# ---- design 1 ----
### Met2 routing, design 1

Scale bar: 100 um.
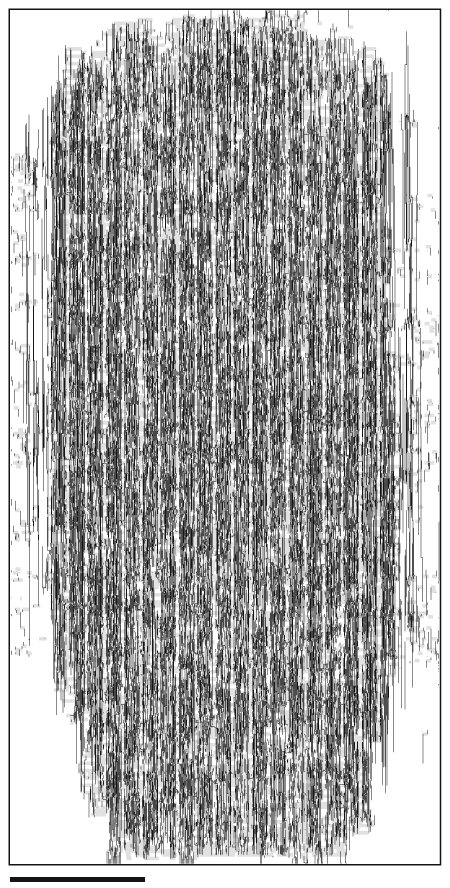

`src/rtl/regfile_32x64.sv`:
```
// ---------------------------------------------------------------------------
// regfile_32x64
//   32-entry register file for the pipelined CPU. Registers 0..30 are
//   WIDTH-bit flops; register 31 (XZR) is not stored and always reads zero.
//   Write enables come from a 2:4 bank decoder gated by RegWrite, followed by
//   a 3:8 decode inside each bank. Two independent combinational read ports
//   feed the ID stage, with an optional write-through bypass (BYPASS=1) that
//   returns WriteData for the register being written this cycle.
//
// Ports
//   clk            in   1      rising-edge clock
//   reset          in   1      synchronous reset, active-high (clears 0..30)
//   RegWrite       in   1      write enable from WB
//   WriteRegister  in   5      destination register index
//   WriteData      in   WIDTH  data to write
//   ReadRegister1  in   5      read port 1 index
//   ReadRegister2  in   5      read port 2 index
//   ReadData1      out  WIDTH  read port 1 data
//   ReadData2      out  WIDTH  read port 2 data
// ---------------------------------------------------------------------------
`timescale 1ns/1ps
module regfile_32x64 #(
    parameter int unsigned WIDTH  = 64,
    parameter bit          BYPASS = 1'b1
) (
    input  logic             clk,
    input  logic             reset,
    input  logic             RegWrite,
    input  logic [4:0]       WriteRegister,
    input  logic [WIDTH-1:0] WriteData,
    input  logic [4:0]       ReadRegister1,
    input  logic [4:0]       ReadRegister2,
    output logic [WIDTH-1:0] ReadData1,
    output logic [WIDTH-1:0] ReadData2
);

    logic [3:0]       w_bank_en;
    logic [31:0]      w_we;
    logic [WIDTH-1:0] r_regs   [0:30];
    logic [WIDTH-1:0] w_stored [0:31];

    // Bank enables are ANDed with RegWrite first, so an unknown
    // WriteRegister while RegWrite=0 still yields all-zero enables.
    always_comb begin
        w_bank_en = '0;
        w_we      = '0;
        for (int unsigned b = 0; b < 4; b++) begin
            w_bank_en[b] = RegWrite && (WriteRegister[4:3] == b[1:0]);
        end
        for (int unsigned b = 0; b < 4; b++) begin
            for (int unsigned r = 0; r < 8; r++) begin
                w_we[b*8 + r] = w_bank_en[b] && (WriteRegister[2:0] == r[2:0]);
            end
        end
        // XZR: writes to 31 are dropped.
        w_we[31] = 1'b0;
    end

    // Reset has priority over any write presented at the same edge.
    always_ff @(posedge clk) begin
        if (reset) begin
            for (int unsigned i = 0; i < 31; i++) begin
                r_regs[i] <= '0;
            end
        end else begin
            for (int unsigned i = 0; i < 31; i++) begin
                if (w_we[i]) begin
                    r_regs[i] <= WriteData;
                end
            end
        end
    end

    always_comb begin
        for (int unsigned i = 0; i < 31; i++) begin
            w_stored[i] = r_regs[i];
        end
        w_stored[31] = '0;
    end

    // w_we[idx] already means "RegWrite, idx matches, idx != 31", which is
    // exactly the bypass condition for that read index.
    always_comb begin
        ReadData1 = w_stored[ReadRegister1];
        ReadData2 = w_stored[ReadRegister2];
        if (BYPASS && w_we[ReadRegister1]) begin
            ReadData1 = WriteData;
        end
        if (BYPASS && w_we[ReadRegister2]) begin
            ReadData2 = WriteData;
        end
    end

endmodule

```
`config.mk`:
```
export PLATFORM = sky130hd
export DESIGN_NAME = regfile_32x64
export DESIGN_NICKNAME = d
export VERILOG_FILES = /design/src/rtl/regfile_32x64.sv
export SDC_FILE = /design/constraint.sdc
export NUM_CORES = 2
export LEC_CHECK = 0
export CAP_MARGIN = 40
export CELL_PAD_IN_SITES_DETAIL_PLACEMENT = 0
export CELL_PAD_IN_SITES_GLOBAL_PLACEMENT = 1
export CORE_ASPECT_RATIO = 2
export CORE_MARGIN = 2
export CORE_UTILIZATION = 50
export CTS_BUF_LIST = sky130_fd_sc_hd__clkbuf_4
export DETAILED_ROUTE_END_ITERATION = 8
export PLACE_DENSITY = 0.81
export RECOVER_POWER = 50
export SLEW_MARGIN = 20
export SYNTH_ARGS = -nofsm -noshare
export SYNTH_HDL_FRONTEND = slang
export SYNTH_SLANG_ARGS = --single-unit
```
`constraint.sdc`:
```
create_clock -name clk -period 10.9 [get_ports clk]
set_clock_uncertainty 0.05 [all_clocks]
set_input_delay 1.635 -clock clk [delete_from_list [all_inputs] [get_ports clk]]
set_output_delay 1.635 -clock clk [all_outputs]
set_load 0.01 [all_outputs]
```
# ---- design 2 ----
$ cat config.mk
export PLATFORM = sky130hd
export DESIGN_NAME = mem_stage
export DESIGN_NICKNAME = d
export VERILOG_FILES = /design/src/rtl/mem_stage.sv
export SDC_FILE = /design/constraint.sdc
export NUM_CORES = 1
export LEC_CHECK = 0
export ABC_AREA = 0
export CAP_MARGIN = 20
export CORE_MARGIN = 5
export CORE_UTILIZATION = 44
export CTS_CLUSTER_SIZE = 24
export DETAILED_ROUTE_END_ITERATION = 16
export GPL_TIMING_DRIVEN = 0
export PLACE_DENSITY = 0.86
export SLEW_MARGIN = 25
export SYNTH_ARGS = -nofsm -noshare
export SYNTH_HDL_FRONTEND = slang
export SYNTH_SLANG_ARGS = --single-unit
$ cat constraint.sdc
create_clock -name clk -period 3.65 [get_ports clk]
set_input_delay 0.9125 -clock clk [delete_from_list [all_inputs] [get_ports clk]]
set_output_delay 0.9125 -clock clk [all_outputs]
set_load 0.02 [all_outputs]
$ cat src/rtl/mem_stage.sv
// MEM stage of the 5-stage MIPS pipeline: branch resolve, req/ack data-memory access, MEM/WB register.
// Optional MEM_MISALIGN_CHECK_EN retires misaligned loads/stores as flagged no-ops without touching memory.
module mem_stage (
  input  logic        clk,
  input  logic        reset,
  input  logic        ctrl_regWrite_ex_mem,
  input  logic        ctrl_memToReg_ex_mem,
  input  logic        ctrl_branch_ex_mem,
  input  logic        ctrl_memRead_ex_mem,
  input  logic        ctrl_memWrite_ex_mem,
  input  logic        zero_ex_mem,
  input  logic [31:0] branch_or_not_address_ex_mem,
  input  logic [31:0] alu_result_ex_mem,
  input  logic [31:0] read_data_2_ex_mem,
  input  logic [4:0]  write_register_ex_mem,
  output logic        dmem_req,
  output logic        dmem_we,
  output logic [31:0] dmem_addr,
  output logic [31:0] dmem_wdata,
  input  logic [31:0] dmem_rdata,
  input  logic        dmem_ack,
  output logic        stall_mem,
  output logic        pc_src,
  output logic [31:0] branch_target,
  output logic        ctrl_regWrite_mem_wb,
  output logic        ctrl_memToReg_mem_wb,
  output logic [31:0] read_data_mem_wb,
  output logic [31:0] alu_result_mem_wb,
  output logic [4:0]  write_register_mem_wb,
  output logic        misalign_mem_wb
);

  // state  | meaning
  // IDLE   | pass-through; a mem_op here raises the request on the next edge
  // ACCESS | request outstanding, waiting for dmem_ack
  // DONE   | access finished; instruction retires to MEM/WB on the next edge
  typedef enum logic [1:0] {S_IDLE, S_ACCESS, S_DONE} state_t;

  state_t      state_q, state_d;
  logic        req_q, req_d, we_q, we_d;
  logic [31:0] addr_q, addr_d, wdata_q, wdata_d, rdata_q, rdata_d;
  logic        rw_q, rw_d, mtr_q, mtr_d, mis_q, mis_d;
  logic [31:0] rd_q, rd_d, alu_q, alu_d;
  logic [4:0]  wr_q, wr_d;
  logic        mem_op, misalign;

  assign mem_op = ctrl_memRead_ex_mem | ctrl_memWrite_ex_mem;
`ifdef MEM_MISALIGN_CHECK_EN
  assign misalign = mem_op & (alu_result_ex_mem[1:0] != 2'b00);
`else
  assign misalign = 1'b0;
`endif

  always_comb begin
    state_d   = state_q;
    req_d     = req_q;
    we_d      = we_q;
    addr_d    = addr_q;
    wdata_d   = wdata_q;
    rdata_d   = rdata_q;
    rw_d      = 1'b0;
    mtr_d     = 1'b0;
    mis_d     = 1'b0;
    rd_d      = 32'd0;
    alu_d     = 32'd0;
    wr_d      = 5'd0;
    stall_mem = 1'b0;
    case (state_q)
      S_IDLE: begin
        if (misalign) begin
          mis_d = 1'b1;
          alu_d = alu_result_ex_mem;
          wr_d  = write_register_ex_mem;
        end else if (mem_op) begin
          stall_mem = 1'b1;
          req_d     = 1'b1;
          we_d      = ctrl_memWrite_ex_mem;
          addr_d    = {alu_result_ex_mem[31:2], 2'b00};
          wdata_d   = read_data_2_ex_mem;
          rdata_d   = 32'd0;
          state_d   = S_ACCESS;
        end else begin
          rw_d  = ctrl_regWrite_ex_mem;
          mtr_d = ctrl_memToReg_ex_mem;
          alu_d = alu_result_ex_mem;
          wr_d  = write_register_ex_mem;
        end
      end
      S_ACCESS: begin
        stall_mem = 1'b1;
        if (dmem_ack) begin
          req_d   = 1'b0;
          rdata_d = we_q ? 32'd0 : dmem_rdata;
          state_d = S_DONE;
        end
      end
      S_DONE: begin
        rw_d    = ctrl_regWrite_ex_mem;
        mtr_d   = ctrl_memToReg_ex_mem;
        rd_d    = rdata_q;
        alu_d   = alu_result_ex_mem;
        wr_d    = write_register_ex_mem;
        state_d = S_IDLE;
      end
      default: state_d = S_IDLE;
    endcase
  end

  always_ff @(posedge clk or negedge reset) begin
    if (!reset) begin
      state_q <= S_IDLE;
      req_q   <= 1'b0;
      we_q    <= 1'b0;
      addr_q  <= 32'd0;
      wdata_q <= 32'd0;
      rdata_q <= 32'd0;
      rw_q    <= 1'b0;
      mtr_q   <= 1'b0;
      mis_q   <= 1'b0;
      rd_q    <= 32'd0;
      alu_q   <= 32'd0;
      wr_q    <= 5'd0;
    end else begin
      state_q <= state_d;
      req_q   <= req_d;
      we_q    <= we_d;
      addr_q  <= addr_d;
      wdata_q <= wdata_d;
      rdata_q <= rdata_d;
      rw_q    <= rw_d;
      mtr_q   <= mtr_d;
      mis_q   <= mis_d;
      rd_q    <= rd_d;
      alu_q   <= alu_d;
      wr_q    <= wr_d;
    end
  end

  // Gating by stall keeps a held branch from redirecting more than once.
  assign pc_src                = ctrl_branch_ex_mem & zero_ex_mem & ~stall_mem;
  assign branch_target         = branch_or_not_address_ex_mem;
  assign dmem_req              = req_q;
  assign dmem_we               = we_q;
  assign dmem_addr             = addr_q;
  assign dmem_wdata            = wdata_q;
  assign ctrl_regWrite_mem_wb  = rw_q;
  assign ctrl_memToReg_mem_wb  = mtr_q;
  assign read_data_mem_wb      = rd_q;
  assign alu_result_mem_wb     = alu_q;
  assign write_register_mem_wb = wr_q;
  assign misalign_mem_wb       = mis_q;

endmodule

### Met1 routing, design 1

Scale bar: 100 um. Supply wires on this layer in gray.
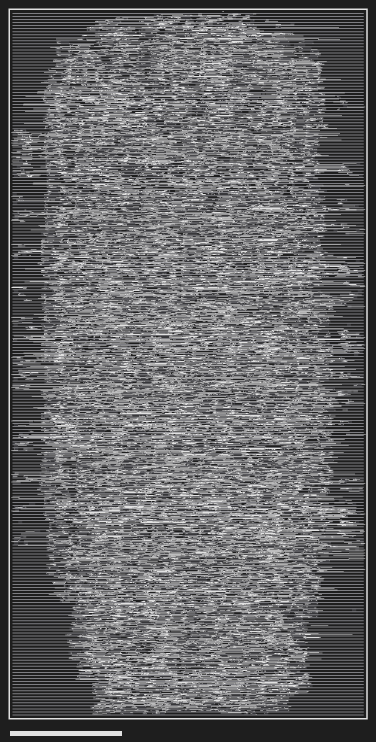
- nets with wire on the layer: 6514
- wire length on this layer: 114 mm
- share of all routed wire: 30%
Detailed Route WL: 383000 um
Global Route met1 Usage: 0.425
routed vias: 70260

### Layout detail, design 1

Scale bar: 10 um. Window x 140 to 180, y 170 to 210 um. Cells in gray, sequential cells in the stronger gray; small squares are vias.
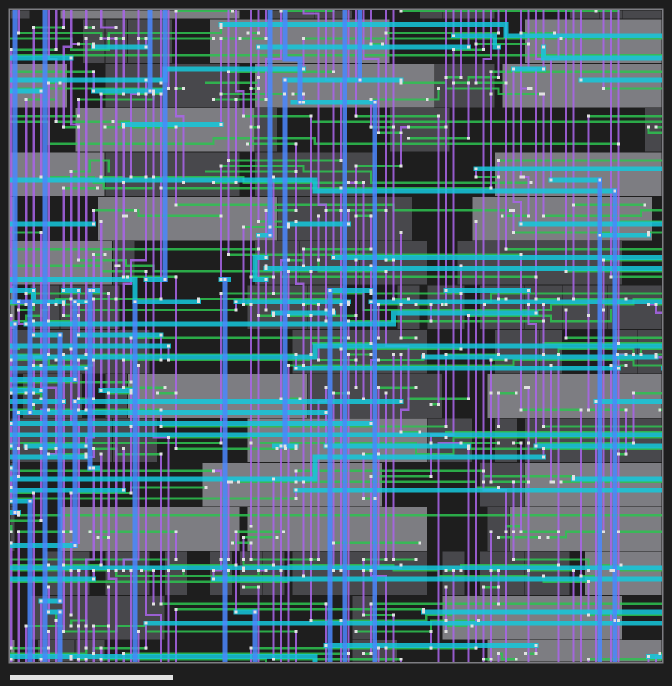
- blue: metal 4
- green: metal 1
- cyan: metal 3
- purple: metal 2
- cells with their middle in the window: 76
- netlist names of flops here include: r_regs (20)
- sequential cells in the window: 20
- most frequent: edfxtp_1 (20), nor2_1 (12), mux4_2 (8)

Notes on 'Met2 routing' of design 1 above:
- main direction: vertical
- longest straight run: 275 um
- wire length on this layer: 182 mm

==> results.txt, design 1 <==
yosys + openroad results -> sequential cell area=59600 um^2, Slowest Stage Delay on Critical Path=approximately 2.4 ns, stage-log warning count=between 40 and 50, hold-critical path depth=3, number of logic gates=3692, Hold Path End=r_regs[0][583], crit path from=reset, Flops=between 1500 and 2000, Post-synth EDFFs=just under 2000, nature of the critical path endpoint=flop, failing checks=capacitance limit, slew limit, fraction of area in registers=0.545, final worst slack=1.04 ns, clock group share of total power=0.321, via/cell ratio=roughly 7.4, length of routed met2 wiring=around 180000 um, Port Buffers=roughly 210, Top logic family=multiplexers, Cell Count, Final, Fillers Out=~9500, IO Pins=around 210, WP data arrival=between 10 and 15 ns, die width=around 320 um, RSZ-0062 raised after global routing=no, Crit path required time=between 10 and 15 ns, Max-Cap Viols=23, Max Slew Vio Count=590, fraction of registers with async set/reset=0, outcome=complete, but fails checks, Fmax achieved=just over 100 MHz, clock tree root driver cell=clkbuf_4
### Sizing map, design 2

Scale bar: 50 um.
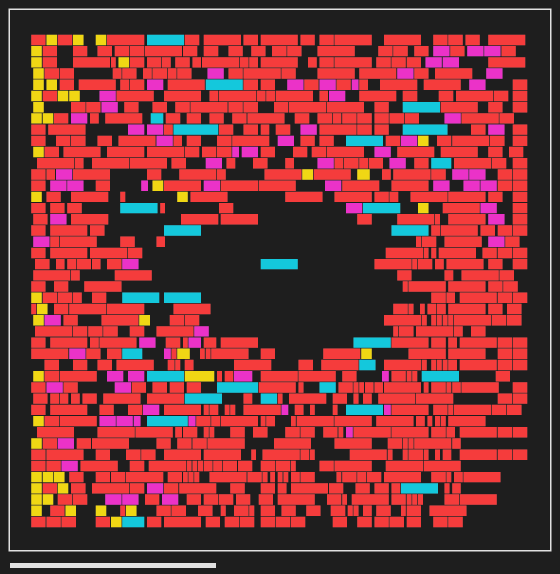
- magenta: _2 cells (cells 75; share 9.5%; most used mux2_2)
- yellow: _3 and _4 cells (cells 45; share 5.7%; most used buf_4)
- red: _0 and _1 cells (cells 638; share 81%; most used clkdlybuf4s50_1)
- cyan: _6 and larger (cells 28; share 3.6%; most used clkbuf_16)
Plain + repair buffers: 334
final worst slack: 0.184 ns
Design Area, Final: 10100 um^2
P&R area growth vs syn: 56.8%

==> results.txt, design 2 <==
yosys + openroad results -> MUX share of area=0.158, final tally of setup violations=0, initial antenna violation count=0, GRT Util Overall=0.194, dpl hpwl=approximately 13000 um, FF-to-FF End=dmem_wdata[29], outcome=finished clean, Slowest Stage Delay on Critical Path=about 0.61 ns, Congestion Overflow GR=0, Met3 Routed Length=1640 um, Reg power frac=0.361, crit path from=ctrl_memWrite_ex_mem, Max Slew Vio Count=0, Placer Congestion=~0.78, CTS max path bufs=2, Mapped Cells=472, IO Pins=314, Fmax achieved=between 200 and 300 MHz, P_int=roughly 5 mW, FILL cells=~960

==> gallery <==
Track usage over the die.
panel A
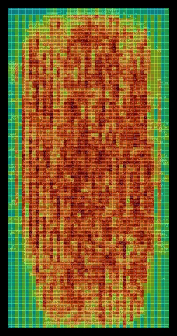
panel B
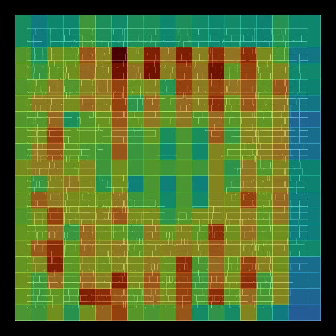
panel A -> design 1
panel B -> design 2
Of these, highest track usage: panel A


# ---- design 3 ----
### Met1 routing, design 3

Scale bar: 50 um. Supply wires on this layer in gray.
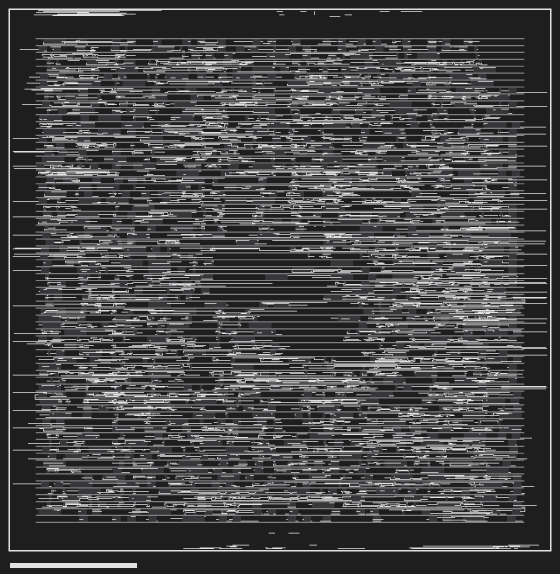

==> config.mk <==
export PLATFORM = sky130hd
export DESIGN_NAME = tt_minmax_stack
export DESIGN_NICKNAME = d
export VERILOG_FILES = /design/src/rtl/tt_minmax_stack.sv
export SDC_FILE = /design/constraint.sdc
export NUM_CORES = 1
export LEC_CHECK = 0
export CAP_MARGIN = 20
export CELL_PAD_IN_SITES_DETAIL_PLACEMENT = 2
export CELL_PAD_IN_SITES_GLOBAL_PLACEMENT = 2
export CORE_MARGIN = 10
export CORE_UTILIZATION = 30
export DETAILED_ROUTE_END_ITERATION = 6
export GPL_ROUTABILITY_DRIVEN = 0
export PLACE_DENSITY_LB_ADDON = 0.1
export SETUP_SLACK_MARGIN = 0.15
export SYNTH_ARGS = -nofsm -noshare
export SYNTH_HDL_FRONTEND = slang
export SYNTH_SLANG_ARGS = --single-unit
==> constraint.sdc <==
create_clock -name iclk -period 14.67 [get_ports iclk]
set_input_delay 1.467 -clock iclk [delete_from_list [all_inputs] [get_ports iclk]]
set_output_delay 1.467 -clock iclk [all_outputs]
set_load 0.03 [all_outputs]
==> src/rtl/tt_minmax_stack.sv <==
// LIFO front-end for an external single-port synchronous RAM that tracks the running max and min.
// Each RAM word keeps {prev max, prev min, data}, so a pop restores both extremes with one read.
module tt_minmax_stack #(
  parameter int unsigned DW     = 32,
  parameter int unsigned AW     = 8,
  parameter bit          SIGNED = 1'b0
) (
  input  logic            iclk,
  input  logic            ireset,
  output logic            oready,
  input  logic            ireq_valid,
  input  logic [1:0]      ireq_op,
  input  logic [DW-1:0]   ireq_push_data,
  output logic            oresp_valid,
  output logic [DW-1:0]   oresp_pop_data,
  output logic [1:0]      oresp_error_code,
  output logic            omax_data_valid,
  output logic [DW-1:0]   omax_data,
  output logic [DW-1:0]   omin_data,
  output logic [AW:0]     ocount,
  output logic [AW-1:0]   omem_addr,
  output logic [3*DW-1:0] omem_write_data,
  output logic            omem_write_enable,
  input  logic [3*DW-1:0] imem_read_data
);

  typedef enum logic [1:0] {StIdle, StPopRd, StPopWait} state_e;

  localparam logic [AW:0] Full = {1'b1, {AW{1'b0}}};
  localparam logic [AW:0] One  = (AW+1)'(1);

  state_e            state_q, state_d;
  logic              ready_q, ready_d;
  logic [AW:0]       count_q, count_d;
  logic [DW-1:0]     max_q, max_d, min_q, min_d;
  logic              valid_q, valid_d;
  logic              peek_q, peek_d;
  logic              resp_valid_q, resp_valid_d;
  logic [DW-1:0]     resp_data_q, resp_data_d;
  logic [1:0]        resp_err_q, resp_err_d;
  logic [AW-1:0]     mem_addr_q, mem_addr_d;
  logic [3*DW-1:0]   mem_wdata_q, mem_wdata_d;
  logic              mem_we_q, mem_we_d;
  logic              accept;
  logic [AW:0]       count_m1;
  logic [DW-1:0]     prev_max, prev_min;

  function automatic logic gt(input logic [DW-1:0] a, input logic [DW-1:0] b);
    if (SIGNED) return $signed(a) > $signed(b);
    else        return a > b;
  endfunction

  // ready_q is only ever set while idle, so it doubles as the idle qualifier
  assign accept   = ireq_valid & ready_q;
  assign count_m1 = count_q - One;
  assign prev_max = valid_q ? max_q : '0;
  assign prev_min = valid_q ? min_q : '0;

  always_comb begin
    state_d      = state_q;
    count_d      = count_q;
    max_d        = max_q;
    min_d        = min_q;
    valid_d      = valid_q;
    peek_d       = peek_q;
    resp_valid_d = 1'b0;
    resp_data_d  = resp_data_q;
    resp_err_d   = resp_err_q;
    mem_addr_d   = mem_addr_q;
    mem_wdata_d  = mem_wdata_q;
    mem_we_d     = 1'b0;

    unique case (state_q)
      StIdle: begin
        if (accept) begin
          unique case (ireq_op)
            2'b00: begin
              resp_valid_d = 1'b1;
              resp_data_d  = '0;
              if (count_q == Full) begin
                resp_err_d = 2'd2;
              end else begin
                resp_err_d  = 2'd0;
                mem_we_d    = 1'b1;
                mem_addr_d  = count_q[AW-1:0];
                mem_wdata_d = {prev_max, prev_min, ireq_push_data};
                count_d     = count_q + One;
                valid_d     = 1'b1;
                if (!valid_q) begin
                  max_d = ireq_push_data;
                  min_d = ireq_push_data;
                end else begin
                  if (gt(ireq_push_data, max_q)) max_d = ireq_push_data;
                  if (gt(min_q, ireq_push_data)) min_d = ireq_push_data;
                end
              end
            end
            2'b01, 2'b10: begin
              if (count_q == '0) begin
                resp_valid_d = 1'b1;
                resp_data_d  = '0;
                resp_err_d   = 2'd1;
              end else begin
                state_d    = StPopRd;
                peek_d     = ireq_op[1];
                mem_addr_d = count_m1[AW-1:0];
              end
            end
            default: begin
              resp_valid_d = 1'b1;
              resp_data_d  = '0;
              resp_err_d   = 2'd0;
              count_d      = '0;
              valid_d      = 1'b0;
              max_d        = '0;
              min_d        = '0;
            end
          endcase
        end
      end
      StPopRd: state_d = StPopWait;
      StPopWait: begin
        state_d      = StIdle;
        resp_valid_d = 1'b1;
        resp_data_d  = imem_read_data[DW-1:0];
        resp_err_d   = 2'd0;
        if (!peek_q) begin
          count_d = count_m1;
          max_d   = imem_read_data[3*DW-1:2*DW];
          min_d   = imem_read_data[2*DW-1:DW];
          valid_d = (count_m1 != '0);
        end
      end
      default: state_d = StIdle;
    endcase
  end

  // Registered ready stays low for the first cycle after reset release
  assign ready_d = (state_d == StIdle);

  always_ff @(posedge iclk or posedge ireset) begin
    if (ireset) begin
      state_q      <= StIdle;
      ready_q      <= 1'b0;
      count_q      <= '0;
      max_q        <= '0;
      min_q        <= '0;
      valid_q      <= 1'b0;
      peek_q       <= 1'b0;
      resp_valid_q <= 1'b0;
      resp_data_q  <= '0;
      resp_err_q   <= '0;
      mem_addr_q   <= '0;
      mem_wdata_q  <= '0;
      mem_we_q     <= 1'b0;
    end else begin
      state_q      <= state_d;
      ready_q      <= ready_d;
      count_q      <= count_d;
      max_q        <= max_d;
      min_q        <= min_d;
      valid_q      <= valid_d;
      peek_q       <= peek_d;
      resp_valid_q <= resp_valid_d;
      resp_data_q  <= resp_data_d;
      resp_err_q   <= resp_err_d;
      mem_addr_q   <= mem_addr_d;
      mem_wdata_q  <= mem_wdata_d;
      mem_we_q     <= mem_we_d;
    end
  end

  assign oready            = ready_q;
  assign oresp_valid       = resp_valid_q;
  assign oresp_pop_data    = resp_data_q;
  assign oresp_error_code  = resp_err_q;
  assign omax_data_valid   = valid_q;
  assign omax_data         = max_q;
  assign omin_data         = min_q;
  assign ocount            = count_q;
  assign omem_addr         = mem_addr_q;
  assign omem_write_data   = mem_wdata_q;
  assign omem_write_enable = mem_we_q;

endmodule
# ---- design 4 ----
--- config.mk ---
export PLATFORM = sky130hd
export DESIGN_NAME = rr_mux_reg
export DESIGN_NICKNAME = d
export VERILOG_FILES = /design/src/rtl/rr_mux_pkg.sv /design/src/rtl/rr_arbiter.sv /design/src/rtl/rr_mux_reg.sv
export SDC_FILE = /design/constraint.sdc
export NUM_CORES = 1
export LEC_CHECK = 0
export CAP_MARGIN = 30
export CORE_MARGIN = 1.5
export CORE_UTILIZATION = 37
export CTS_CLUSTER_DIAMETER = 60
export CTS_CLUSTER_SIZE = 40
export DETAILED_ROUTE_END_ITERATION = 8
export PLACE_DENSITY = 0.86
export SKIP_CTS_REPAIR_TIMING = 1
export SYNTH_ARGS = -nofsm -noshare
export SYNTH_HDL_FRONTEND = slang
export SYNTH_SLANG_ARGS = --single-unit
export TNS_END_PERCENT = 1
--- constraint.sdc ---
create_clock -name clk -period 5.17 [get_ports clk]
set_input_delay 1.034 -clock clk [delete_from_list [all_inputs] [get_ports clk]]
set_output_delay 1.034 -clock clk [all_outputs]
set_load 0.05 [all_outputs]
--- src/rtl/rr_mux_pkg.sv ---
// rr_mux_pkg: shared constants and helpers for the round-robin registered mux.
// Optional build macro used by this block: RR_MUX_PRIO_EN (see rr_arbiter).
package rr_mux_pkg;

    localparam int RR_MUX_WIDTH = 16;
    localparam int RR_MUX_N     = 4;

    // Ceiling log2; returns 0 for v <= 1.
    function automatic int clog2(input int v);
        int r;
        r = 0;
        while ((1 << r) < v) begin
            r = r + 1;
        end
        return r;
    endfunction

endpackage

--- src/rtl/rr_arbiter.sv ---
// rr_arbiter: round-robin arbiter that owns the rotation pointer.
// Build option RR_MUX_PRIO_EN: channel 0 wins whenever it requests and does not
// move the pointer; channels 1..N-1 rotate among themselves.
module rr_arbiter
    import rr_mux_pkg::*;
#(
    parameter  int N  = RR_MUX_N,
    localparam int SW = (N > 1) ? clog2(N) : 1
) (
    input  logic          clk,
    input  logic          rst_n,
    input  logic [N-1:0]  req,
    input  logic          advance,
    output logic [N-1:0]  grant,
    output logic [SW-1:0] idx,
    output logic          any
);

    logic [SW-1:0] ptr_q, ptr_d;
    logic [N-1:0]  rr_req;
    logic          prio_hit;
    int            j;

    // Grant select: scan requests starting at ptr, wrapping modulo N.
    always_comb begin
        grant  = '0;
        idx    = '0;
        any    = 1'b0;
        j      = 0;
        rr_req = req;
`ifdef RR_MUX_PRIO_EN
        prio_hit  = req[0];
        rr_req[0] = 1'b0;
`else
        prio_hit  = 1'b0;
`endif
        for (int k = 0; k < N; k++) begin
            j = int'(ptr_q) + k;
            if (j >= N) begin
                j = j - N;
            end
            if (!any && rr_req[j]) begin
                any = 1'b1;
                idx = SW'(j);
            end
        end
        if (prio_hit) begin
            any = 1'b1;
            idx = '0;
        end
        if (any) begin
            grant = N'(1) << idx;
        end
    end

    // Pointer moves past the winner only on an accepted round-robin grant.
    always_comb begin
        ptr_d = ptr_q;
        if (advance && any && !prio_hit) begin
            ptr_d = (int'(idx) == N - 1) ? '0 : idx + 1'b1;
        end
    end

    // Pointer register.
    always_ff @(posedge clk or negedge rst_n) begin
        if (!rst_n) begin
            ptr_q <= '0;
        end else begin
            ptr_q <= ptr_d;
        end
    end

endmodule

--- src/rtl/rr_mux_reg.sv ---
// rr_mux_reg: N-input WIDTH-bit registered mux with valid/ready handshakes and
// round-robin arbitration. One output register, one-cycle latency, no bubble on
// simultaneous drain and fill. Build option RR_MUX_PRIO_EN (channel 0 priority)
// lives in rr_arbiter; the interface is the same in both builds.
module rr_mux_reg
    import rr_mux_pkg::*;
#(
    parameter  int WIDTH = RR_MUX_WIDTH,
    parameter  int N     = RR_MUX_N,
    localparam int SW    = (N > 1) ? clog2(N) : 1
) (
    input  logic               clk,
    input  logic               rst_n,
    input  logic [N*WIDTH-1:0] in_data,
    input  logic [N-1:0]       in_valid,
    output logic [N-1:0]       in_ready,
    output logic [WIDTH-1:0]   out_data,
    output logic               out_valid,
    input  logic               out_ready,
    output logic [SW-1:0]      out_sel
);

    logic             load;
    logic [N-1:0]     grant;
    logic [SW-1:0]    gidx;
    logic             any;
    logic [WIDTH-1:0] mux_word;
    logic [WIDTH-1:0] data_q, data_d;
    logic [SW-1:0]    sel_q, sel_d;
    logic             valid_q, valid_d;

    assign load = !valid_q || out_ready;

    rr_arbiter #(.N(N)) u_arb (
        .clk     (clk),
        .rst_n   (rst_n),
        .req     (in_valid),
        .advance (load),
        .grant   (grant),
        .idx     (gidx),
        .any     (any)
    );

    assign in_ready = load ? grant : '0;

    // AND-OR data mux over the one-hot grant.
    always_comb begin
        mux_word = '0;
        for (int i = 0; i < N; i++) begin
            mux_word = mux_word | (in_data[i*WIDTH +: WIDTH] & {WIDTH{grant[i]}});
        end
    end

    // Output register next state: load a granted word, empty on idle, hold on stall.
    always_comb begin
        data_d  = data_q;
        sel_d   = sel_q;
        valid_d = valid_q;
        if (load) begin
            valid_d = any;
            if (any) begin
                data_d = mux_word;
                sel_d  = gidx;
            end
        end
    end

    // Output register.
    always_ff @(posedge clk or negedge rst_n) begin
        if (!rst_n) begin
            data_q  <= '0;
            sel_q   <= '0;
            valid_q <= 1'b0;
        end else begin
            data_q  <= data_d;
            sel_q   <= sel_d;
            valid_q <= valid_d;
        end
    end

    assign out_data  = data_q;
    assign out_sel   = sel_q;
    assign out_valid = valid_q;

endmodule

### Met2 routing, design 3

Scale bar: 50 um.
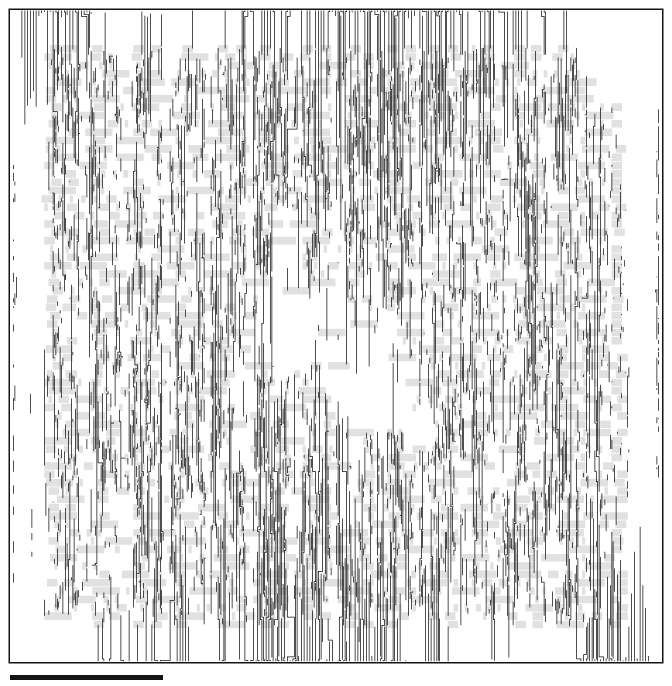
- share of all routed wire: 50%
- main direction: vertical
- wire length on this layer: 23.4 mm
- nets with wire on the layer: 1547

About 'Met1 routing' of design 3:
- nets with wire on the layer: 1568
- longest straight run: 70.4 um
- share of all routed wire: 42%
Detailed Route WL: 47000 um
Global Route met1 Usage: 0.247
routed vias: 10011

==> results.txt, design 3 <==
yosys + openroad results -> Met3 Routed Length=2750 um, Fmax achieved=210 MHz, Crit path required time=15.10 ns, sequential cell area=5460 um^2, leading area contributor after synthesis=dfrtp_1, reg-to-reg setup timing slack=~11 ns, dpl hpwl=approximately 34000 um, final tally of setup violations=0, PostCTS Resize Cnt=0, area reported by Yosys stat=11100 um^2, Post-synth EDFFs=0, Crit Path Class=in2reg, synthesized flop and latch total=between 200 and 250, Tot Pwr=~3.3 mW, Mapped Cells=1184, Final ANT Viol Nets=0, Buf+Inv Stages, Crit Path=2, fin util=0.433, PwrDens=211 nW/um^2, setup TNS=0 ns, Cell Count, Final, Fillers Out=around 2000, outcome=finished clean, ClkCell Share=0.0553, Post CTS Setup Buffer Count=0, measured slew at the worst slew-check pin=1.07 ns, Max Slew Vio Count=0, signal buffers share of area=0.225, Critical Path Start Type=input port, first-pass GRT wire length=between 70000 and 80000 um, clock buffer count=44, Reg clk slew, reported paths=approximately 0.060 ns, FF-to-FF path depth=9, Plain + repair buffers=~360, Final period util=0.325, crit path capture=omin_data[30], GRT Util Overall=0.204, Synth top cells by count=289 x nand2_1, 218 x dfrtp_1, 112 x o21ai_0, Top Family by Delay on Critical Path=AND-OR/OR-AND gates
### Layout detail, design 4

Scale bar: 10 um. Window x 11 to 51, y 0 to 40 um. Cells in gray, sequential cells in the stronger gray; small squares are vias.
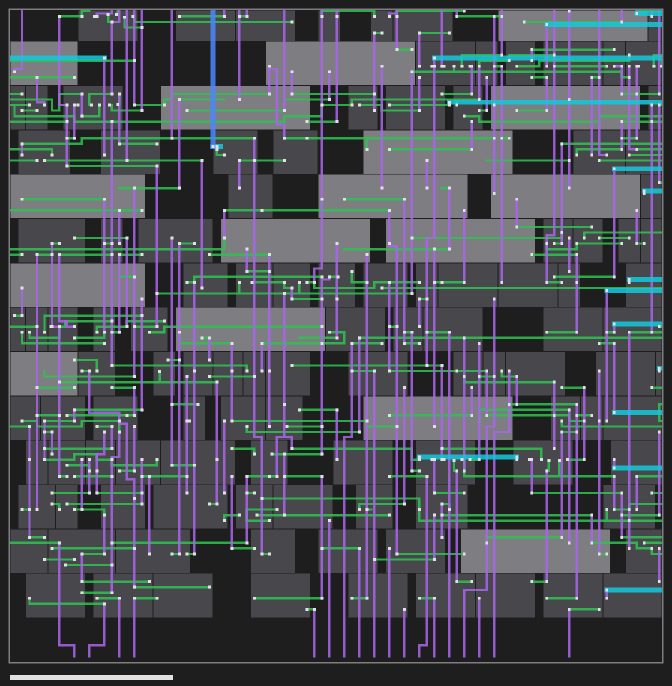
- cyan: metal 3
- blue: metal 4
- green: metal 1
- purple: metal 2
- cells with their middle in the window: 120
- sequential cells in the window: 14
- most frequent: clkdlybuf4s50_1 (33), nand2_1 (16), dfrtp_1 (14)
- netlist names of flops here include: out_data (10), out_sel (2)

==> results.txt, design 4 <==
yosys + openroad results -> outcome=finished clean, Synth top cell by count=nand2_1, largest net degree at the start of global routing=38, Flops=21, Reg power frac=0.244, core area=roughly 3300 um^2, area share, top type=0.415, Combinational Power Share=0.688, register area share after synthesis=0.415, Congestion Overflow GR=0, top cell category=buffers, PwrDens=~500 nW/um^2, FILL cells=274, clock group share of total power=0.068, dpl hpwl=3200 um, ClkCell Share=0.0122, ant diodes=0, clock sinks=21, length of routed met2 wiring=about 2200 um, Hold Path End=out_sel[1], setup TNS=0 ns, Max-Cap Viols=0, reg-to-reg setup timing slack=about 2.8 ns, GRT Util Overall=0.231, Hold Fails Final Rpt=0, TAP cells=46, GRT Max-Usage Layer=met2, initial antenna violation count=0, FF-to-FF Start=u_arb.ptr_q[0], Top logic family=AND-OR/OR-AND gates, Crit Path Class=in2out, nature of the critical path endpoint=primary output, P&R area growth vs syn=78.9%, Crit path required time=4.14 ns, drc violations=0, Cell Area, Placed=between 2000 and 2500 um^2, vias in the first global route=approximately 1400, Rows=21, final worst slack=0.788 ns, Placer Congestion=0.849, Synth top cells by count=22 x nand2_1, 21 x dfrtp_1, 17 x o21ai_0, Synth Net Count=208, die width=roughly 61 um, Netlist Area Pre-Place=1260 um^2, Top cells by area=dfrtp_1 42%, a222oi_1 13%, a22o_1 11%

# ---- design 5 ----
**config.mk**
```make
export PLATFORM = sky130hd
export DESIGN_NAME = bch_serial_decoder_15_7_flat
export DESIGN_NICKNAME = d
export VERILOG_FILES = /design/src/rtl/bch_serial_decoder_15_7_if.sv /design/src/rtl/bch_serial_decoder_15_7.sv /design/src/flat_wrapper.sv
export SDC_FILE = /design/constraint.sdc
export NUM_CORES = 1
export LEC_CHECK = 0
export ABC_AREA = 1
export CAP_MARGIN = 10
export CORE_ASPECT_RATIO = 1.2
export CORE_MARGIN = 4
export CORE_UTILIZATION = 50
export CTS_CLUSTER_DIAMETER = 200
export DETAILED_ROUTE_END_ITERATION = 6
export PLACE_DENSITY = 0.66
export SYNTH_ARGS = -nofsm -noshare
export SYNTH_HDL_FRONTEND = slang
export SYNTH_SLANG_ARGS = --single-unit
export TNS_END_PERCENT = 20
```
**constraint.sdc**
```tcl
create_clock -name clk -period 8.8 [get_ports clk]
set_input_delay 1.76 -clock clk [delete_from_list [all_inputs] [get_ports clk]]
set_output_delay 1.76 -clock clk [all_outputs]
set_load 0.005 [all_outputs]
```
**src/rtl/bch_serial_decoder_15_7_if.sv**
```systemverilog
// Handshake and result bundle for the serial BCH(15,7) decoder.
// master: bit source / result consumer; slave: the decoder itself.
interface bch_serial_decoder_15_7_if;
  logic       in_valid;
  logic       in_bit;
  logic       in_ready;
  logic       out_valid;
  logic       out_ready;
  logic [6:0] out_msg;
  logic [1:0] out_err_cnt;
  logic       out_uncorrectable;

  modport master (
    output in_valid, in_bit, out_ready,
    input  in_ready, out_valid, out_msg, out_err_cnt, out_uncorrectable
  );

  modport slave (
    input  in_valid, in_bit, out_ready,
    output in_ready, out_valid, out_msg, out_err_cnt, out_uncorrectable
  );
endinterface

```
**src/rtl/bch_serial_decoder_15_7.sv**
```systemverilog
// Serial BCH(15,7,2) decoder over GF(16) (x^4+x+1).
// Bits arrive c14 first; syndromes S1=r(alpha), S3=r(alpha^3) are built in
// Horner form, the error locator is formed in one cycle (Peterson, t=2),
// then a 15-cycle Chien search flips the located bits. Latency from the
// last accepted bit to out_valid is a fixed 17 cycles.
module bch_serial_decoder_15_7 (
  input logic                      clk,
  input logic                      rst,
  bch_serial_decoder_15_7_if.slave bus
);

  localparam logic [1:0] ST_RECV  = 2'd0;
  localparam logic [1:0] ST_SIGMA = 2'd1;
  localparam logic [1:0] ST_CHIEN = 2'd2;
  localparam logic [1:0] ST_DONE  = 2'd3;

  // ---------------------------------------------------------------------------
  // GF(16) helpers (log/antilog based; zero operands short-circuit so the
  // undefined log of 0 never enters the exponent arithmetic)
  // ---------------------------------------------------------------------------
  function automatic logic [3:0] gf_alog(input logic [3:0] e);
    logic [3:0] r;
    case (e)
      4'd0:    r = 4'd1;
      4'd1:    r = 4'd2;
      4'd2:    r = 4'd4;
      4'd3:    r = 4'd8;
      4'd4:    r = 4'd3;
      4'd5:    r = 4'd6;
      4'd6:    r = 4'd12;
      4'd7:    r = 4'd11;
      4'd8:    r = 4'd5;
      4'd9:    r = 4'd10;
      4'd10:   r = 4'd7;
      4'd11:   r = 4'd14;
      4'd12:   r = 4'd15;
      4'd13:   r = 4'd13;
      4'd14:   r = 4'd9;
      default: r = 4'd1;
    endcase
    return r;
  endfunction

  function automatic logic [3:0] gf_log(input logic [3:0] a);
    logic [3:0] r;
    case (a)
      4'd1:    r = 4'd0;
      4'd2:    r = 4'd1;
      4'd4:    r = 4'd2;
      4'd8:    r = 4'd3;
      4'd3:    r = 4'd4;
      4'd6:    r = 4'd5;
      4'd12:   r = 4'd6;
      4'd11:   r = 4'd7;
      4'd5:    r = 4'd8;
      4'd10:   r = 4'd9;
      4'd7:    r = 4'd10;
      4'd14:   r = 4'd11;
      4'd15:   r = 4'd12;
      4'd13:   r = 4'd13;
      4'd9:    r = 4'd14;
      default: r = 4'd0;
    endcase
    return r;
  endfunction

  // Reduce an exponent sum (0..28) modulo 15.
  function automatic logic [3:0] gf_exp_mod(input logic [4:0] s);
    logic [3:0] r;
    if (s >= 5'd15) begin
      r = 4'(s - 5'd15);
    end else begin
      r = s[3:0];
    end
    return r;
  endfunction

  // a * alpha^e
  function automatic logic [3:0] gf_scale(input logic [3:0] a, input logic [3:0] e);
    logic [3:0] r;
    if (a == 4'd0) begin
      r = 4'd0;
    end else begin
      r = gf_alog(gf_exp_mod({1'b0, gf_log(a)} + {1'b0, e}));
    end
    return r;
  endfunction

  function automatic logic [3:0] gf_mul(input logic [3:0] a, input logic [3:0] b);
    logic [3:0] r;
    if ((a == 4'd0) || (b == 4'd0)) begin
      r = 4'd0;
    end else begin
      r = gf_alog(gf_exp_mod({1'b0, gf_log(a)} + {1'b0, gf_log(b)}));
    end
    return r;
  endfunction

  function automatic logic [3:0] gf_inv(input logic [3:0] a);
    logic [3:0] r;
    logic [3:0] l;
    l = gf_log(a);
    if (a == 4'd0) begin
      r = 4'd0;
    end else if (l == 4'd0) begin
      r = 4'd1;
    end else begin
      r = gf_alog(4'(5'd15 - {1'b0, l}));
    end
    return r;
  endfunction

  // ---------------------------------------------------------------------------
  // Registers
  // ---------------------------------------------------------------------------
  logic [1:0]  state_r;
  logic        in_ready_r;
  logic        out_valid_r;
  logic [3:0]  bit_cnt_r;
  logic [3:0]  s1_r;
  logic [3:0]  s3_r;
  logic [14:0] word_r;
  logic [6:0]  raw_msg_r;
  logic [3:0]  sigma1_r;
  logic [3:0]  sigma2_r;
  logic [1:0]  exp_deg_r;
  logic        fail_flag_r;
  logic [3:0]  chien_cnt_r;
  logic [1:0]  root_cnt_r;
  logic [6:0]  out_msg_r;
  logic [1:0]  out_err_cnt_r;
  logic        out_unc_r;

  // Combinational terms
  logic [1:0]  next_state_s;
  logic        accept_s;
  logic [3:0]  s1_cube_s;
  logic [3:0]  syn_sum_s;
  logic [3:0]  sigma2_s;
  logic [1:0]  exp_deg_s;
  logic        fail_flag_s;
  logic [3:0]  neg_j_s;
  logic [3:0]  two_j_s;
  logic [3:0]  neg_2j_s;
  logic [3:0]  loc_val_s;
  logic        root_s;
  logic [14:0] word_fix_s;
  logic [1:0]  root_cnt_next_s;
  logic        unc_s;

  assign accept_s = bus.in_valid & in_ready_r;

  // Next-state decode of the RECV -> SIGMA -> CHIEN -> DONE sequence.
  always_comb begin
    next_state_s = state_r;
    case (state_r)
      ST_RECV: begin
        if (accept_s && (bit_cnt_r == 4'd14)) begin
          next_state_s = ST_SIGMA;
        end else begin
          next_state_s = ST_RECV;
        end
      end
      ST_SIGMA: next_state_s = ST_CHIEN;
      ST_CHIEN: begin
        if (chien_cnt_r == 4'd14) begin
          next_state_s = ST_DONE;
        end else begin
          next_state_s = ST_CHIEN;
        end
      end
      ST_DONE: begin
        if (bus.out_ready) begin
          next_state_s = ST_RECV;
        end else begin
          next_state_s = ST_DONE;
        end
      end
      default: next_state_s = ST_RECV;
    endcase
  end

  // Error-locator coefficients and expected degree from the syndromes.
  always_comb begin
    s1_cube_s = gf_mul(s1_r, gf_mul(s1_r, s1_r));
    syn_sum_s = s3_r ^ s1_cube_s;
    sigma2_s  = 4'd0;
    exp_deg_s = 2'd0;
    fail_flag_s = 1'b0;
    if (s1_r != 4'd0) begin
      sigma2_s = gf_mul(syn_sum_s, gf_inv(s1_r));
      if (syn_sum_s == 4'd0) begin
        exp_deg_s = 2'd1;
      end else begin
        exp_deg_s = 2'd2;
      end
    end else begin
      exp_deg_s   = 2'd0;
      fail_flag_s = (s3_r != 4'd0);
    end
  end

  // Chien step j: evaluate L(alpha^-j) and derive the corrected word/count.
  always_comb begin
    neg_j_s  = (chien_cnt_r == 4'd0) ? 4'd0 : 4'(5'd15 - {1'b0, chien_cnt_r});
    two_j_s  = gf_exp_mod({chien_cnt_r, 1'b0});
    neg_2j_s = (two_j_s == 4'd0) ? 4'd0 : 4'(5'd15 - {1'b0, two_j_s});
    loc_val_s = 4'd1 ^ gf_scale(sigma1_r, neg_j_s) ^ gf_scale(sigma2_r, neg_2j_s);
    root_s = (loc_val_s == 4'd0);
    if (root_s) begin
      word_fix_s = word_r ^ (15'd1 << chien_cnt_r);
      root_cnt_next_s = (root_cnt_r == 2'd3) ? 2'd3 : (root_cnt_r + 2'd1);
    end else begin
      word_fix_s = word_r;
      root_cnt_next_s = root_cnt_r;
    end
    unc_s = fail_flag_r | (root_cnt_next_s != exp_deg_r);
  end

  // State register with the handshake flags registered alongside it.
  always_ff @(posedge clk or posedge rst) begin
    if (rst) begin
      state_r     <= ST_RECV;
      in_ready_r  <= 1'b1;
      out_valid_r <= 1'b0;
    end else begin
      state_r     <= next_state_s;
      in_ready_r  <= (next_state_s == ST_RECV);
      out_valid_r <= (next_state_s == ST_DONE);
    end
  end

  // Syndrome accumulation, locator capture, Chien correction and result hold.
  always_ff @(posedge clk or posedge rst) begin
    if (rst) begin
      bit_cnt_r     <= 4'd0;
      s1_r          <= 4'd0;
      s3_r          <= 4'd0;
      word_r        <= 15'd0;
      raw_msg_r     <= 7'd0;
      sigma1_r      <= 4'd0;
      sigma2_r      <= 4'd0;
      exp_deg_r     <= 2'd0;
      fail_flag_r   <= 1'b0;
      chien_cnt_r   <= 4'd0;
      root_cnt_r    <= 2'd0;
      out_msg_r     <= 7'd0;
      out_err_cnt_r <= 2'd0;
      out_unc_r     <= 1'b0;
    end else begin
      case (state_r)
        ST_RECV: begin
          if (accept_s) begin
            bit_cnt_r <= bit_cnt_r + 4'd1;
            s1_r      <= gf_mul(s1_r, 4'd2) ^ {3'd0, bus.in_bit};
            s3_r      <= gf_mul(s3_r, 4'd8) ^ {3'd0, bus.in_bit};
            word_r    <= {word_r[13:0], bus.in_bit};
          end
        end
        ST_SIGMA: begin
          sigma1_r    <= s1_r;
          sigma2_r    <= sigma2_s;
          exp_deg_r   <= exp_deg_s;
          fail_flag_r <= fail_flag_s;
          raw_msg_r   <= word_r[14:8];
          chien_cnt_r <= 4'd0;
          root_cnt_r  <= 2'd0;
        end
        ST_CHIEN: begin
          word_r      <= word_fix_s;
          root_cnt_r  <= root_cnt_next_s;
          chien_cnt_r <= chien_cnt_r + 4'd1;
          if (chien_cnt_r == 4'd14) begin
            out_unc_r <= unc_s;
            if (unc_s) begin
              out_msg_r     <= raw_msg_r;
              out_err_cnt_r <= 2'd0;
            end else begin
              out_msg_r     <= word_fix_s[14:8];
              out_err_cnt_r <= root_cnt_next_s;
            end
          end
        end
        ST_DONE: begin
          if (bus.out_ready) begin
            bit_cnt_r   <= 4'd0;
            s1_r        <= 4'd0;
            s3_r        <= 4'd0;
            root_cnt_r  <= 2'd0;
            chien_cnt_r <= 4'd0;
          end
        end
        default: begin
          bit_cnt_r <= 4'd0;
        end
      endcase
    end
  end

  assign bus.in_ready          = in_ready_r;
  assign bus.out_valid         = out_valid_r;
  assign bus.out_msg           = out_msg_r;
  assign bus.out_err_cnt       = out_err_cnt_r;
  assign bus.out_uncorrectable = out_unc_r;

endmodule

```
**src/flat_wrapper.sv**
```systemverilog
// flat-port wrapper written by rule: the top's interface ports become plain ports
module bch_serial_decoder_15_7_flat 
  (clk, rst, bus_in_valid, bus_in_bit, bus_out_ready, bus_in_ready, bus_out_valid, bus_out_msg, bus_out_err_cnt, bus_out_uncorrectable);
  bch_serial_decoder_15_7_if bus_i ();
  input logic clk;
  input logic rst;
  input wire logic [$bits(bus_i.in_valid)-1:0] bus_in_valid;
  input wire logic [$bits(bus_i.in_bit)-1:0] bus_in_bit;
  input wire logic [$bits(bus_i.out_ready)-1:0] bus_out_ready;
  output wire logic [$bits(bus_i.in_ready)-1:0] bus_in_ready;
  output wire logic [$bits(bus_i.out_valid)-1:0] bus_out_valid;
  output wire logic [$bits(bus_i.out_msg)-1:0] bus_out_msg;
  output wire logic [$bits(bus_i.out_err_cnt)-1:0] bus_out_err_cnt;
  output wire logic [$bits(bus_i.out_uncorrectable)-1:0] bus_out_uncorrectable;
  assign bus_i.in_valid = bus_in_valid;
  assign bus_i.in_bit = bus_in_bit;
  assign bus_i.out_ready = bus_out_ready;
  assign bus_in_ready = bus_i.in_ready;
  assign bus_out_valid = bus_i.out_valid;
  assign bus_out_msg = bus_i.out_msg;
  assign bus_out_err_cnt = bus_i.out_err_cnt;
  assign bus_out_uncorrectable = bus_i.out_uncorrectable;
  bch_serial_decoder_15_7 u_core (.clk(clk), .rst(rst), .bus(bus_i));
endmodule
```
# ---- design 6 ----
### src/rtl/alu_issue_ctrl.sv
// Issue/hold controller in front of a combinational FP ALU: accepts one command,
// waits an opcode-dependent settle time, captures and classifies the result.
module alu_issue_ctrl #(
    parameter int ADD_CYCLES = 1,
    parameter int MUL_CYCLES = 2,
    parameter int DIV_CYCLES = 4
) (
    input  logic        Clk,
    input  logic        Rst,
    input  logic        InValid,
    output logic        InReady,
    input  logic [31:0] InA,
    input  logic [31:0] InB,
    input  logic [1:0]  InOp,
    output logic [31:0] AluA,
    output logic [31:0] AluB,
    output logic [1:0]  AluOp,
    input  logic [31:0] AluOut,
    output logic        OutValid,
    input  logic        OutReady,
    output logic [31:0] Out,
    output logic [3:0]  OutFlags,
    output logic [15:0] OpCount
);

    localparam int MAX_AM  = (ADD_CYCLES > MUL_CYCLES) ? ADD_CYCLES : MUL_CYCLES;
    localparam int MAX_LAT = (MAX_AM > DIV_CYCLES) ? MAX_AM : DIV_CYCLES;
    // Counter holds L-1 at most, so clog2 of the largest latency is enough.
    localparam int CNT_W   = (MAX_LAT > 1) ? $clog2(MAX_LAT) : 1;

    typedef enum logic [1:0] {
        ST_IDLE = 2'd0,
        ST_EXEC = 2'd1,
        ST_DONE = 2'd2
    } state_t;

    state_t           state_q, state_d;
    logic [CNT_W-1:0] cnt_q, cnt_d;
    logic [31:0]      a_q, a_d;
    logic [31:0]      b_q, b_d;
    logic [1:0]       op_q, op_d;
    logic [31:0]      out_q, out_d;
    logic [3:0]       flags_q, flags_d;
    logic [15:0]      op_count_q, op_count_d;
    logic             in_ready_q, in_ready_d;
    logic             out_valid_q, out_valid_d;

    function automatic logic [CNT_W-1:0] lat_m1(input logic [1:0] op);
        case (op)
            2'b10:   return CNT_W'(MUL_CYCLES - 1);
            2'b11:   return CNT_W'(DIV_CYCLES - 1);
            default: return CNT_W'(ADD_CYCLES - 1);
        endcase
    endfunction

    // {NaN, Inf, Zero, Denorm}; sign bit deliberately ignored.
    function automatic logic [3:0] classify(input logic [31:0] x);
        logic exp_ones;
        logic exp_zero;
        logic man_zero;
        exp_ones = (x[30:23] == 8'hFF);
        exp_zero = (x[30:23] == 8'h00);
        man_zero = (x[22:0] == 23'd0);
        return {exp_ones & ~man_zero, exp_ones & man_zero,
                exp_zero & man_zero, exp_zero & ~man_zero};
    endfunction

    always_comb begin
        state_d     = state_q;
        cnt_d       = cnt_q;
        a_d         = a_q;
        b_d         = b_q;
        op_d        = op_q;
        out_d       = out_q;
        flags_d     = flags_q;
        op_count_d  = op_count_q;
        in_ready_d  = in_ready_q;
        out_valid_d = out_valid_q;
        case (state_q)
            ST_IDLE: begin
                if (InValid) begin
                    a_d        = InA;
                    b_d        = InB;
                    op_d       = InOp;
                    cnt_d      = lat_m1(InOp);
                    in_ready_d = 1'b0;
                    state_d    = ST_EXEC;
                end
            end
            ST_EXEC: begin
                if (cnt_q == '0) begin
                    out_d       = AluOut;
                    flags_d     = classify(AluOut);
                    out_valid_d = 1'b1;
                    state_d     = ST_DONE;
                end else begin
                    cnt_d = cnt_q - CNT_W'(1);
                end
            end
            ST_DONE: begin
                // Going back to IDLE here (not straight to EXEC) means a command
                // can never be taken on the same edge a result is consumed.
                if (OutReady) begin
                    out_valid_d = 1'b0;
                    in_ready_d  = 1'b1;
                    op_count_d  = op_count_q + 16'd1;
                    state_d     = ST_IDLE;
                end
            end
            default: begin
                out_valid_d = 1'b0;
                in_ready_d  = 1'b1;
                state_d     = ST_IDLE;
            end
        endcase
    end

    always_ff @(posedge Clk or posedge Rst) begin
        if (Rst) begin
            state_q     <= ST_IDLE;
            cnt_q       <= '0;
            a_q         <= '0;
            b_q         <= '0;
            op_q        <= '0;
            out_q       <= '0;
            flags_q     <= '0;
            op_count_q  <= '0;
            in_ready_q  <= 1'b1;
            out_valid_q <= 1'b0;
        end else begin
            state_q     <= state_d;
            cnt_q       <= cnt_d;
            a_q         <= a_d;
            b_q         <= b_d;
            op_q        <= op_d;
            out_q       <= out_d;
            flags_q     <= flags_d;
            op_count_q  <= op_count_d;
            in_ready_q  <= in_ready_d;
            out_valid_q <= out_valid_d;
        end
    end

    assign InReady  = in_ready_q;
    assign OutValid = out_valid_q;
    assign AluA     = a_q;
    assign AluB     = b_q;
    assign AluOp    = op_q;
    assign Out      = out_q;
    assign OutFlags = flags_q;
    assign OpCount  = op_count_q;

endmodule

### config.mk
export PLATFORM = sky130hd
export DESIGN_NAME = alu_issue_ctrl
export DESIGN_NICKNAME = d
export VERILOG_FILES = /design/src/rtl/alu_issue_ctrl.sv
export SDC_FILE = /design/constraint.sdc
export NUM_CORES = 1
export LEC_CHECK = 0
export CORE_ASPECT_RATIO = 1.75
export CORE_MARGIN = 2
export CORE_UTILIZATION = 26
export CTS_CLUSTER_DIAMETER = 150
export DETAILED_ROUTE_END_ITERATION = 10
export PLACE_DENSITY_LB_ADDON = 0.15
export RECOVER_POWER = 50
export SKIP_CTS_REPAIR_TIMING = 1
export SYNTH_ARGS = -nofsm -noshare
export SYNTH_HDL_FRONTEND = slang
export SYNTH_SLANG_ARGS = --single-unit
### constraint.sdc
create_clock -name Clk -period 9.8 [get_ports Clk]
set_input_delay 1.96 -clock Clk [delete_from_list [all_inputs] [get_ports Clk]]
set_output_delay 1.96 -clock Clk [all_outputs]
set_load 0.03 [all_outputs]
# ---- design 7 ----
$ cat src/rtl/apb_ic_arbiter_v2_pkg.sv
// Shared APB interconnect definitions: default master count and index-width helper.
package apb_ic_arbiter_v2_pkg;

  localparam int NUM_MASTERS_DEF = 4;

  // Index width for n masters: clog2(n), but never less than one bit.
  function automatic int idx_w(input int n);
    return (n <= 1) ? 1 : $clog2(n);
  endfunction

endpackage

$ cat src/rtl/apb_rr_pick.sv
// Rotating priority encoder: finds the first set request at or after 'start',
// wrapping modulo N. Purely combinational.
module apb_rr_pick
  import apb_ic_arbiter_v2_pkg::*;
#(
  parameter int N  = NUM_MASTERS_DEF,
  parameter int IW = idx_w(NUM_MASTERS_DEF)
) (
  input  logic [N-1:0]  reqs,
  input  logic [IW-1:0] start,
  output logic          valid,
  output logic [IW-1:0] index,
  output logic [N-1:0]  onehot
);

  logic [2*N-1:0] dbl;
  logic [N-1:0]   rot;
  int             off;
  int             pos;

  // Rotate requests so that 'start' lands on bit 0, then pick the lowest set bit
  // and map it back to an absolute master index.
  always_comb begin
    dbl = {reqs, reqs} >> start;
    rot = dbl[N-1:0];
    off = 0;
    // Scan high to low so the lowest set bit is the last one written.
    for (int i = N - 1; i >= 0; i--) begin
      off = rot[i] ? i : off;
    end
    pos    = int'(start) + off;
    pos    = (pos >= N) ? (pos - N) : pos;
    valid  = |rot;
    index  = IW'(pos);
    onehot = valid ? (N'(1) << pos) : {N{1'b0}};
  end

endmodule

$ cat src/rtl/apb_ic_arbiter_v2.sv
// Round-robin APB bus arbiter with ownership lock and a registered,
// always-one-hot grant vector that parks on the last owner when idle.
module apb_ic_arbiter_v2
  import apb_ic_arbiter_v2_pkg::*;
#(
  parameter int NUM_MASTERS = NUM_MASTERS_DEF
) (
  input  logic                   clk,
  input  logic                   reset,
  input  logic [NUM_MASTERS-1:0] reqs,
  output logic [NUM_MASTERS-1:0] grants
);

  localparam int IDX_W = idx_w(NUM_MASTERS);

  logic [IDX_W-1:0]       last;
  logic [IDX_W-1:0]       start;
  logic                   lock;
  logic                   pick_valid;
  logic [IDX_W-1:0]       pick_index;
  logic [NUM_MASTERS-1:0] pick_onehot;

  // Search begins just past the current owner, so the owner is considered last.
  always_comb begin
    if (int'(last) >= NUM_MASTERS - 1) begin
      start = {IDX_W{1'b0}};
    end else begin
      start = last + IDX_W'(1);
    end
    lock = reqs[last];
  end

  apb_rr_pick #(
    .N  (NUM_MASTERS),
    .IW (IDX_W)
  ) u_pick (
    .reqs   (reqs),
    .start  (start),
    .valid  (pick_valid),
    .index  (pick_index),
    .onehot (pick_onehot)
  );

  // Ownership register: reset to master 0, hold while locked or idle, else hand over.
  always_ff @(posedge clk) begin
    if (!reset) begin
      grants <= NUM_MASTERS'(1);
      last   <= {IDX_W{1'b0}};
    end else if (lock) begin
      grants <= grants;
      last   <= last;
    end else if (pick_valid) begin
      grants <= pick_onehot;
      last   <= pick_index;
    end else begin
      grants <= grants;
      last   <= last;
    end
  end

endmodule

$ cat config.mk
export PLATFORM = sky130hd
export DESIGN_NAME = apb_ic_arbiter_v2
export DESIGN_NICKNAME = d
export VERILOG_FILES = /design/src/rtl/apb_ic_arbiter_v2_pkg.sv /design/src/rtl/apb_rr_pick.sv /design/src/rtl/apb_ic_arbiter_v2.sv
export SDC_FILE = /design/constraint.sdc
export NUM_CORES = 1
export LEC_CHECK = 0
export CAP_MARGIN = 20
export CORE_AREA = 5 5 42 44
export CTS_BUF_LIST = sky130_fd_sc_hd__clkbuf_4
export DETAILED_ROUTE_END_ITERATION = 12
export DIE_AREA = 0 0 47 49
export GPL_TIMING_DRIVEN = 0
export SLEW_MARGIN = 20
export SYNTH_ARGS = -nofsm -noshare
export SYNTH_HDL_FRONTEND = slang
export SYNTH_SLANG_ARGS = --single-unit
$ cat constraint.sdc
create_clock -name clk -period 2.7 [get_ports clk]
set_clock_uncertainty 0.15 [all_clocks]
set_input_delay 0.54 -clock clk [delete_from_list [all_inputs] [get_ports clk]]
set_output_delay 0.54 -clock clk [all_outputs]
set_load 0.05 [all_outputs]
# ---- design 8 ----
===== src/rtl/ctr_pkg.sv =====
// ctr_pkg: shared definitions for the ctr_bank counter bank.
//   ctr_mode_e : boundary behaviour of a channel (wrap or saturate).
//   clamp_load : limits a load value to the terminal value.
package ctr_pkg;

    typedef enum logic {
        CTR_WRAP = 1'b0,
        CTR_SAT  = 1'b1
    } ctr_mode_e;

    // Operates on 32 bits so one function serves every legal WIDTH (2..32).
    // Callers zero-extend their operands and truncate the result.
    function automatic logic [31:0] clamp_load(input logic [31:0] val,
                                               input logic [31:0] max_val);
        return (val > max_val) ? max_val : val;
    endfunction

endpackage


===== src/rtl/ctr_chan.sv =====
// ctr_chan: one up/down counter channel of ctr_bank.
//   clk, rst  : rising-edge clock, synchronous active-high reset
//   en        : count enable
//   dir       : 1 = count up, 0 = count down
//   ld        : synchronous load strobe (wins over en)
//   ld_val    : load value, clamped to MAX_VAL
//   clr_ovf   : clears the sticky overflow flag (a same-edge set wins)
//   q         : counter value (registered)
//   tc        : one-cycle pulse in the cycle after a boundary event
//   ovf       : sticky boundary-event flag
module ctr_chan
    import ctr_pkg::*;
#(
    parameter int unsigned      WIDTH    = 8,
    parameter logic [WIDTH-1:0] MAX_VAL  = '1,
    parameter bit               SATURATE = 1'b0
) (
    input  logic             clk,
    input  logic             rst,
    input  logic             en,
    input  logic             dir,
    input  logic             ld,
    input  logic [WIDTH-1:0] ld_val,
    input  logic             clr_ovf,
    output logic [WIDTH-1:0] q,
    output logic             tc,
    output logic             ovf
);

    localparam ctr_mode_e MODE = ctr_mode_e'(SATURATE);

    logic [WIDTH-1:0] ld_clamped;

    assign ld_clamped = WIDTH'(clamp_load(32'(ld_val), 32'(MAX_VAL)));

    always_ff @(posedge clk) begin
        if (rst) begin
            q   <= '0;
            tc  <= 1'b0;
            ovf <= 1'b0;
        end else begin
            tc <= 1'b0;
            // Cleared first so that a boundary event later in this block
            // overrides the clear on the same edge.
            if (clr_ovf) begin
                ovf <= 1'b0;
            end
            if (ld) begin
                q <= ld_clamped;
            end else if (en) begin
                if (dir) begin
                    if (q == MAX_VAL) begin
                        q   <= (MODE == CTR_SAT) ? MAX_VAL : '0;
                        tc  <= 1'b1;
                        ovf <= 1'b1;
                    end else begin
                        q <= q + WIDTH'(1);
                    end
                end else begin
                    if (q == '0) begin
                        q   <= (MODE == CTR_SAT) ? '0 : MAX_VAL;
                        tc  <= 1'b1;
                        ovf <= 1'b1;
                    end else begin
                        q <= q - WIDTH'(1);
                    end
                end
            end
        end
    end

endmodule


===== src/rtl/ctr_bank.sv =====
// ctr_bank: NCH independent up/down counter channels.
//   clk, rst  : rising-edge clock, synchronous active-high reset
//   en        : [NCH] per-channel count enable
//   dir       : [NCH] per-channel direction, 1 = up
//   ld        : [NCH] per-channel synchronous load strobe
//   ld_val    : [NCH*WIDTH] load values, channel i at [i*WIDTH +: WIDTH]
//   clr_ovf   : [NCH] per-channel sticky-overflow clear
//   q         : [NCH*WIDTH] counter values, packed like ld_val
//   tc        : [NCH] one-cycle terminal-count pulses
//   ovf       : [NCH] sticky boundary-event flags
// All outputs come straight from channel flops.
module ctr_bank
    import ctr_pkg::*;
#(
    parameter int unsigned      WIDTH    = 8,
    parameter int unsigned      NCH      = 4,
    parameter logic [WIDTH-1:0] MAX_VAL  = '1,
    parameter bit               SATURATE = 1'b0
) (
    input  logic                 clk,
    input  logic                 rst,
    input  logic [NCH-1:0]       en,
    input  logic [NCH-1:0]       dir,
    input  logic [NCH-1:0]       ld,
    input  logic [NCH*WIDTH-1:0] ld_val,
    input  logic [NCH-1:0]       clr_ovf,
    output logic [NCH*WIDTH-1:0] q,
    output logic [NCH-1:0]       tc,
    output logic [NCH-1:0]       ovf
);

    for (genvar i = 0; i < NCH; i++) begin : g_chan
        ctr_chan #(
            .WIDTH    (WIDTH),
            .MAX_VAL  (MAX_VAL),
            .SATURATE (SATURATE)
        ) u_chan (
            .clk     (clk),
            .rst     (rst),
            .en      (en[i]),
            .dir     (dir[i]),
            .ld      (ld[i]),
            .ld_val  (ld_val[i*WIDTH +: WIDTH]),
            .clr_ovf (clr_ovf[i]),
            .q       (q[i*WIDTH +: WIDTH]),
            .tc      (tc[i]),
            .ovf     (ovf[i])
        );
    end

endmodule


===== config.mk =====
export PLATFORM = sky130hd
export DESIGN_NAME = ctr_bank
export DESIGN_NICKNAME = d
export VERILOG_FILES = /design/src/rtl/ctr_pkg.sv /design/src/rtl/ctr_chan.sv /design/src/rtl/ctr_bank.sv
export SDC_FILE = /design/constraint.sdc
export NUM_CORES = 1
export LEC_CHECK = 0
export CAP_MARGIN = 10
export CELL_PAD_IN_SITES_DETAIL_PLACEMENT = 1
export CELL_PAD_IN_SITES_GLOBAL_PLACEMENT = 1
export CORE_ASPECT_RATIO = 0.9
export CORE_MARGIN = 2
export CORE_UTILIZATION = 39
export CTS_BUF_LIST = sky130_fd_sc_hd__clkbuf_8
export DETAILED_ROUTE_END_ITERATION = 8
export GPL_ROUTABILITY_DRIVEN = 0
export PLACE_DENSITY_LB_ADDON = 0.08
export SLEW_MARGIN = 40
export SYNTH_ARGS = -nofsm -noshare
export SYNTH_HDL_FRONTEND = slang
export SYNTH_SLANG_ARGS = --single-unit

===== constraint.sdc =====
create_clock -name clk -period 3.2 [get_ports clk]
set_input_delay 0.48 -clock clk [delete_from_list [all_inputs] [get_ports clk]]
set_output_delay 0.48 -clock clk [all_outputs]
set_load 0.005 [all_outputs]

### Sizing map, design 5

Scale bar: 20 um.
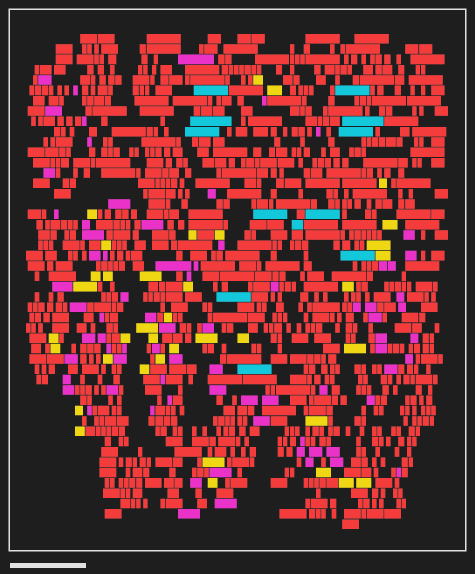
- magenta: _2 cells (cells 76; share 6.9%; most used inv_2)
- cyan: _6 and larger (cells 12; share 1.1%; most used clkbuf_16)
- yellow: _3 and _4 cells (cells 37; share 3.3%; most used buf_4)
- red: _0 and _1 cells (cells 980; share 89%; most used nand2_1)

### Layout detail, design 5

Scale bar: 10 um. Window x 40 to 80, y 23 to 63 um. Cells in gray, sequential cells in the stronger gray; small squares are vias.
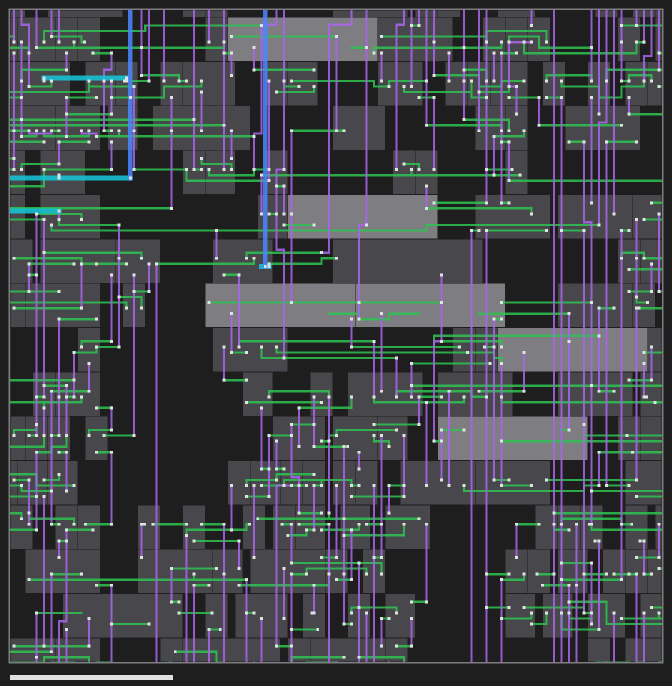
- cyan: metal 3
- green: metal 1
- blue: metal 4
- purple: metal 2
- netlist names of flops here include: u_core.sigma2_r (4), u_core.sigma1_r (2)
- most frequent: nand2_1 (31), inv_1 (19)
- sequential cells in the window: 6
- cells with their middle in the window: 136

==> results.txt, design 5 <==
yosys + openroad results -> Final period util=0.934, top cell category=combinational gates, Inverters=160, Rows=roughly 48, Critical Path Start Type=flop, CTS tree=yes, area share, top type=0.213, Post-synth EDFFs=0, outcome=finished clean, Top Family by Delay on Critical Path=adder cells, length of routed met2 wiring=a little over 8000 um, WP data arrival=8.47 ns, layout cells sized above 1=0.113, PostCTS Resize Cnt=3, CTS Hold Bufs=0, Met3 Routed Length=approximately 350 um, Synth top cell by count=nand2_1, first-pass GRT wire length=about 28000 um, total stage count of the critical path=between 40 and 50, most numerous logic cells after layout=248 x nand2_1, 133 x inv_1, 105 x nand3_1, IO Pins=17, leading area contributor after synthesis=dfrtp_1, Hold WS=approximately 0.47 ns, setup TNS=0 ns, via/cell ratio=about 5.2, GRT Max-Usage Layer=met2, FILL cells=1421, register area share after synthesis=0.217
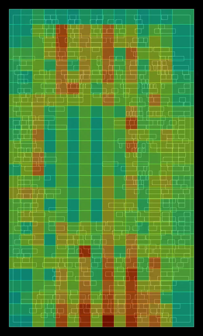
*Track usage over the die, design 6*
fin util: 0.419
Global Route met1 Usage: 0.136
grt met3 use: 0.0394
WL/cell: 16.7 um

==> results.txt, design 6 <==
yosys + openroad results -> CTS tree=yes, outcome=complete, but fails checks, Slowest Stage Delay on Critical Path=1.23 ns, number of logic gates=approximately 190, Max Slew Vio Count=about 80, CTS max path bufs=2, Cell Area, Placed=about 7500 um^2, Top logic family=multiplexers, length of routed met2 wiring=about 7900 um, IO Pins=222, Inverters=5, top sig layer=met4, final tally of setup violations=0, Rows=67, Met3 Routed Length=between 700 and 800 um, Hold Path End=OpCount[15], Max-Cap Viols=2, crit path capture=AluA[22], ant diodes=0, failing checks=capacitance limit, slew limit, vias in the first global route=3910, Crit path required time=10.09 ns
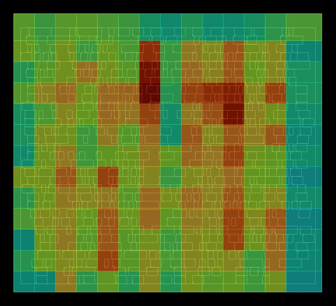
*Track usage over the die, design 8*
grt met3 use: 0.0297
GRT Max-Usage Layer: met2
GRT Util Overall: 0.232

==> results.txt, design 8 <==
yosys + openroad results -> outcome=finished clean, P&R area growth vs syn=29.7%, Port Buffers=approximately 90, final worst slack=approximately 0.83 ns, clk ins delay skew pair=approximately 0.3 ns, Rel. slew slack=0.507, crit path capture=g_chan[1].u_chan.q[3], Top logic family=simple AND/OR/NAND/NOR gates, crit path from=g_chan[1].u_chan.q[0], Netlist Area Pre-Place=around 3300 um^2, largest net degree at the start of global routing=23, Buf+Inv Stages, Crit Path=1, Top Family by Delay on Critical Path=simple AND/OR/NAND/NOR gates, synthesized area per cell=7.37 um^2, total stage count of the critical path=7, main flop type=dfxtp_1, FF-to-FF End=g_chan[1].u_chan.q[3], Final ANT Viol Nets=0, Global Route met1 Usage=0.323, hold-critical path depth=2, sequential cell area=801 um^2, FP Util=0.407, adder share=0.0450, number of logic gates=346, register area share after synthesis=0.240, IO Pins=90, routed vias=3630, Max Slew Vio Count=0, fin util=0.528, Rows=31, signal buffers share of area=0.213, via/cell ratio=about 5.8, initial drt markers=approximately 90, fraction of registers with async set/reset=0, Crit path required time=around 3.4 ns, Max-Cap Viols=0, Slowest Stage Delay on Critical Path=between 0.5 and 0.6 ns, Plain + repair buffers=93, Synth Net Count=514, MUX share of area=0.0252
### Met1 routing, design 7

Scale bar: 10 um. Supply wires on this layer in gray.
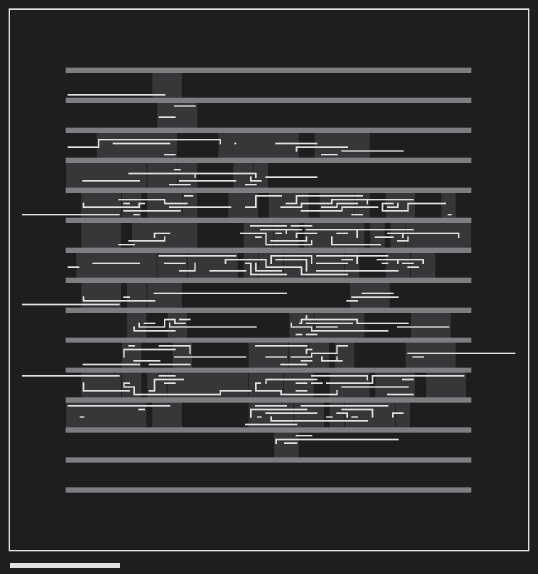
- main direction: horizontal
- longest straight run: 12.0 um
- wire length on this layer: 576 um
- share of all routed wire: 50%
Detailed Route WL: 1150 um
routed vias: 492
Global Route met1 Usage: 0.149

### Met2 routing, design 7

Scale bar: 10 um.
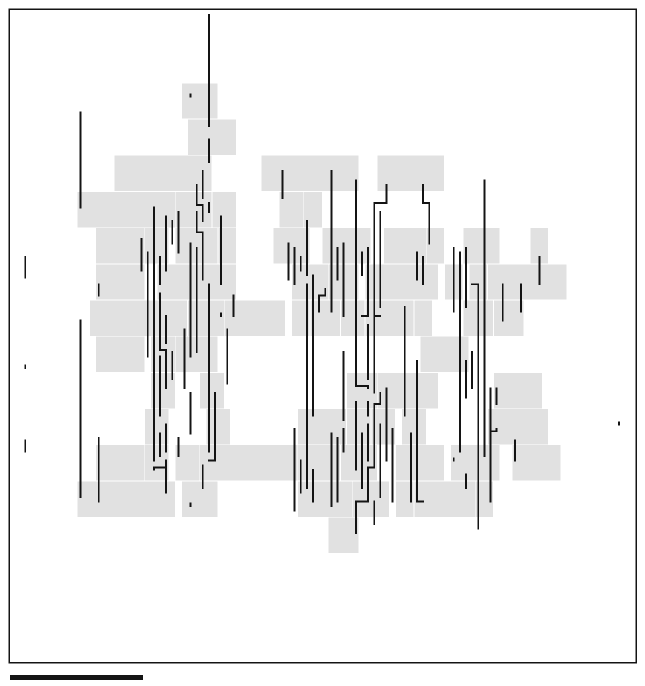
- longest straight run: 20.7 um
- nets with wire on the layer: 69

==> results.txt, design 7 <==
yosys + openroad results -> crit-path cells=clkdlybuf4s50_1 > or4b_4 > nand2_1 > a21oi_1 > nor2_1 > ha_1 > xnor2_1 > o41ai_2, CTS H-tree depth=1, P&R area growth vs syn=28.6%, adder share=0.0704, clk ins delay skew pair=around 0.25 ns, Top Registers=grants: 4 flops, last: 2 flops, ys cells=roughly 59, outcome=finished clean, reg-to-reg setup timing slack=between 0.3 and 0.4 ns, crit path time final=roughly 2.5 ns, Crit Path Class=in2reg, drc violations=0, area reported by Yosys stat=roughly 500 um^2, Final Net Count=~80, CTS tree=yes, Logic area=roughly 370 um^2, Design Area, Final=roughly 640 um^2, FP Util=0.355, core area=about 1400 um^2, top cell category=combinational gates, Distinct lib cells used=30, Placer Congestion=0.775, Final period util=0.944, Port Buffers=9, Hold WS=between 0.3 and 0.4 ns, Synth Net Count=about 67, Plain + repair buffers=10, sequential cell area=approximately 120 um^2, stage-log warning count=26, aoi share=0.362, grt met3 use=0.0369, Largest register FFs=4, Synth top cell by count=dfxtp_1, Die Height=around 49 um, synthesized area per cell=8.44 um^2

# ---- design 9 ----
### Met2 routing, design 9

Scale bar: 100 um.
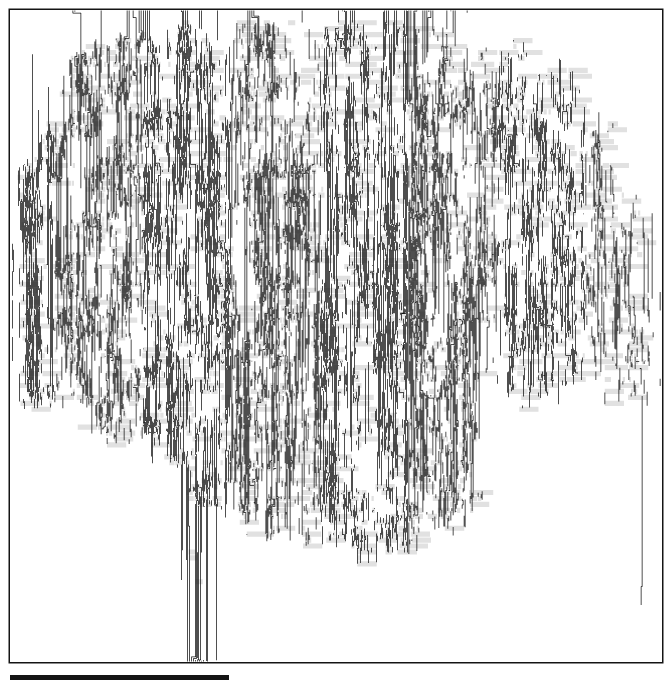

$ cat src/rtl/ex_muldiv_unit_if.sv
// Request/response bundle between the EX-stage control and the iterative
// multiply/divide unit.
interface ex_muldiv_unit_if #(
   parameter int XLEN = 32
);
   logic            START;
   logic [2:0]      MULDIV_OP;
   logic [XLEN-1:0] OPERAND1;
   logic [XLEN-1:0] OPERAND2;
   logic [4:0]      DEST_REG;
   logic            FLUSH;
   logic            BUSY;
   logic            DONE;
   logic [XLEN-1:0] RESULT;
   logic [4:0]      OUT_DEST_REG;

   modport master (
      output START, MULDIV_OP, OPERAND1, OPERAND2, DEST_REG, FLUSH,
      input  BUSY, DONE, RESULT, OUT_DEST_REG
   );

   modport slave (
      input  START, MULDIV_OP, OPERAND1, OPERAND2, DEST_REG, FLUSH,
      output BUSY, DONE, RESULT, OUT_DEST_REG
   );
endinterface

$ cat src/rtl/ex_muldiv_unit.sv
// Iterative RV32M multiply/divide unit: radix-2 shift-add multiply and
// restoring divide on magnitudes, one bit per cycle, sign fixed up in FIN.
module ex_muldiv_unit #(
   parameter int XLEN       = 32,
   parameter int ITER_CNT_W = 6
) (
   input logic              CLK,
   input logic              RESET,
   ex_muldiv_unit_if.slave  bus
);

   typedef enum logic [1:0] {IDLE, MUL, DIV, FIN} state_t;

   state_t                state;
   logic [2:0]            op_q;
   logic [4:0]            dest_q;
   logic                  sign1_q;
   logic                  sign2_q;
   logic                  fast_q;
   logic [ITER_CNT_W-1:0] cnt_q;
   logic [2*XLEN-1:0]     acc_q;
   logic [2*XLEN-1:0]     mcand_q;
   logic [XLEN-1:0]       opb_q;
   logic [XLEN-1:0]       quo_q;
   logic [XLEN-1:0]       rem_q;

   logic                  signed1;
   logic                  signed2;
   logic                  sgn1;
   logic                  sgn2;
   logic [XLEN-1:0]       mag1;
   logic [XLEN-1:0]       mag2;
   logic                  accept;
   logic                  div_zero;
   logic                  div_ovf;
   logic                  last_iter;
   logic [XLEN:0]         rem_shift;
   logic [XLEN:0]         rem_diff;
   logic [2*XLEN-1:0]     prod;
   logic [XLEN-1:0]       quo;
   logic [XLEN-1:0]       rem;
   logic [XLEN-1:0]       fin_result;

   function automatic logic [XLEN-1:0] neg_if(input logic [XLEN-1:0] v, input logic n);
      return n ? (~v + 1'b1) : v;
   endfunction

   function automatic logic [2*XLEN-1:0] neg_if_wide(input logic [2*XLEN-1:0] v, input logic n);
      return n ? (~v + 1'b1) : v;
   endfunction

   always_comb begin
      // MULH, MULHSU and DIV/REM treat rs1 as signed; only MULH and DIV/REM treat rs2 as signed
      signed1   = (bus.MULDIV_OP == 3'b001) || (bus.MULDIV_OP == 3'b010) ||
                  (bus.MULDIV_OP[2] && !bus.MULDIV_OP[0]);
      signed2   = (bus.MULDIV_OP == 3'b001) || (bus.MULDIV_OP[2] && !bus.MULDIV_OP[0]);
      sgn1      = signed1 && bus.OPERAND1[XLEN-1];
      sgn2      = signed2 && bus.OPERAND2[XLEN-1];
      mag1      = neg_if(bus.OPERAND1, sgn1);
      mag2      = neg_if(bus.OPERAND2, sgn2);
      accept    = bus.START && ((state == IDLE) || (state == FIN));
      div_zero  = bus.MULDIV_OP[2] && (bus.OPERAND2 == '0);
      div_ovf   = bus.MULDIV_OP[2] && !bus.MULDIV_OP[0] &&
                  (bus.OPERAND1 == {1'b1, {(XLEN-1){1'b0}}}) && (bus.OPERAND2 == '1);
      last_iter = (cnt_q == ITER_CNT_W'(XLEN-1));
      rem_shift = {rem_q, quo_q[XLEN-1]};
      rem_diff  = rem_shift - {1'b0, opb_q};

      // Fast-path results were loaded pre-signed at accept, so they bypass correction
      prod = neg_if_wide(acc_q, sign1_q ^ sign2_q);
      quo  = fast_q ? quo_q : neg_if(quo_q, sign1_q ^ sign2_q);
      rem  = fast_q ? rem_q : neg_if(rem_q, sign1_q);
      case (op_q)
         3'b000:                 fin_result = prod[XLEN-1:0];
         3'b001, 3'b010, 3'b011: fin_result = prod[2*XLEN-1:XLEN];
         3'b100, 3'b101:         fin_result = quo;
         default:                fin_result = rem;
      endcase
   end

   always_ff @(posedge CLK or negedge RESET) begin
      if (!RESET) begin
         state            <= IDLE;
         bus.BUSY         <= 1'b0;
         bus.DONE         <= 1'b0;
         bus.RESULT       <= '0;
         bus.OUT_DEST_REG <= '0;
         op_q             <= '0;
         dest_q           <= '0;
         sign1_q          <= 1'b0;
         sign2_q          <= 1'b0;
         fast_q           <= 1'b0;
         cnt_q            <= '0;
         acc_q            <= '0;
         mcand_q          <= '0;
         opb_q            <= '0;
         quo_q            <= '0;
         rem_q            <= '0;
      end else begin
         bus.DONE <= 1'b0;
         if (bus.FLUSH) begin
            state    <= IDLE;
            bus.BUSY <= 1'b0;
         end else begin
            case (state)
               MUL: begin
                  if (opb_q[0]) acc_q <= acc_q + mcand_q;
                  mcand_q <= mcand_q << 1;
                  opb_q   <= opb_q >> 1;
                  cnt_q   <= cnt_q + 1'b1;
                  if (last_iter) begin
                     state    <= FIN;
                     bus.BUSY <= 1'b0;
                  end
               end
               DIV: begin
                  // Restoring step: keep the subtraction only when it did not borrow
                  if (!rem_diff[XLEN]) begin
                     rem_q <= rem_diff[XLEN-1:0];
                     quo_q <= {quo_q[XLEN-2:0], 1'b1};
                  end else begin
                     rem_q <= rem_shift[XLEN-1:0];
                     quo_q <= {quo_q[XLEN-2:0], 1'b0};
                  end
                  cnt_q <= cnt_q + 1'b1;
                  if (last_iter) begin
                     state    <= FIN;
                     bus.BUSY <= 1'b0;
                  end
               end
               FIN: begin
                  bus.RESULT       <= fin_result;
                  bus.OUT_DEST_REG <= dest_q;
                  bus.DONE         <= 1'b1;
                  state            <= IDLE;
               end
               default: ;
            endcase

            if (accept) begin
               op_q    <= bus.MULDIV_OP;
               dest_q  <= bus.DEST_REG;
               sign1_q <= sgn1;
               sign2_q <= sgn2;
               cnt_q   <= '0;
               fast_q  <= 1'b0;
               acc_q   <= '0;
               mcand_q <= {{XLEN{1'b0}}, mag1};
               opb_q   <= mag2;
               quo_q   <= mag1;
               rem_q   <= '0;
               if (!bus.MULDIV_OP[2]) begin
                  state    <= MUL;
                  bus.BUSY <= 1'b1;
               end else if (div_zero) begin
                  state  <= FIN;
                  fast_q <= 1'b1;
                  quo_q  <= '1;
                  rem_q  <= bus.OPERAND1;
               end else if (div_ovf) begin
                  state  <= FIN;
                  fast_q <= 1'b1;
                  quo_q  <= {1'b1, {(XLEN-1){1'b0}}};
                  rem_q  <= '0;
               end else begin
                  state    <= DIV;
                  bus.BUSY <= 1'b1;
               end
            end
         end
      end
   end

endmodule

$ cat src/flat_wrapper.sv
// flat-port wrapper written by rule: the top's interface ports become plain ports
module ex_muldiv_unit_flat 
#(
   parameter int XLEN       = 32,
   parameter int ITER_CNT_W = 6
)
  (CLK, RESET, bus_START, bus_MULDIV_OP, bus_OPERAND1, bus_OPERAND2, bus_DEST_REG, bus_FLUSH, bus_BUSY, bus_DONE, bus_RESULT, bus_OUT_DEST_REG);
  ex_muldiv_unit_if #(.XLEN(XLEN)) bus_i ();
  input logic CLK;
  input logic RESET;
  input wire logic [$bits(bus_i.START)-1:0] bus_START;
  input wire logic [$bits(bus_i.MULDIV_OP)-1:0] bus_MULDIV_OP;
  input wire logic [$bits(bus_i.OPERAND1)-1:0] bus_OPERAND1;
  input wire logic [$bits(bus_i.OPERAND2)-1:0] bus_OPERAND2;
  input wire logic [$bits(bus_i.DEST_REG)-1:0] bus_DEST_REG;
  input wire logic [$bits(bus_i.FLUSH)-1:0] bus_FLUSH;
  output wire logic [$bits(bus_i.BUSY)-1:0] bus_BUSY;
  output wire logic [$bits(bus_i.DONE)-1:0] bus_DONE;
  output wire logic [$bits(bus_i.RESULT)-1:0] bus_RESULT;
  output wire logic [$bits(bus_i.OUT_DEST_REG)-1:0] bus_OUT_DEST_REG;
  assign bus_i.START = bus_START;
  assign bus_i.MULDIV_OP = bus_MULDIV_OP;
  assign bus_i.OPERAND1 = bus_OPERAND1;
  assign bus_i.OPERAND2 = bus_OPERAND2;
  assign bus_i.DEST_REG = bus_DEST_REG;
  assign bus_i.FLUSH = bus_FLUSH;
  assign bus_BUSY = bus_i.BUSY;
  assign bus_DONE = bus_i.DONE;
  assign bus_RESULT = bus_i.RESULT;
  assign bus_OUT_DEST_REG = bus_i.OUT_DEST_REG;
  ex_muldiv_unit #(.XLEN(XLEN), .ITER_CNT_W(ITER_CNT_W)) u_core (.CLK(CLK), .RESET(RESET), .bus(bus_i));
endmodule
$ cat config.mk
export PLATFORM = sky130hd
export DESIGN_NAME = ex_muldiv_unit_flat
export DESIGN_NICKNAME = d
export VERILOG_FILES = /design/src/rtl/ex_muldiv_unit_if.sv /design/src/rtl/ex_muldiv_unit.sv /design/src/flat_wrapper.sv
export SDC_FILE = /design/constraint.sdc
export NUM_CORES = 1
export LEC_CHECK = 0
export CORE_MARGIN = 2
export CORE_UTILIZATION = 25
export CTS_CLUSTER_DIAMETER = 30
export DETAILED_ROUTE_END_ITERATION = 8
export DONT_BUFFER_PORTS = 1
export HOLD_SLACK_MARGIN = 0.06
export PLACE_DENSITY_LB_ADDON = 0.2
export SYNTH_ARGS = -nofsm -noshare
export SYNTH_HDL_FRONTEND = slang
export SYNTH_SLANG_ARGS = --single-unit
$ cat constraint.sdc
create_clock -name CLK -period 4.6 [get_ports CLK]
set_input_delay 0.46 -clock CLK [delete_from_list [all_inputs] [get_ports CLK]]
set_output_delay 0.46 -clock CLK [all_outputs]
set_load 0.05 [all_outputs]
# ---- design 10 ----
<file path="src/rtl/alu_share_arbiter.sv">
// alu_share_arbiter
// Round-robin arbiter that lends one combinational ALU to NUM_REQ requesters.
// A granted request has its operands registered onto alu_*. One cycle later the ALU
// result is captured into the response registers. The response is then held until
// the owning requester accepts it.
// Optional feature macro: ALU_ARB_OVERLAP_EN. When it is defined, the cycle that
// retires a response can also grant the next request, which skips the IDLE cycle.
module alu_share_arbiter #(
    parameter int NUM_REQ = 2,
    localparam int IDW    = (NUM_REQ > 1) ? $clog2(NUM_REQ) : 1
) (
    input  logic                    clk,
    input  logic                    reset,
    input  logic [NUM_REQ-1:0]      req_valid,
    output logic [NUM_REQ-1:0]      req_ready,
    input  logic [5*NUM_REQ-1:0]    req_conf,
    input  logic [NUM_REQ-1:0]      req_sign,
    input  logic [32*NUM_REQ-1:0]   req_in1,
    input  logic [32*NUM_REQ-1:0]   req_in2,
    output logic [4:0]              alu_conf,
    output logic                    alu_sign,
    output logic [31:0]             alu_in1,
    output logic [31:0]             alu_in2,
    input  logic [31:0]             alu_result,
    input  logic [1:0]              alu_relation,
    output logic [NUM_REQ-1:0]      resp_valid,
    input  logic [NUM_REQ-1:0]      resp_ready,
    output logic [31:0]             resp_result,
    output logic [1:0]              resp_relation,
    output logic [IDW-1:0]          resp_id
);

    localparam int SW = IDW + 1;

    typedef enum logic [1:0] {
        S_IDLE = 2'd0,
        S_EXEC = 2'd1,
        S_RESP = 2'd2
    } state_t;

    state_t               r_state;
    state_t               w_state_next;
    logic [IDW-1:0]       r_rr_ptr;
    logic [IDW-1:0]       r_gnt_id;
    logic [4:0]           r_alu_conf;
    logic                 r_alu_sign;
    logic [31:0]          r_alu_in1;
    logic [31:0]          r_alu_in2;
    logic [NUM_REQ-1:0]   r_resp_valid;
    logic [31:0]          r_resp_result;
    logic [1:0]           r_resp_relation;
    logic [IDW-1:0]       r_resp_id;

    logic [4:0]           w_conf_arr [NUM_REQ];
    logic                 w_sign_arr [NUM_REQ];
    logic [31:0]          w_in1_arr  [NUM_REQ];
    logic [31:0]          w_in2_arr  [NUM_REQ];
    logic                 w_found;
    logic [IDW-1:0]       w_win;
    logic [SW-1:0]        w_sum;
    logic                 w_resp_hs;
    logic                 w_arb_en;
    logic                 w_grant;
    logic [IDW-1:0]       w_rr_next;
    logic [NUM_REQ-1:0]   w_gnt_onehot;

    // Unpack the flat per-requester buses into indexable arrays.
    generate
        for (genvar gi = 0; gi < NUM_REQ; gi++) begin : g_slice
            assign w_conf_arr[gi] = req_conf[5*gi +: 5];
            assign w_sign_arr[gi] = req_sign[gi];
            assign w_in1_arr[gi]  = req_in1[32*gi +: 32];
            assign w_in2_arr[gi]  = req_in2[32*gi +: 32];
        end
    endgenerate

    // Round-robin search: first valid requester starting at r_rr_ptr, wrapping modulo NUM_REQ.
    always_comb begin
        w_found = 1'b0;
        w_win   = '0;
        w_sum   = '0;
        for (int k = 0; k < NUM_REQ; k++) begin
            w_sum = {1'b0, r_rr_ptr} + SW'(k);
            if (w_sum >= SW'(NUM_REQ)) begin
                w_sum = w_sum - SW'(NUM_REQ);
            end
            if (!w_found && req_valid[w_sum[IDW-1:0]]) begin
                w_found = 1'b1;
                w_win   = w_sum[IDW-1:0];
            end
        end
    end

    // The response retires only on the owner's ready bit. Other requesters' ready bits are ignored.
    assign w_resp_hs = (r_state == S_RESP) && resp_ready[r_resp_id];

`ifdef ALU_ARB_OVERLAP_EN
    assign w_arb_en = (r_state == S_IDLE) || w_resp_hs;
`else
    assign w_arb_en = (r_state == S_IDLE);
`endif

    assign w_grant   = w_arb_en && w_found;
    assign w_rr_next = (w_win == IDW'(NUM_REQ - 1)) ? '0 : w_win + IDW'(1);

    // One-hot grant back to the requesters, combinational from req_valid.
    always_comb begin
        req_ready = '0;
        if (w_grant) begin
            req_ready[w_win] = 1'b1;
        end
    end

    // One-hot owner mask for the response about to be issued.
    always_comb begin
        w_gnt_onehot = NUM_REQ'(1) << r_gnt_id;
    end

    // Next-state logic: IDLE -> EXEC -> RESP -> IDLE (or RESP -> EXEC when overlapped).
    always_comb begin
        w_state_next = r_state;
        unique case (r_state)
            S_IDLE: begin
                if (w_grant) begin
                    w_state_next = S_EXEC;
                end
            end
            S_EXEC: begin
                w_state_next = S_RESP;
            end
            S_RESP: begin
                if (w_resp_hs) begin
                    w_state_next = w_grant ? S_EXEC : S_IDLE;
                end
            end
            default: begin
                w_state_next = S_IDLE;
            end
        endcase
    end

    // State register.
    always_ff @(posedge clk) begin
        if (!reset) begin
            r_state <= S_IDLE;
        end else begin
            r_state <= w_state_next;
        end
    end

    // Operand latch on grant, result capture in EXEC, response retire on owner handshake.
    always_ff @(posedge clk) begin
        if (!reset) begin
            r_rr_ptr        <= '0;
            r_gnt_id        <= '0;
            r_alu_conf      <= '0;
            r_alu_sign      <= 1'b0;
            r_alu_in1       <= '0;
            r_alu_in2       <= '0;
            r_resp_valid    <= '0;
            r_resp_result   <= '0;
            r_resp_relation <= '0;
            r_resp_id       <= '0;
        end else begin
            if (w_grant) begin
                r_alu_conf <= w_conf_arr[w_win];
                r_alu_sign <= w_sign_arr[w_win];
                r_alu_in1  <= w_in1_arr[w_win];
                r_alu_in2  <= w_in2_arr[w_win];
                r_gnt_id   <= w_win;
                r_rr_ptr   <= w_rr_next;
            end
            if (r_state == S_EXEC) begin
                r_resp_result   <= alu_result;
                r_resp_relation <= alu_relation;
                r_resp_id       <= r_gnt_id;
                r_resp_valid    <= w_gnt_onehot;
            end else if (w_resp_hs) begin
                r_resp_valid <= '0;
            end
        end
    end

    assign alu_conf      = r_alu_conf;
    assign alu_sign      = r_alu_sign;
    assign alu_in1       = r_alu_in1;
    assign alu_in2       = r_alu_in2;
    assign resp_valid    = r_resp_valid;
    assign resp_result   = r_resp_result;
    assign resp_relation = r_resp_relation;
    assign resp_id       = r_resp_id;

endmodule

</file>
<file path="config.mk">
export PLATFORM = sky130hd
export DESIGN_NAME = alu_share_arbiter
export DESIGN_NICKNAME = d
export VERILOG_FILES = /design/src/rtl/alu_share_arbiter.sv
export SDC_FILE = /design/constraint.sdc
export NUM_CORES = 1
export LEC_CHECK = 0
export CELL_PAD_IN_SITES_DETAIL_PLACEMENT = 0
export CELL_PAD_IN_SITES_GLOBAL_PLACEMENT = 1
export CORE_MARGIN = 2
export CORE_UTILIZATION = 26
export CTS_BUF_LIST = sky130_fd_sc_hd__clkbuf_4 sky130_fd_sc_hd__clkbuf_8
export CTS_CLUSTER_DIAMETER = 80
export CTS_CLUSTER_SIZE = 20
export DETAILED_ROUTE_END_ITERATION = 6
export PLACE_DENSITY = 0.82
export SETUP_SLACK_MARGIN = 0.1
export SLEW_MARGIN = 20
export SYNTH_ARGS = -nofsm -noshare
export SYNTH_HDL_FRONTEND = slang
export SYNTH_SLANG_ARGS = --single-unit
export TNS_END_PERCENT = 100
</file>
<file path="constraint.sdc">
create_clock -name clk -period 1.7 [get_ports clk]
set_input_delay 0.34 -clock clk [delete_from_list [all_inputs] [get_ports clk]]
set_output_delay 0.34 -clock clk [all_outputs]
set_load 0.01 [all_outputs]
</file>
# ---- design 11 ----
==> src/rtl/swt16_pkg.sv <==
`default_nettype none
// ============================================================================
// Module      : swt16_pkg
// Description : Widths, opcodes and memaccess state encoding shared by the
//               swt16 pipeline stages.
// Revision    : 1.0 - initial release
// ============================================================================
package swt16_pkg;

  localparam int OPCODE_WIDTH    = 4;
  localparam int PMEM_WORD_WIDTH = 16;
  localparam int PC_WIDTH        = 12;
  localparam int IALU_WORD_WIDTH = 16;
  localparam int REG_IDX_WIDTH   = 4;
  localparam int DMEM_ADDR_WIDTH = 12;
  localparam int DMEM_WORD_WIDTH = 16;
  localparam int TIMEOUT_CYCLES  = 255;

  localparam logic [3:0] OPC_LOAD  = 4'hA;
  localparam logic [3:0] OPC_STORE = 4'hB;

  typedef enum logic [0:0] {
    MA_IDLE = 1'b0,
    MA_REQ  = 1'b1
  } ma_state_e;

endpackage
`default_nettype wire

==> src/rtl/memaccess_if.sv <==
`default_nettype none
// ============================================================================
// Module      : memaccess_if
// Description : Data-memory req/ack bus between memaccess (master) and the
//               data memory (slave).
// Revision    : 1.0 - initial release
// ============================================================================
interface memaccess_if
  import swt16_pkg::*;
#(
  parameter int ADDR_W = DMEM_ADDR_WIDTH,
  parameter int DATA_W = DMEM_WORD_WIDTH
);

  logic              dmem_req;
  logic              dmem_we;
  logic [ADDR_W-1:0] dmem_addr;
  logic [DATA_W-1:0] dmem_wdata;
  logic [DATA_W-1:0] dmem_rdata;
  logic              dmem_ack;

  modport master (
    output dmem_req, dmem_we, dmem_addr, dmem_wdata,
    input  dmem_rdata, dmem_ack
  );

  modport slave (
    input  dmem_req, dmem_we, dmem_addr, dmem_wdata,
    output dmem_rdata, dmem_ack
  );

endinterface
`default_nettype wire

==> src/rtl/memaccess_timeout.sv <==
`default_nettype none
// ============================================================================
// Module      : memaccess_timeout
// Description : Clear/enable wait counter; tc_o marks the last allowed wait
//               cycle so the FSM can give up on the following edge.
// Revision    : 1.0 - initial release
// ============================================================================
module memaccess_timeout #(
  parameter int TIMEOUT_CYCLES = swt16_pkg::TIMEOUT_CYCLES
) (
  input  wire logic clock,
  input  wire logic reset,
  input  wire logic clr_i,
  input  wire logic en_i,
  output logic      tc_o
);

  localparam int                 c_CNT_W = $clog2(TIMEOUT_CYCLES + 1);
  localparam logic [c_CNT_W-1:0] c_TC    = c_CNT_W'(TIMEOUT_CYCLES - 1);
  localparam logic [c_CNT_W-1:0] c_ONE   = c_CNT_W'(1);

  logic [c_CNT_W-1:0] cnt_q, cnt_d;

  always_comb begin
    cnt_d = cnt_q;
    if (clr_i) begin
      cnt_d = '0;
    end else if (en_i) begin
      cnt_d = cnt_q + c_ONE;
    end
  end

  always_ff @(posedge clock or posedge reset) begin
    if (reset) begin
      cnt_q <= '0;
    end else begin
      cnt_q <= cnt_d;
    end
  end

  // Counter holds the number of completed wait cycles in the current REQ cycle
  assign tc_o = (cnt_q == c_TC);

endmodule
`default_nettype wire

==> src/rtl/memaccess.sv <==
`default_nettype none
// ============================================================================
// Module      : memaccess
// Description : swt16 memory-access stage: ALU pass-through and load/store
//               over a req/ack data bus, registered results to writeback.
// Revision    : 1.0 - initial release
// ============================================================================
module memaccess #(
  parameter int                      OPCODE_WIDTH    = swt16_pkg::OPCODE_WIDTH,
  parameter int                      PMEM_WORD_WIDTH = swt16_pkg::PMEM_WORD_WIDTH,
  parameter int                      PC_WIDTH        = swt16_pkg::PC_WIDTH,
  parameter int                      IALU_WORD_WIDTH = swt16_pkg::IALU_WORD_WIDTH,
  parameter int                      REG_IDX_WIDTH   = swt16_pkg::REG_IDX_WIDTH,
  parameter int                      DMEM_ADDR_WIDTH = swt16_pkg::DMEM_ADDR_WIDTH,
  parameter int                      DMEM_WORD_WIDTH = swt16_pkg::DMEM_WORD_WIDTH,
  parameter logic [OPCODE_WIDTH-1:0] OPC_LOAD        = swt16_pkg::OPC_LOAD,
  parameter logic [OPCODE_WIDTH-1:0] OPC_STORE       = swt16_pkg::OPC_STORE,
  parameter int                      TIMEOUT_CYCLES  = swt16_pkg::TIMEOUT_CYCLES
) (
  input  wire logic                       clock,
  input  wire logic                       reset,
  input  wire logic                       in_valid,
  input  wire logic [PMEM_WORD_WIDTH-1:0] in_instr,
  input  wire logic [PC_WIDTH-1:0]        in_pc,
  input  wire logic [IALU_WORD_WIDTH-1:0] in_res,
  input  wire logic [IALU_WORD_WIDTH-1:0] in_store_data,
  input  wire logic                       in_act_write_res_to_reg,
  input  wire logic [REG_IDX_WIDTH-1:0]   in_res_reg_idx,
  output logic                            out_stall,
  memaccess_if.master                     dmem,
  output logic                            out_valid,
  output logic                            out_act_write_res_to_reg,
  output logic [PMEM_WORD_WIDTH-1:0]      out_instr,
  output logic [PC_WIDTH-1:0]             out_pc,
  output logic [IALU_WORD_WIDTH-1:0]      out_res,
  output logic [REG_IDX_WIDTH-1:0]        out_res_reg_idx,
  output logic                            out_bus_err
);

  import swt16_pkg::*;

  ma_state_e                  state_q, state_d;
  logic                       req_q, req_d, we_q, we_d;
  logic [DMEM_ADDR_WIDTH-1:0] addr_q, addr_d;
  logic [DMEM_WORD_WIDTH-1:0] wdata_q, wdata_d;
  logic [PMEM_WORD_WIDTH-1:0] mem_instr_q, mem_instr_d;
  logic [PC_WIDTH-1:0]        mem_pc_q, mem_pc_d;
  logic [REG_IDX_WIDTH-1:0]   mem_idx_q, mem_idx_d;
  logic                       out_valid_q, out_valid_d, out_act_q, out_act_d;
  logic [PMEM_WORD_WIDTH-1:0] out_instr_q, out_instr_d;
  logic [PC_WIDTH-1:0]        out_pc_q, out_pc_d;
  logic [IALU_WORD_WIDTH-1:0] out_res_q, out_res_d;
  logic [REG_IDX_WIDTH-1:0]   out_idx_q, out_idx_d;
  logic                       bus_err_q, bus_err_d;

  logic                    w_accept, w_is_load, w_is_store, w_cnt_clr, w_cnt_en, w_tc;
  logic [OPCODE_WIDTH-1:0] w_opcode;

  assign w_opcode   = in_instr[PMEM_WORD_WIDTH-1 -: OPCODE_WIDTH];
  assign w_is_load  = (w_opcode == OPC_LOAD);
  assign w_is_store = (w_opcode == OPC_STORE);
  assign w_accept   = in_valid && (state_q == MA_IDLE);

  memaccess_timeout #(
    .TIMEOUT_CYCLES(TIMEOUT_CYCLES)
  ) u_timeout (
    .clock (clock),
    .reset (reset),
    .clr_i (w_cnt_clr),
    .en_i  (w_cnt_en),
    .tc_o  (w_tc)
  );

  always_comb begin
    state_d     = state_q;
    req_d       = req_q;
    we_d        = we_q;
    addr_d      = addr_q;
    wdata_d     = wdata_q;
    mem_instr_d = mem_instr_q;
    mem_pc_d    = mem_pc_q;
    mem_idx_d   = mem_idx_q;
    out_valid_d = 1'b0;
    out_act_d   = 1'b0;
    out_instr_d = out_instr_q;
    out_pc_d    = out_pc_q;
    out_res_d   = out_res_q;
    out_idx_d   = out_idx_q;
    bus_err_d   = bus_err_q;
    w_cnt_clr   = 1'b0;
    w_cnt_en    = 1'b0;
    case (state_q)
      MA_IDLE: begin
        if (w_accept && (w_is_load || w_is_store)) begin
          state_d     = MA_REQ;
          req_d       = 1'b1;
          we_d        = w_is_store;
          addr_d      = in_res[DMEM_ADDR_WIDTH-1:0];
          mem_instr_d = in_instr;
          mem_pc_d    = in_pc;
          mem_idx_d   = in_res_reg_idx;
          w_cnt_clr   = 1'b1;
          if (w_is_store) wdata_d = in_store_data;
        end else if (w_accept) begin
          out_valid_d = 1'b1;
          out_act_d   = in_act_write_res_to_reg;
          out_instr_d = in_instr;
          out_pc_d    = in_pc;
          out_res_d   = in_res;
          out_idx_d   = in_res_reg_idx;
        end
      end
      MA_REQ: begin
        if (dmem.dmem_ack || w_tc) begin
          state_d     = MA_IDLE;
          req_d       = 1'b0;
          out_valid_d = 1'b1;
          out_instr_d = mem_instr_q;
          out_pc_d    = mem_pc_q;
          out_idx_d   = mem_idx_q;
          // Ack wins over a timeout landing in the same cycle
          if (!dmem.dmem_ack) begin
            out_res_d = '0;
            bus_err_d = 1'b1;
          end else if (we_q) begin
            out_res_d = IALU_WORD_WIDTH'(addr_q);
          end else begin
            out_res_d = dmem.dmem_rdata;
            out_act_d = 1'b1;
          end
        end else begin
          w_cnt_en = 1'b1;
        end
      end
      default: state_d = MA_IDLE;
    endcase
  end

  always_ff @(posedge clock or posedge reset) begin
    if (reset) begin
      state_q     <= MA_IDLE;
      req_q       <= 1'b0;
      we_q        <= 1'b0;
      addr_q      <= '0;
      wdata_q     <= '0;
      mem_instr_q <= '0;
      mem_pc_q    <= '0;
      mem_idx_q   <= '0;
      out_valid_q <= 1'b0;
      out_act_q   <= 1'b0;
      out_instr_q <= '0;
      out_pc_q    <= '0;
      out_res_q   <= '0;
      out_idx_q   <= '0;
      bus_err_q   <= 1'b0;
    end else begin
      state_q     <= state_d;
      req_q       <= req_d;
      we_q        <= we_d;
      addr_q      <= addr_d;
      wdata_q     <= wdata_d;
      mem_instr_q <= mem_instr_d;
      mem_pc_q    <= mem_pc_d;
      mem_idx_q   <= mem_idx_d;
      out_valid_q <= out_valid_d;
      out_act_q   <= out_act_d;
      out_instr_q <= out_instr_d;
      out_pc_q    <= out_pc_d;
      out_res_q   <= out_res_d;
      out_idx_q   <= out_idx_d;
      bus_err_q   <= bus_err_d;
    end
  end

  assign out_stall                = (state_q == MA_REQ);
  assign dmem.dmem_req            = req_q;
  assign dmem.dmem_we             = we_q;
  assign dmem.dmem_addr           = addr_q;
  assign dmem.dmem_wdata          = wdata_q;
  assign out_valid                = out_valid_q;
  assign out_act_write_res_to_reg = out_act_q;
  assign out_instr                = out_instr_q;
  assign out_pc                   = out_pc_q;
  assign out_res                  = out_res_q;
  assign out_res_reg_idx          = out_idx_q;
  assign out_bus_err              = bus_err_q;

endmodule
`default_nettype wire

==> src/flat_wrapper.sv <==
// flat-port wrapper written by rule: the top's interface ports become plain ports
module memaccess_flat import swt16_pkg::*;
#(
  parameter int                      OPCODE_WIDTH    = swt16_pkg::OPCODE_WIDTH,
  parameter int                      PMEM_WORD_WIDTH = swt16_pkg::PMEM_WORD_WIDTH,
  parameter int                      PC_WIDTH        = swt16_pkg::PC_WIDTH,
  parameter int                      IALU_WORD_WIDTH = swt16_pkg::IALU_WORD_WIDTH,
  parameter int                      REG_IDX_WIDTH   = swt16_pkg::REG_IDX_WIDTH,
  parameter int                      DMEM_ADDR_WIDTH = swt16_pkg::DMEM_ADDR_WIDTH,
  parameter int                      DMEM_WORD_WIDTH = swt16_pkg::DMEM_WORD_WIDTH,
  parameter logic [OPCODE_WIDTH-1:0] OPC_LOAD        = swt16_pkg::OPC_LOAD,
  parameter logic [OPCODE_WIDTH-1:0] OPC_STORE       = swt16_pkg::OPC_STORE,
  parameter int                      TIMEOUT_CYCLES  = swt16_pkg::TIMEOUT_CYCLES
)
  (clock, reset, in_valid, in_instr, in_pc, in_res, in_store_data, in_act_write_res_to_reg, in_res_reg_idx, out_stall, out_valid, out_act_write_res_to_reg, out_instr, out_pc, out_res, out_res_reg_idx, out_bus_err, dmem_dmem_req, dmem_dmem_we, dmem_dmem_addr, dmem_dmem_wdata, dmem_dmem_rdata, dmem_dmem_ack);
  memaccess_if dmem_i ();
  input  wire logic clock;
  input  wire logic reset;
  input  wire logic in_valid;
  input  wire logic [PMEM_WORD_WIDTH-1:0] in_instr;
  input  wire logic [PC_WIDTH-1:0] in_pc;
  input  wire logic [IALU_WORD_WIDTH-1:0] in_res;
  input  wire logic [IALU_WORD_WIDTH-1:0] in_store_data;
  input  wire logic in_act_write_res_to_reg;
  input  wire logic [REG_IDX_WIDTH-1:0] in_res_reg_idx;
  output logic out_stall;
  output logic out_valid;
  output logic out_act_write_res_to_reg;
  output logic [PMEM_WORD_WIDTH-1:0] out_instr;
  output logic [PC_WIDTH-1:0] out_pc;
  output logic [IALU_WORD_WIDTH-1:0] out_res;
  output logic [REG_IDX_WIDTH-1:0] out_res_reg_idx;
  output logic out_bus_err;
  output wire logic [$bits(dmem_i.dmem_req)-1:0] dmem_dmem_req;
  output wire logic [$bits(dmem_i.dmem_we)-1:0] dmem_dmem_we;
  output wire logic [$bits(dmem_i.dmem_addr)-1:0] dmem_dmem_addr;
  output wire logic [$bits(dmem_i.dmem_wdata)-1:0] dmem_dmem_wdata;
  input wire logic [$bits(dmem_i.dmem_rdata)-1:0] dmem_dmem_rdata;
  input wire logic [$bits(dmem_i.dmem_ack)-1:0] dmem_dmem_ack;
  assign dmem_dmem_req = dmem_i.dmem_req;
  assign dmem_dmem_we = dmem_i.dmem_we;
  assign dmem_dmem_addr = dmem_i.dmem_addr;
  assign dmem_dmem_wdata = dmem_i.dmem_wdata;
  assign dmem_i.dmem_rdata = dmem_dmem_rdata;
  assign dmem_i.dmem_ack = dmem_dmem_ack;
  memaccess #(.OPCODE_WIDTH(OPCODE_WIDTH), .PMEM_WORD_WIDTH(PMEM_WORD_WIDTH), .PC_WIDTH(PC_WIDTH), .IALU_WORD_WIDTH(IALU_WORD_WIDTH), .REG_IDX_WIDTH(REG_IDX_WIDTH), .DMEM_ADDR_WIDTH(DMEM_ADDR_WIDTH), .DMEM_WORD_WIDTH(DMEM_WORD_WIDTH), .OPC_LOAD(OPC_LOAD), .OPC_STORE(OPC_STORE), .TIMEOUT_CYCLES(TIMEOUT_CYCLES)) u_core (.clock(clock), .reset(reset), .in_valid(in_valid), .in_instr(in_instr), .in_pc(in_pc), .in_res(in_res), .in_store_data(in_store_data), .in_act_write_res_to_reg(in_act_write_res_to_reg), .in_res_reg_idx(in_res_reg_idx), .out_stall(out_stall), .dmem(dmem_i), .out_valid(out_valid), .out_act_write_res_to_reg(out_act_write_res_to_reg), .out_instr(out_instr), .out_pc(out_pc), .out_res(out_res), .out_res_reg_idx(out_res_reg_idx), .out_bus_err(out_bus_err));
endmodule
==> config.mk <==
export PLATFORM = sky130hd
export DESIGN_NAME = memaccess_flat
export DESIGN_NICKNAME = d
export VERILOG_FILES = /design/src/rtl/swt16_pkg.sv /design/src/rtl/memaccess_if.sv /design/src/rtl/memaccess_timeout.sv /design/src/rtl/memaccess.sv /design/src/flat_wrapper.sv
export SDC_FILE = /design/constraint.sdc
export NUM_CORES = 1
export LEC_CHECK = 0
export ABC_AREA = 1
export CAP_MARGIN = 15
export CORE_UTILIZATION = 45
export DETAILED_ROUTE_END_ITERATION = 16
export HOLD_SLACK_MARGIN = 0.03
export PLACE_DENSITY_LB_ADDON = 0.12
export SKIP_LAST_GASP = 1
export SLEW_MARGIN = 5
export SYNTH_ARGS = -nofsm -noshare
export SYNTH_HDL_FRONTEND = slang
export SYNTH_SLANG_ARGS = --single-unit
==> constraint.sdc <==
create_clock -name clock -period 4.7 [get_ports clock]
set_input_delay 0.94 -clock clock [delete_from_list [all_inputs] [get_ports clock]]
set_output_delay 0.94 -clock clock [all_outputs]
set_load 0.05 [all_outputs]
### Sizing map, design 11

Scale bar: 20 um.
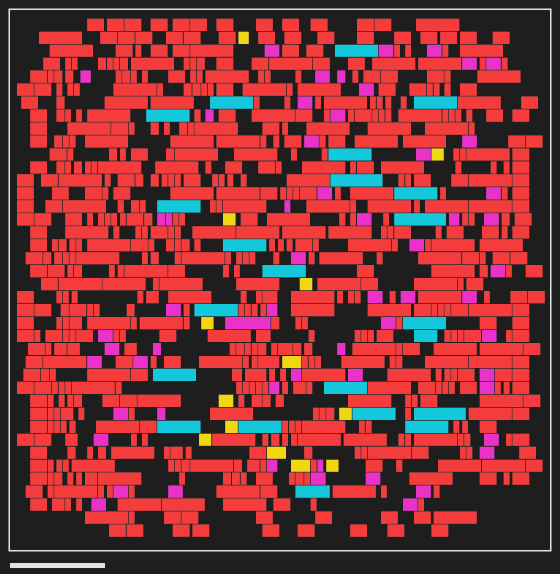
- cyan: _6 and larger (cells 22; share 2.8%; most used clkbuf_16)
- red: _0 and _1 cells (cells 685; share 88%; most used nand2_1)
- yellow: _3 and _4 cells (cells 13; share 1.7%; most used buf_4)
- magenta: _2 cells (cells 59; share 7.6%; most used o21ai_2)
P&R area growth vs syn: 41.1%
Design Area, Final: 7860 um^2
Plain + repair buffers: 171

### Met2 routing, design 11

Scale bar: 20 um.
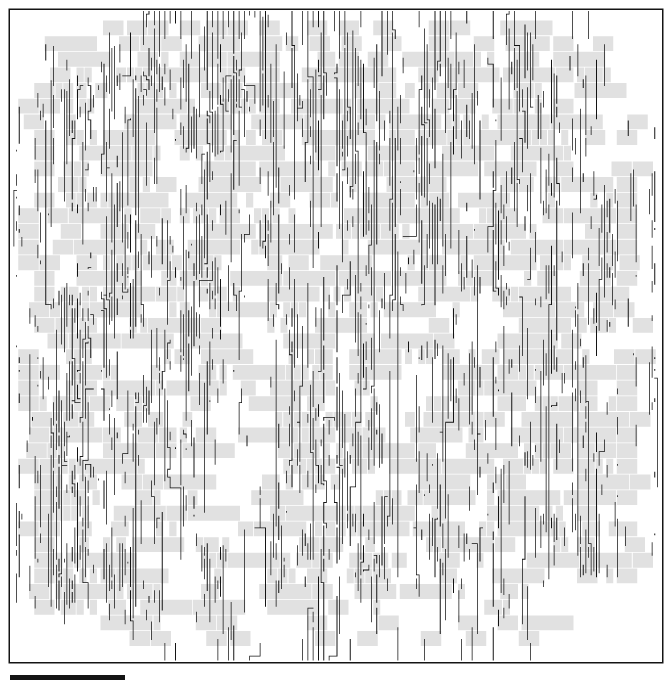
- share of all routed wire: 48%
- wire length on this layer: 6760 um

==> results.txt, design 11 <==
yosys + openroad results -> outcome=finished clean, PostCTS Resize Cnt=0, FILL cells=999, Top cell excl fill/tap=nand2_1, length of routed met2 wiring=about 6800 um, fraction of registers with async set/reset=1.00, layout cells sized above 1=0.121, crit path from=u_core.dmem.dmem_we, VDD IR max=a little under 0.2 mV, initial antenna violation count=0, Global Route met1 Usage=0.291, Crit path required time=3.76 ns, Combinational Power Share=0.297, WP data arrival=2.26 ns, simple share=0.227, Clock net power=1.30 mW, clock sinks=approximately 120, Hold Crit Class=reg2reg, CTS tree=yes, Hold WS=about 0.46 ns
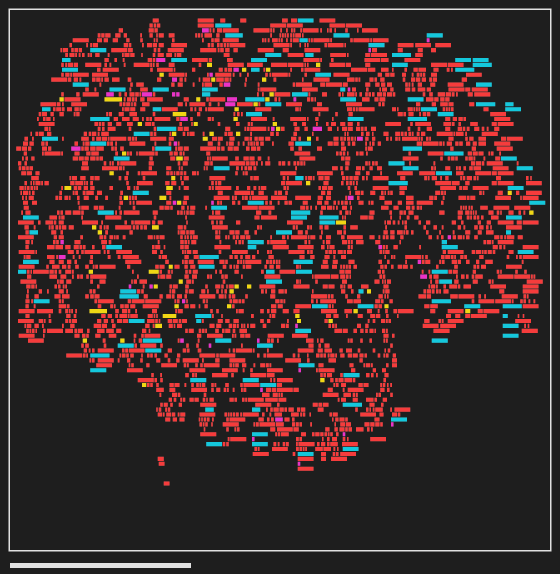
*Sizing map, design 9*
Scale bar: 100 um.
- magenta: _2 cells (cells 45; share 1.6%; most used clkinv_2)
- cyan: _6 and larger (cells 131; share 4.7%; most used clkbuf_16)
- red: _0 and _1 cells (cells 2530; share 91%; most used nand2_1)
- yellow: _3 and _4 cells (cells 65; share 2.3%; most used buf_4)
final worst slack: 0.578 ns
Design Area, Final: 26400 um^2
P&R area growth vs syn: 21.9%
Plain + repair buffers: 72

### Layout detail, design 9

Scale bar: 10 um. Window x 129 to 169, y 69 to 109 um. Cells in gray, sequential cells in the stronger gray; small squares are vias.
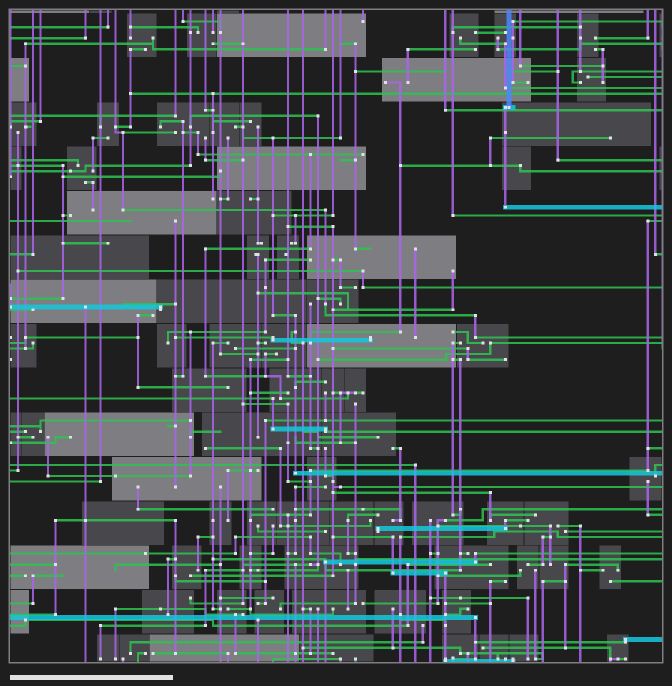
- cyan: metal 3
- green: metal 1
- purple: metal 2
- blue: metal 4
- sequential cells in the window: 11
- most frequent: dfrtp_1 (11), a21oi_1 (8), nand2_1 (8)
- cells with their middle in the window: 75
- netlist names of flops here include: u_core.acc_q (6), u_core.mcand_q (5)

About 'Met2 routing' of design 9:
- main direction: vertical
- longest straight run: 109 um
- wire length on this layer: 41.3 mm
Detailed Route WL: 89500 um
routed vias: 21174
met2 Resource Use GR: 0.318

==> results.txt, design 9 <==
yosys + openroad results -> outcome=complete, but fails checks, failing checks=hold timing, synthesized area per cell=8.02 um^2, length of routed met2 wiring=a little over 40000 um, Distinct lib cells used=around 83, area reported by Yosys stat=~22000 um^2, clock group share of total power=0.283, Hold Fails Final Rpt=between 200 and 300, CTS H-tree depth=3, Post-synth EDFFs=0, Crit Path Class=reg2reg, measured slew at the worst slew-check pin=1.06 ns, PwrDens=about 890 nW/um^2, Tot Pwr=between 20 and 25 mW, VDD IR max=between 0.3 and 0.4 mV, Top Family by Delay on Critical Path=AND-OR/OR-AND gates, RSZ-0062 raised after global routing=no, drc violations=0, Synth top cell by count=nand2_1, seq pwr=5.11 mW, Initial DRT Pass Iterations=5, Final Net Count=slightly below 3000, Top cell excl fill/tap=nand2_1, area share, top type=0.326, Reg clk slew, reported paths=0.04 ns, WP data arrival=between 4 and 5 ns, top sig layer=met5, Buf+Inv Stages, Crit Path=0, ClkCell Share=0.123, Combinational Power Share=0.498, PostCTS Resize Cnt=0, Hold WS=-0.419 ns, Hold Crit Class=in2async, Die Height=slightly below 300 um, total stage count of the critical path=13
### Met2 routing, design 10

Scale bar: 50 um.
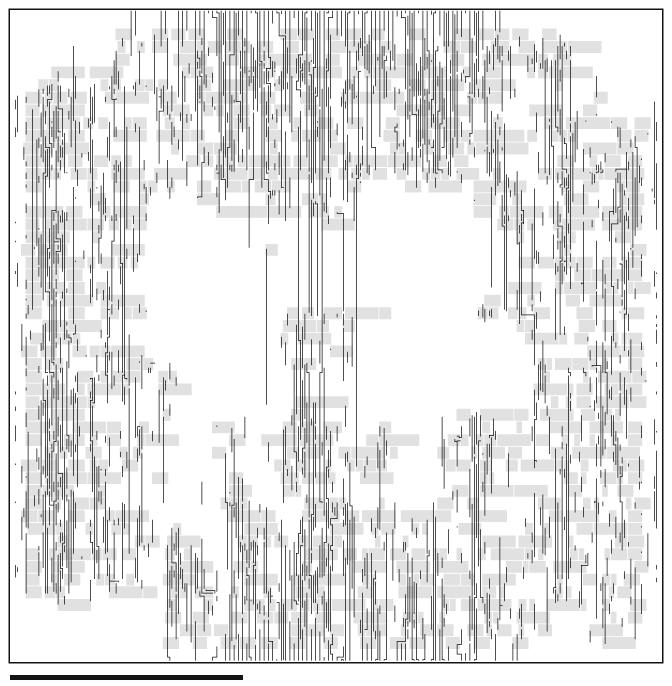
- longest straight run: 62.6 um
- main direction: vertical
- share of all routed wire: 48%
routed vias: 5586
Detailed Route WL: 19000 um
met2 Resource Use GR: 0.303

### Met1 routing, design 10

Scale bar: 50 um. Supply wires on this layer in gray.
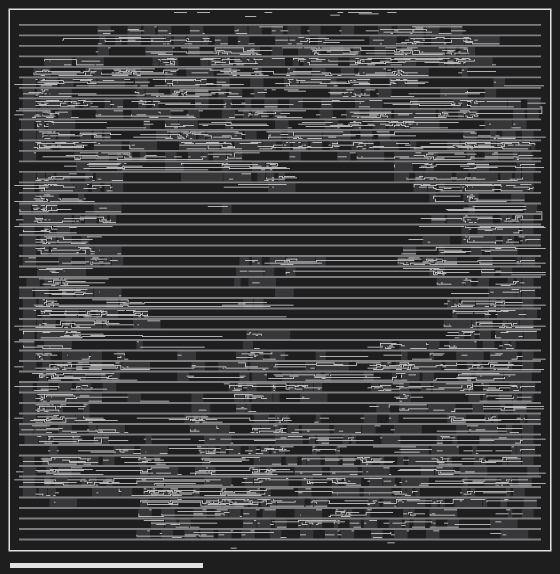
- nets with wire on the layer: 890
- share of all routed wire: 43%
- longest straight run: 36.8 um
- main direction: horizontal

==> results.txt, design 10 <==
yosys + openroad results -> outcome=finished clean, area share, top type=0.463, fraction of area in multi-input gates=0.273, fin util=0.444, fraction of registers with async set/reset=0, Cell Area, Placed=7880 um^2, final worst slack=0.110 ns, die area=~20000 um^2, DP Worst Slack=-0.0932 ns, GRT Util Overall=0.186, initial antenna violation count=1, synthesized flop and latch total=between 100 and 150, Final period util=0.935, Netlist Area Pre-Place=about 4800 um^2, aoi share=0.216, TAP cells=roughly 230, total stage count of the critical path=4, simple share=0.235, CTS max path bufs=2, crit path time final=approximately 1.6 ns, Synth top cell by count=dfxtp_1, MUX share of area=0.00209, drc violations=0, CP max FO=3, CTS H-tree depth=3, top cell category=buffers, reg-to-reg setup timing slack=about 0.19 ns, Top cells by area=dfxtp_1 46%, a31oi_1 9.1%, nand4_1 9.1%, Top logic family=simple AND/OR/NAND/NOR gates, Cell Count, Final, Fillers Out=between 1000 and 1500, FF-to-FF Start=r_state[1], Mapped Cells=roughly 600, worst clock skew=a little under 0.01 ns, Net Switching=~2 mW, Rel. slew slack=0.631, Crit path required time=1.36 ns, Die Height=140 um, Hold Startpoint=req_valid[1], Rows=between 40 and 50, first-pass GRT wire length=29400 um, IO Pins=a little under 300, Hold WS=approximately 0.4 ns, area reported by Yosys stat=about 4800 um^2, fraction of area in registers=0.279, Fmax achieved=between 600 and 700 MHz

## Gallery

Track usage over the die.
image #1
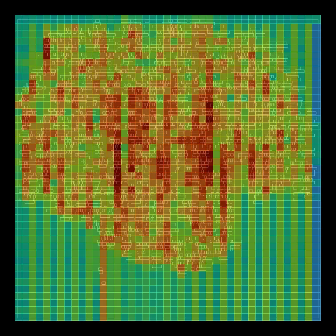
image #2
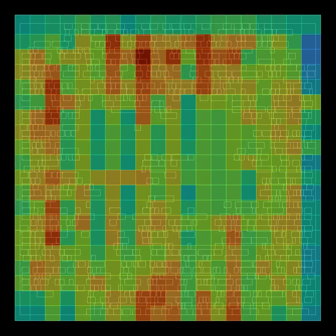
image #3
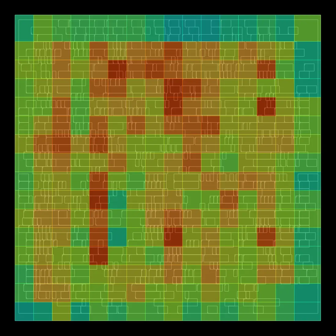
image #2 -> design 10
image #3 -> design 11
image #1 -> design 9
Of these, least wire per cell: image #3
Of these, most wire per cell: image #1



==> gallery <==
Sizing map.
(a)
Scale bar: 20 um.
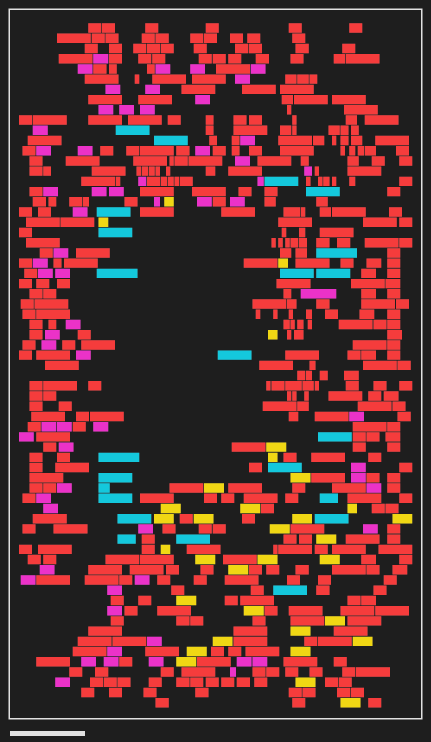
(b)
Scale bar: 10 um.
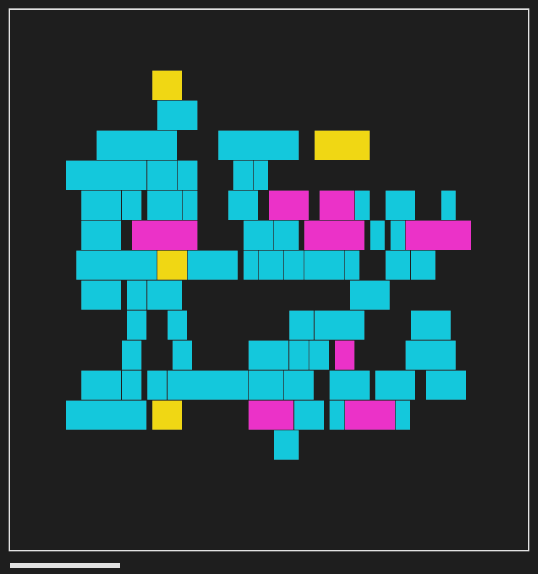
(c)
Scale bar: 20 um.
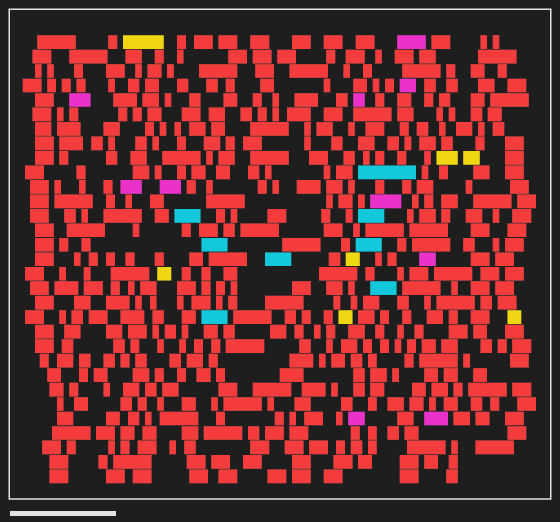
(d)
Scale bar: 20 um.
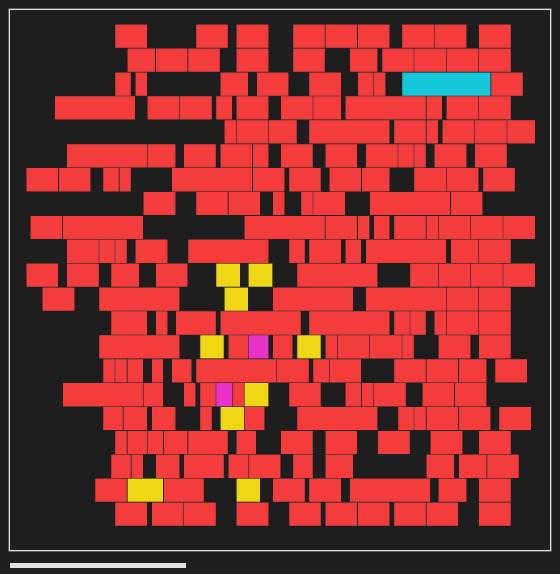
(e)
Scale bar: 50 um.
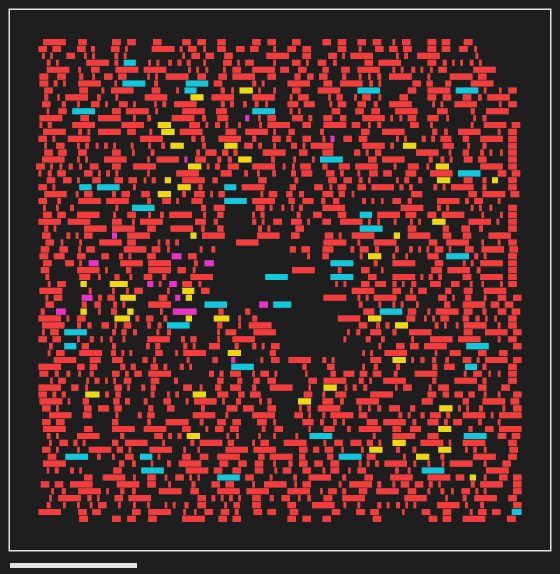
(f)
Scale bar: 50 um.
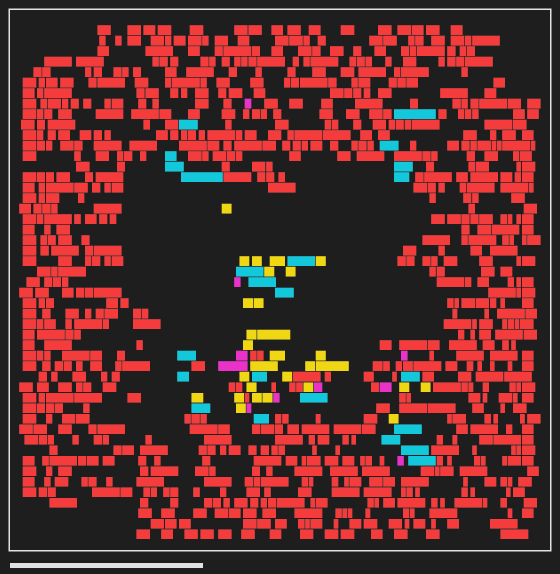
The one with the fewest cells is (b).
The one with the most cells is (e).
(e) is design 3.
(b) is design 7.
(d) is design 4.
(a) is design 6.
(c) is design 8.
(f) is design 10.


==> notes/layouts.md <==
Pictures saved along the way, in no particular order.

Met1 routing.
picture 1
Scale bar: 20 um. Supply wires on this layer in gray.
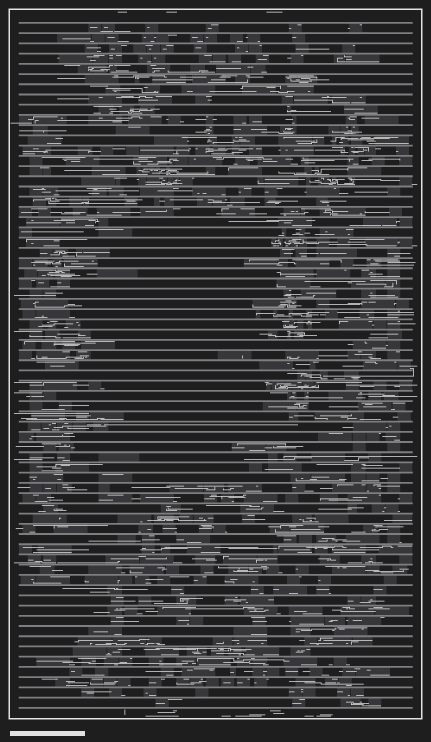
picture 2
Scale bar: 20 um. Supply wires on this layer in gray.
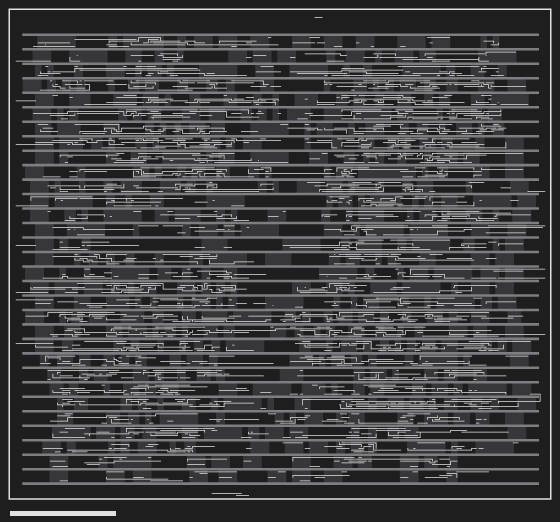
picture 3
Scale bar: 20 um. Supply wires on this layer in gray.
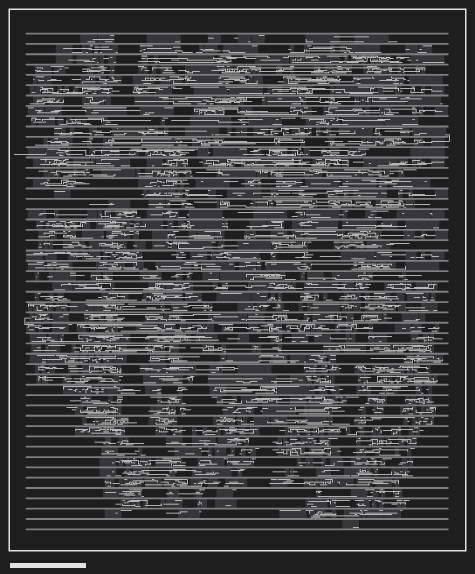
picture 4
Scale bar: 20 um. Supply wires on this layer in gray.
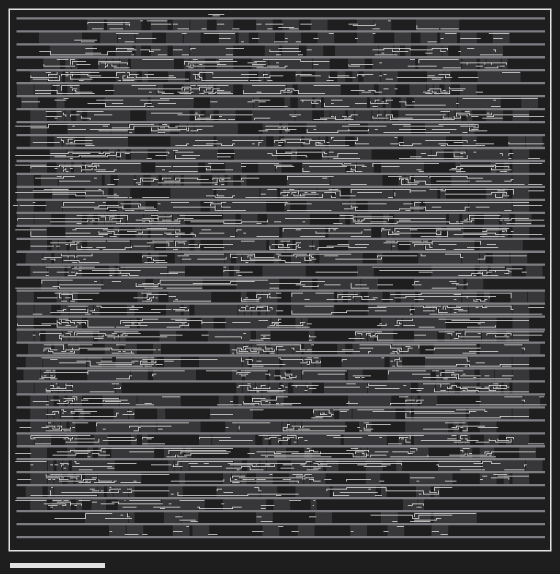
picture 5
Scale bar: 50 um. Supply wires on this layer in gray.
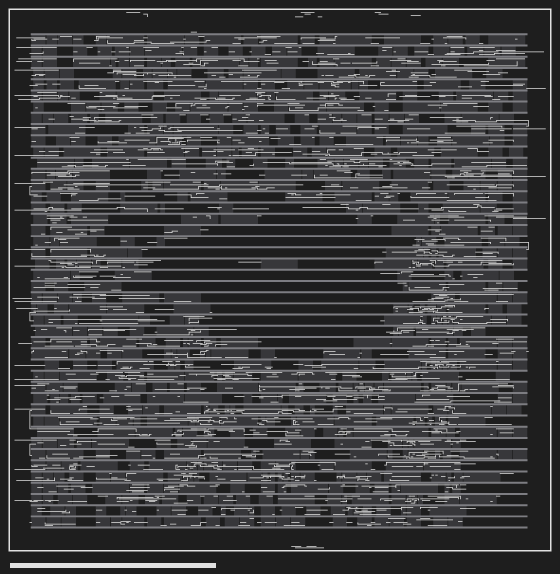
picture 6
Scale bar: 20 um. Supply wires on this layer in gray.
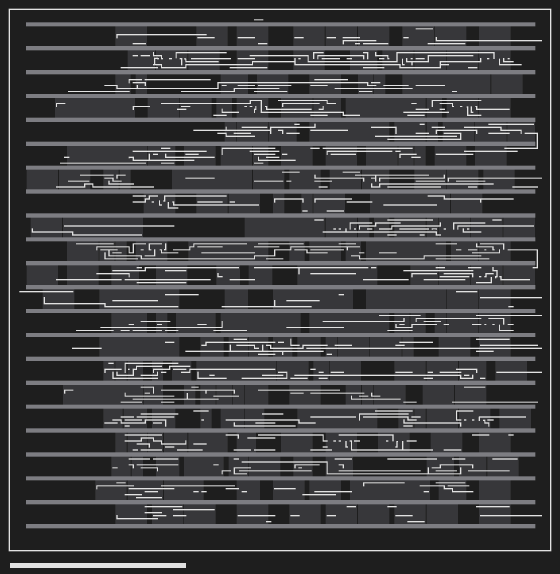
- smallest die: picture 6
- largest die: picture 1
| from | picture |
|---|---|
| design 8 | picture 2 |
| design 6 | picture 1 |
| design 11 | picture 4 |
| design 4 | picture 6 |
| design 2 | picture 5 |
| design 5 | picture 3 |

Key to picture 5:
- main direction: horizontal
- share of all routed wire: 34%
- longest straight run: 27.1 um
- nets with wire on the layer: 775
- wire length on this layer: 5710 um

Power figures rest on the tool's default switching activity, not on a simulated workload.
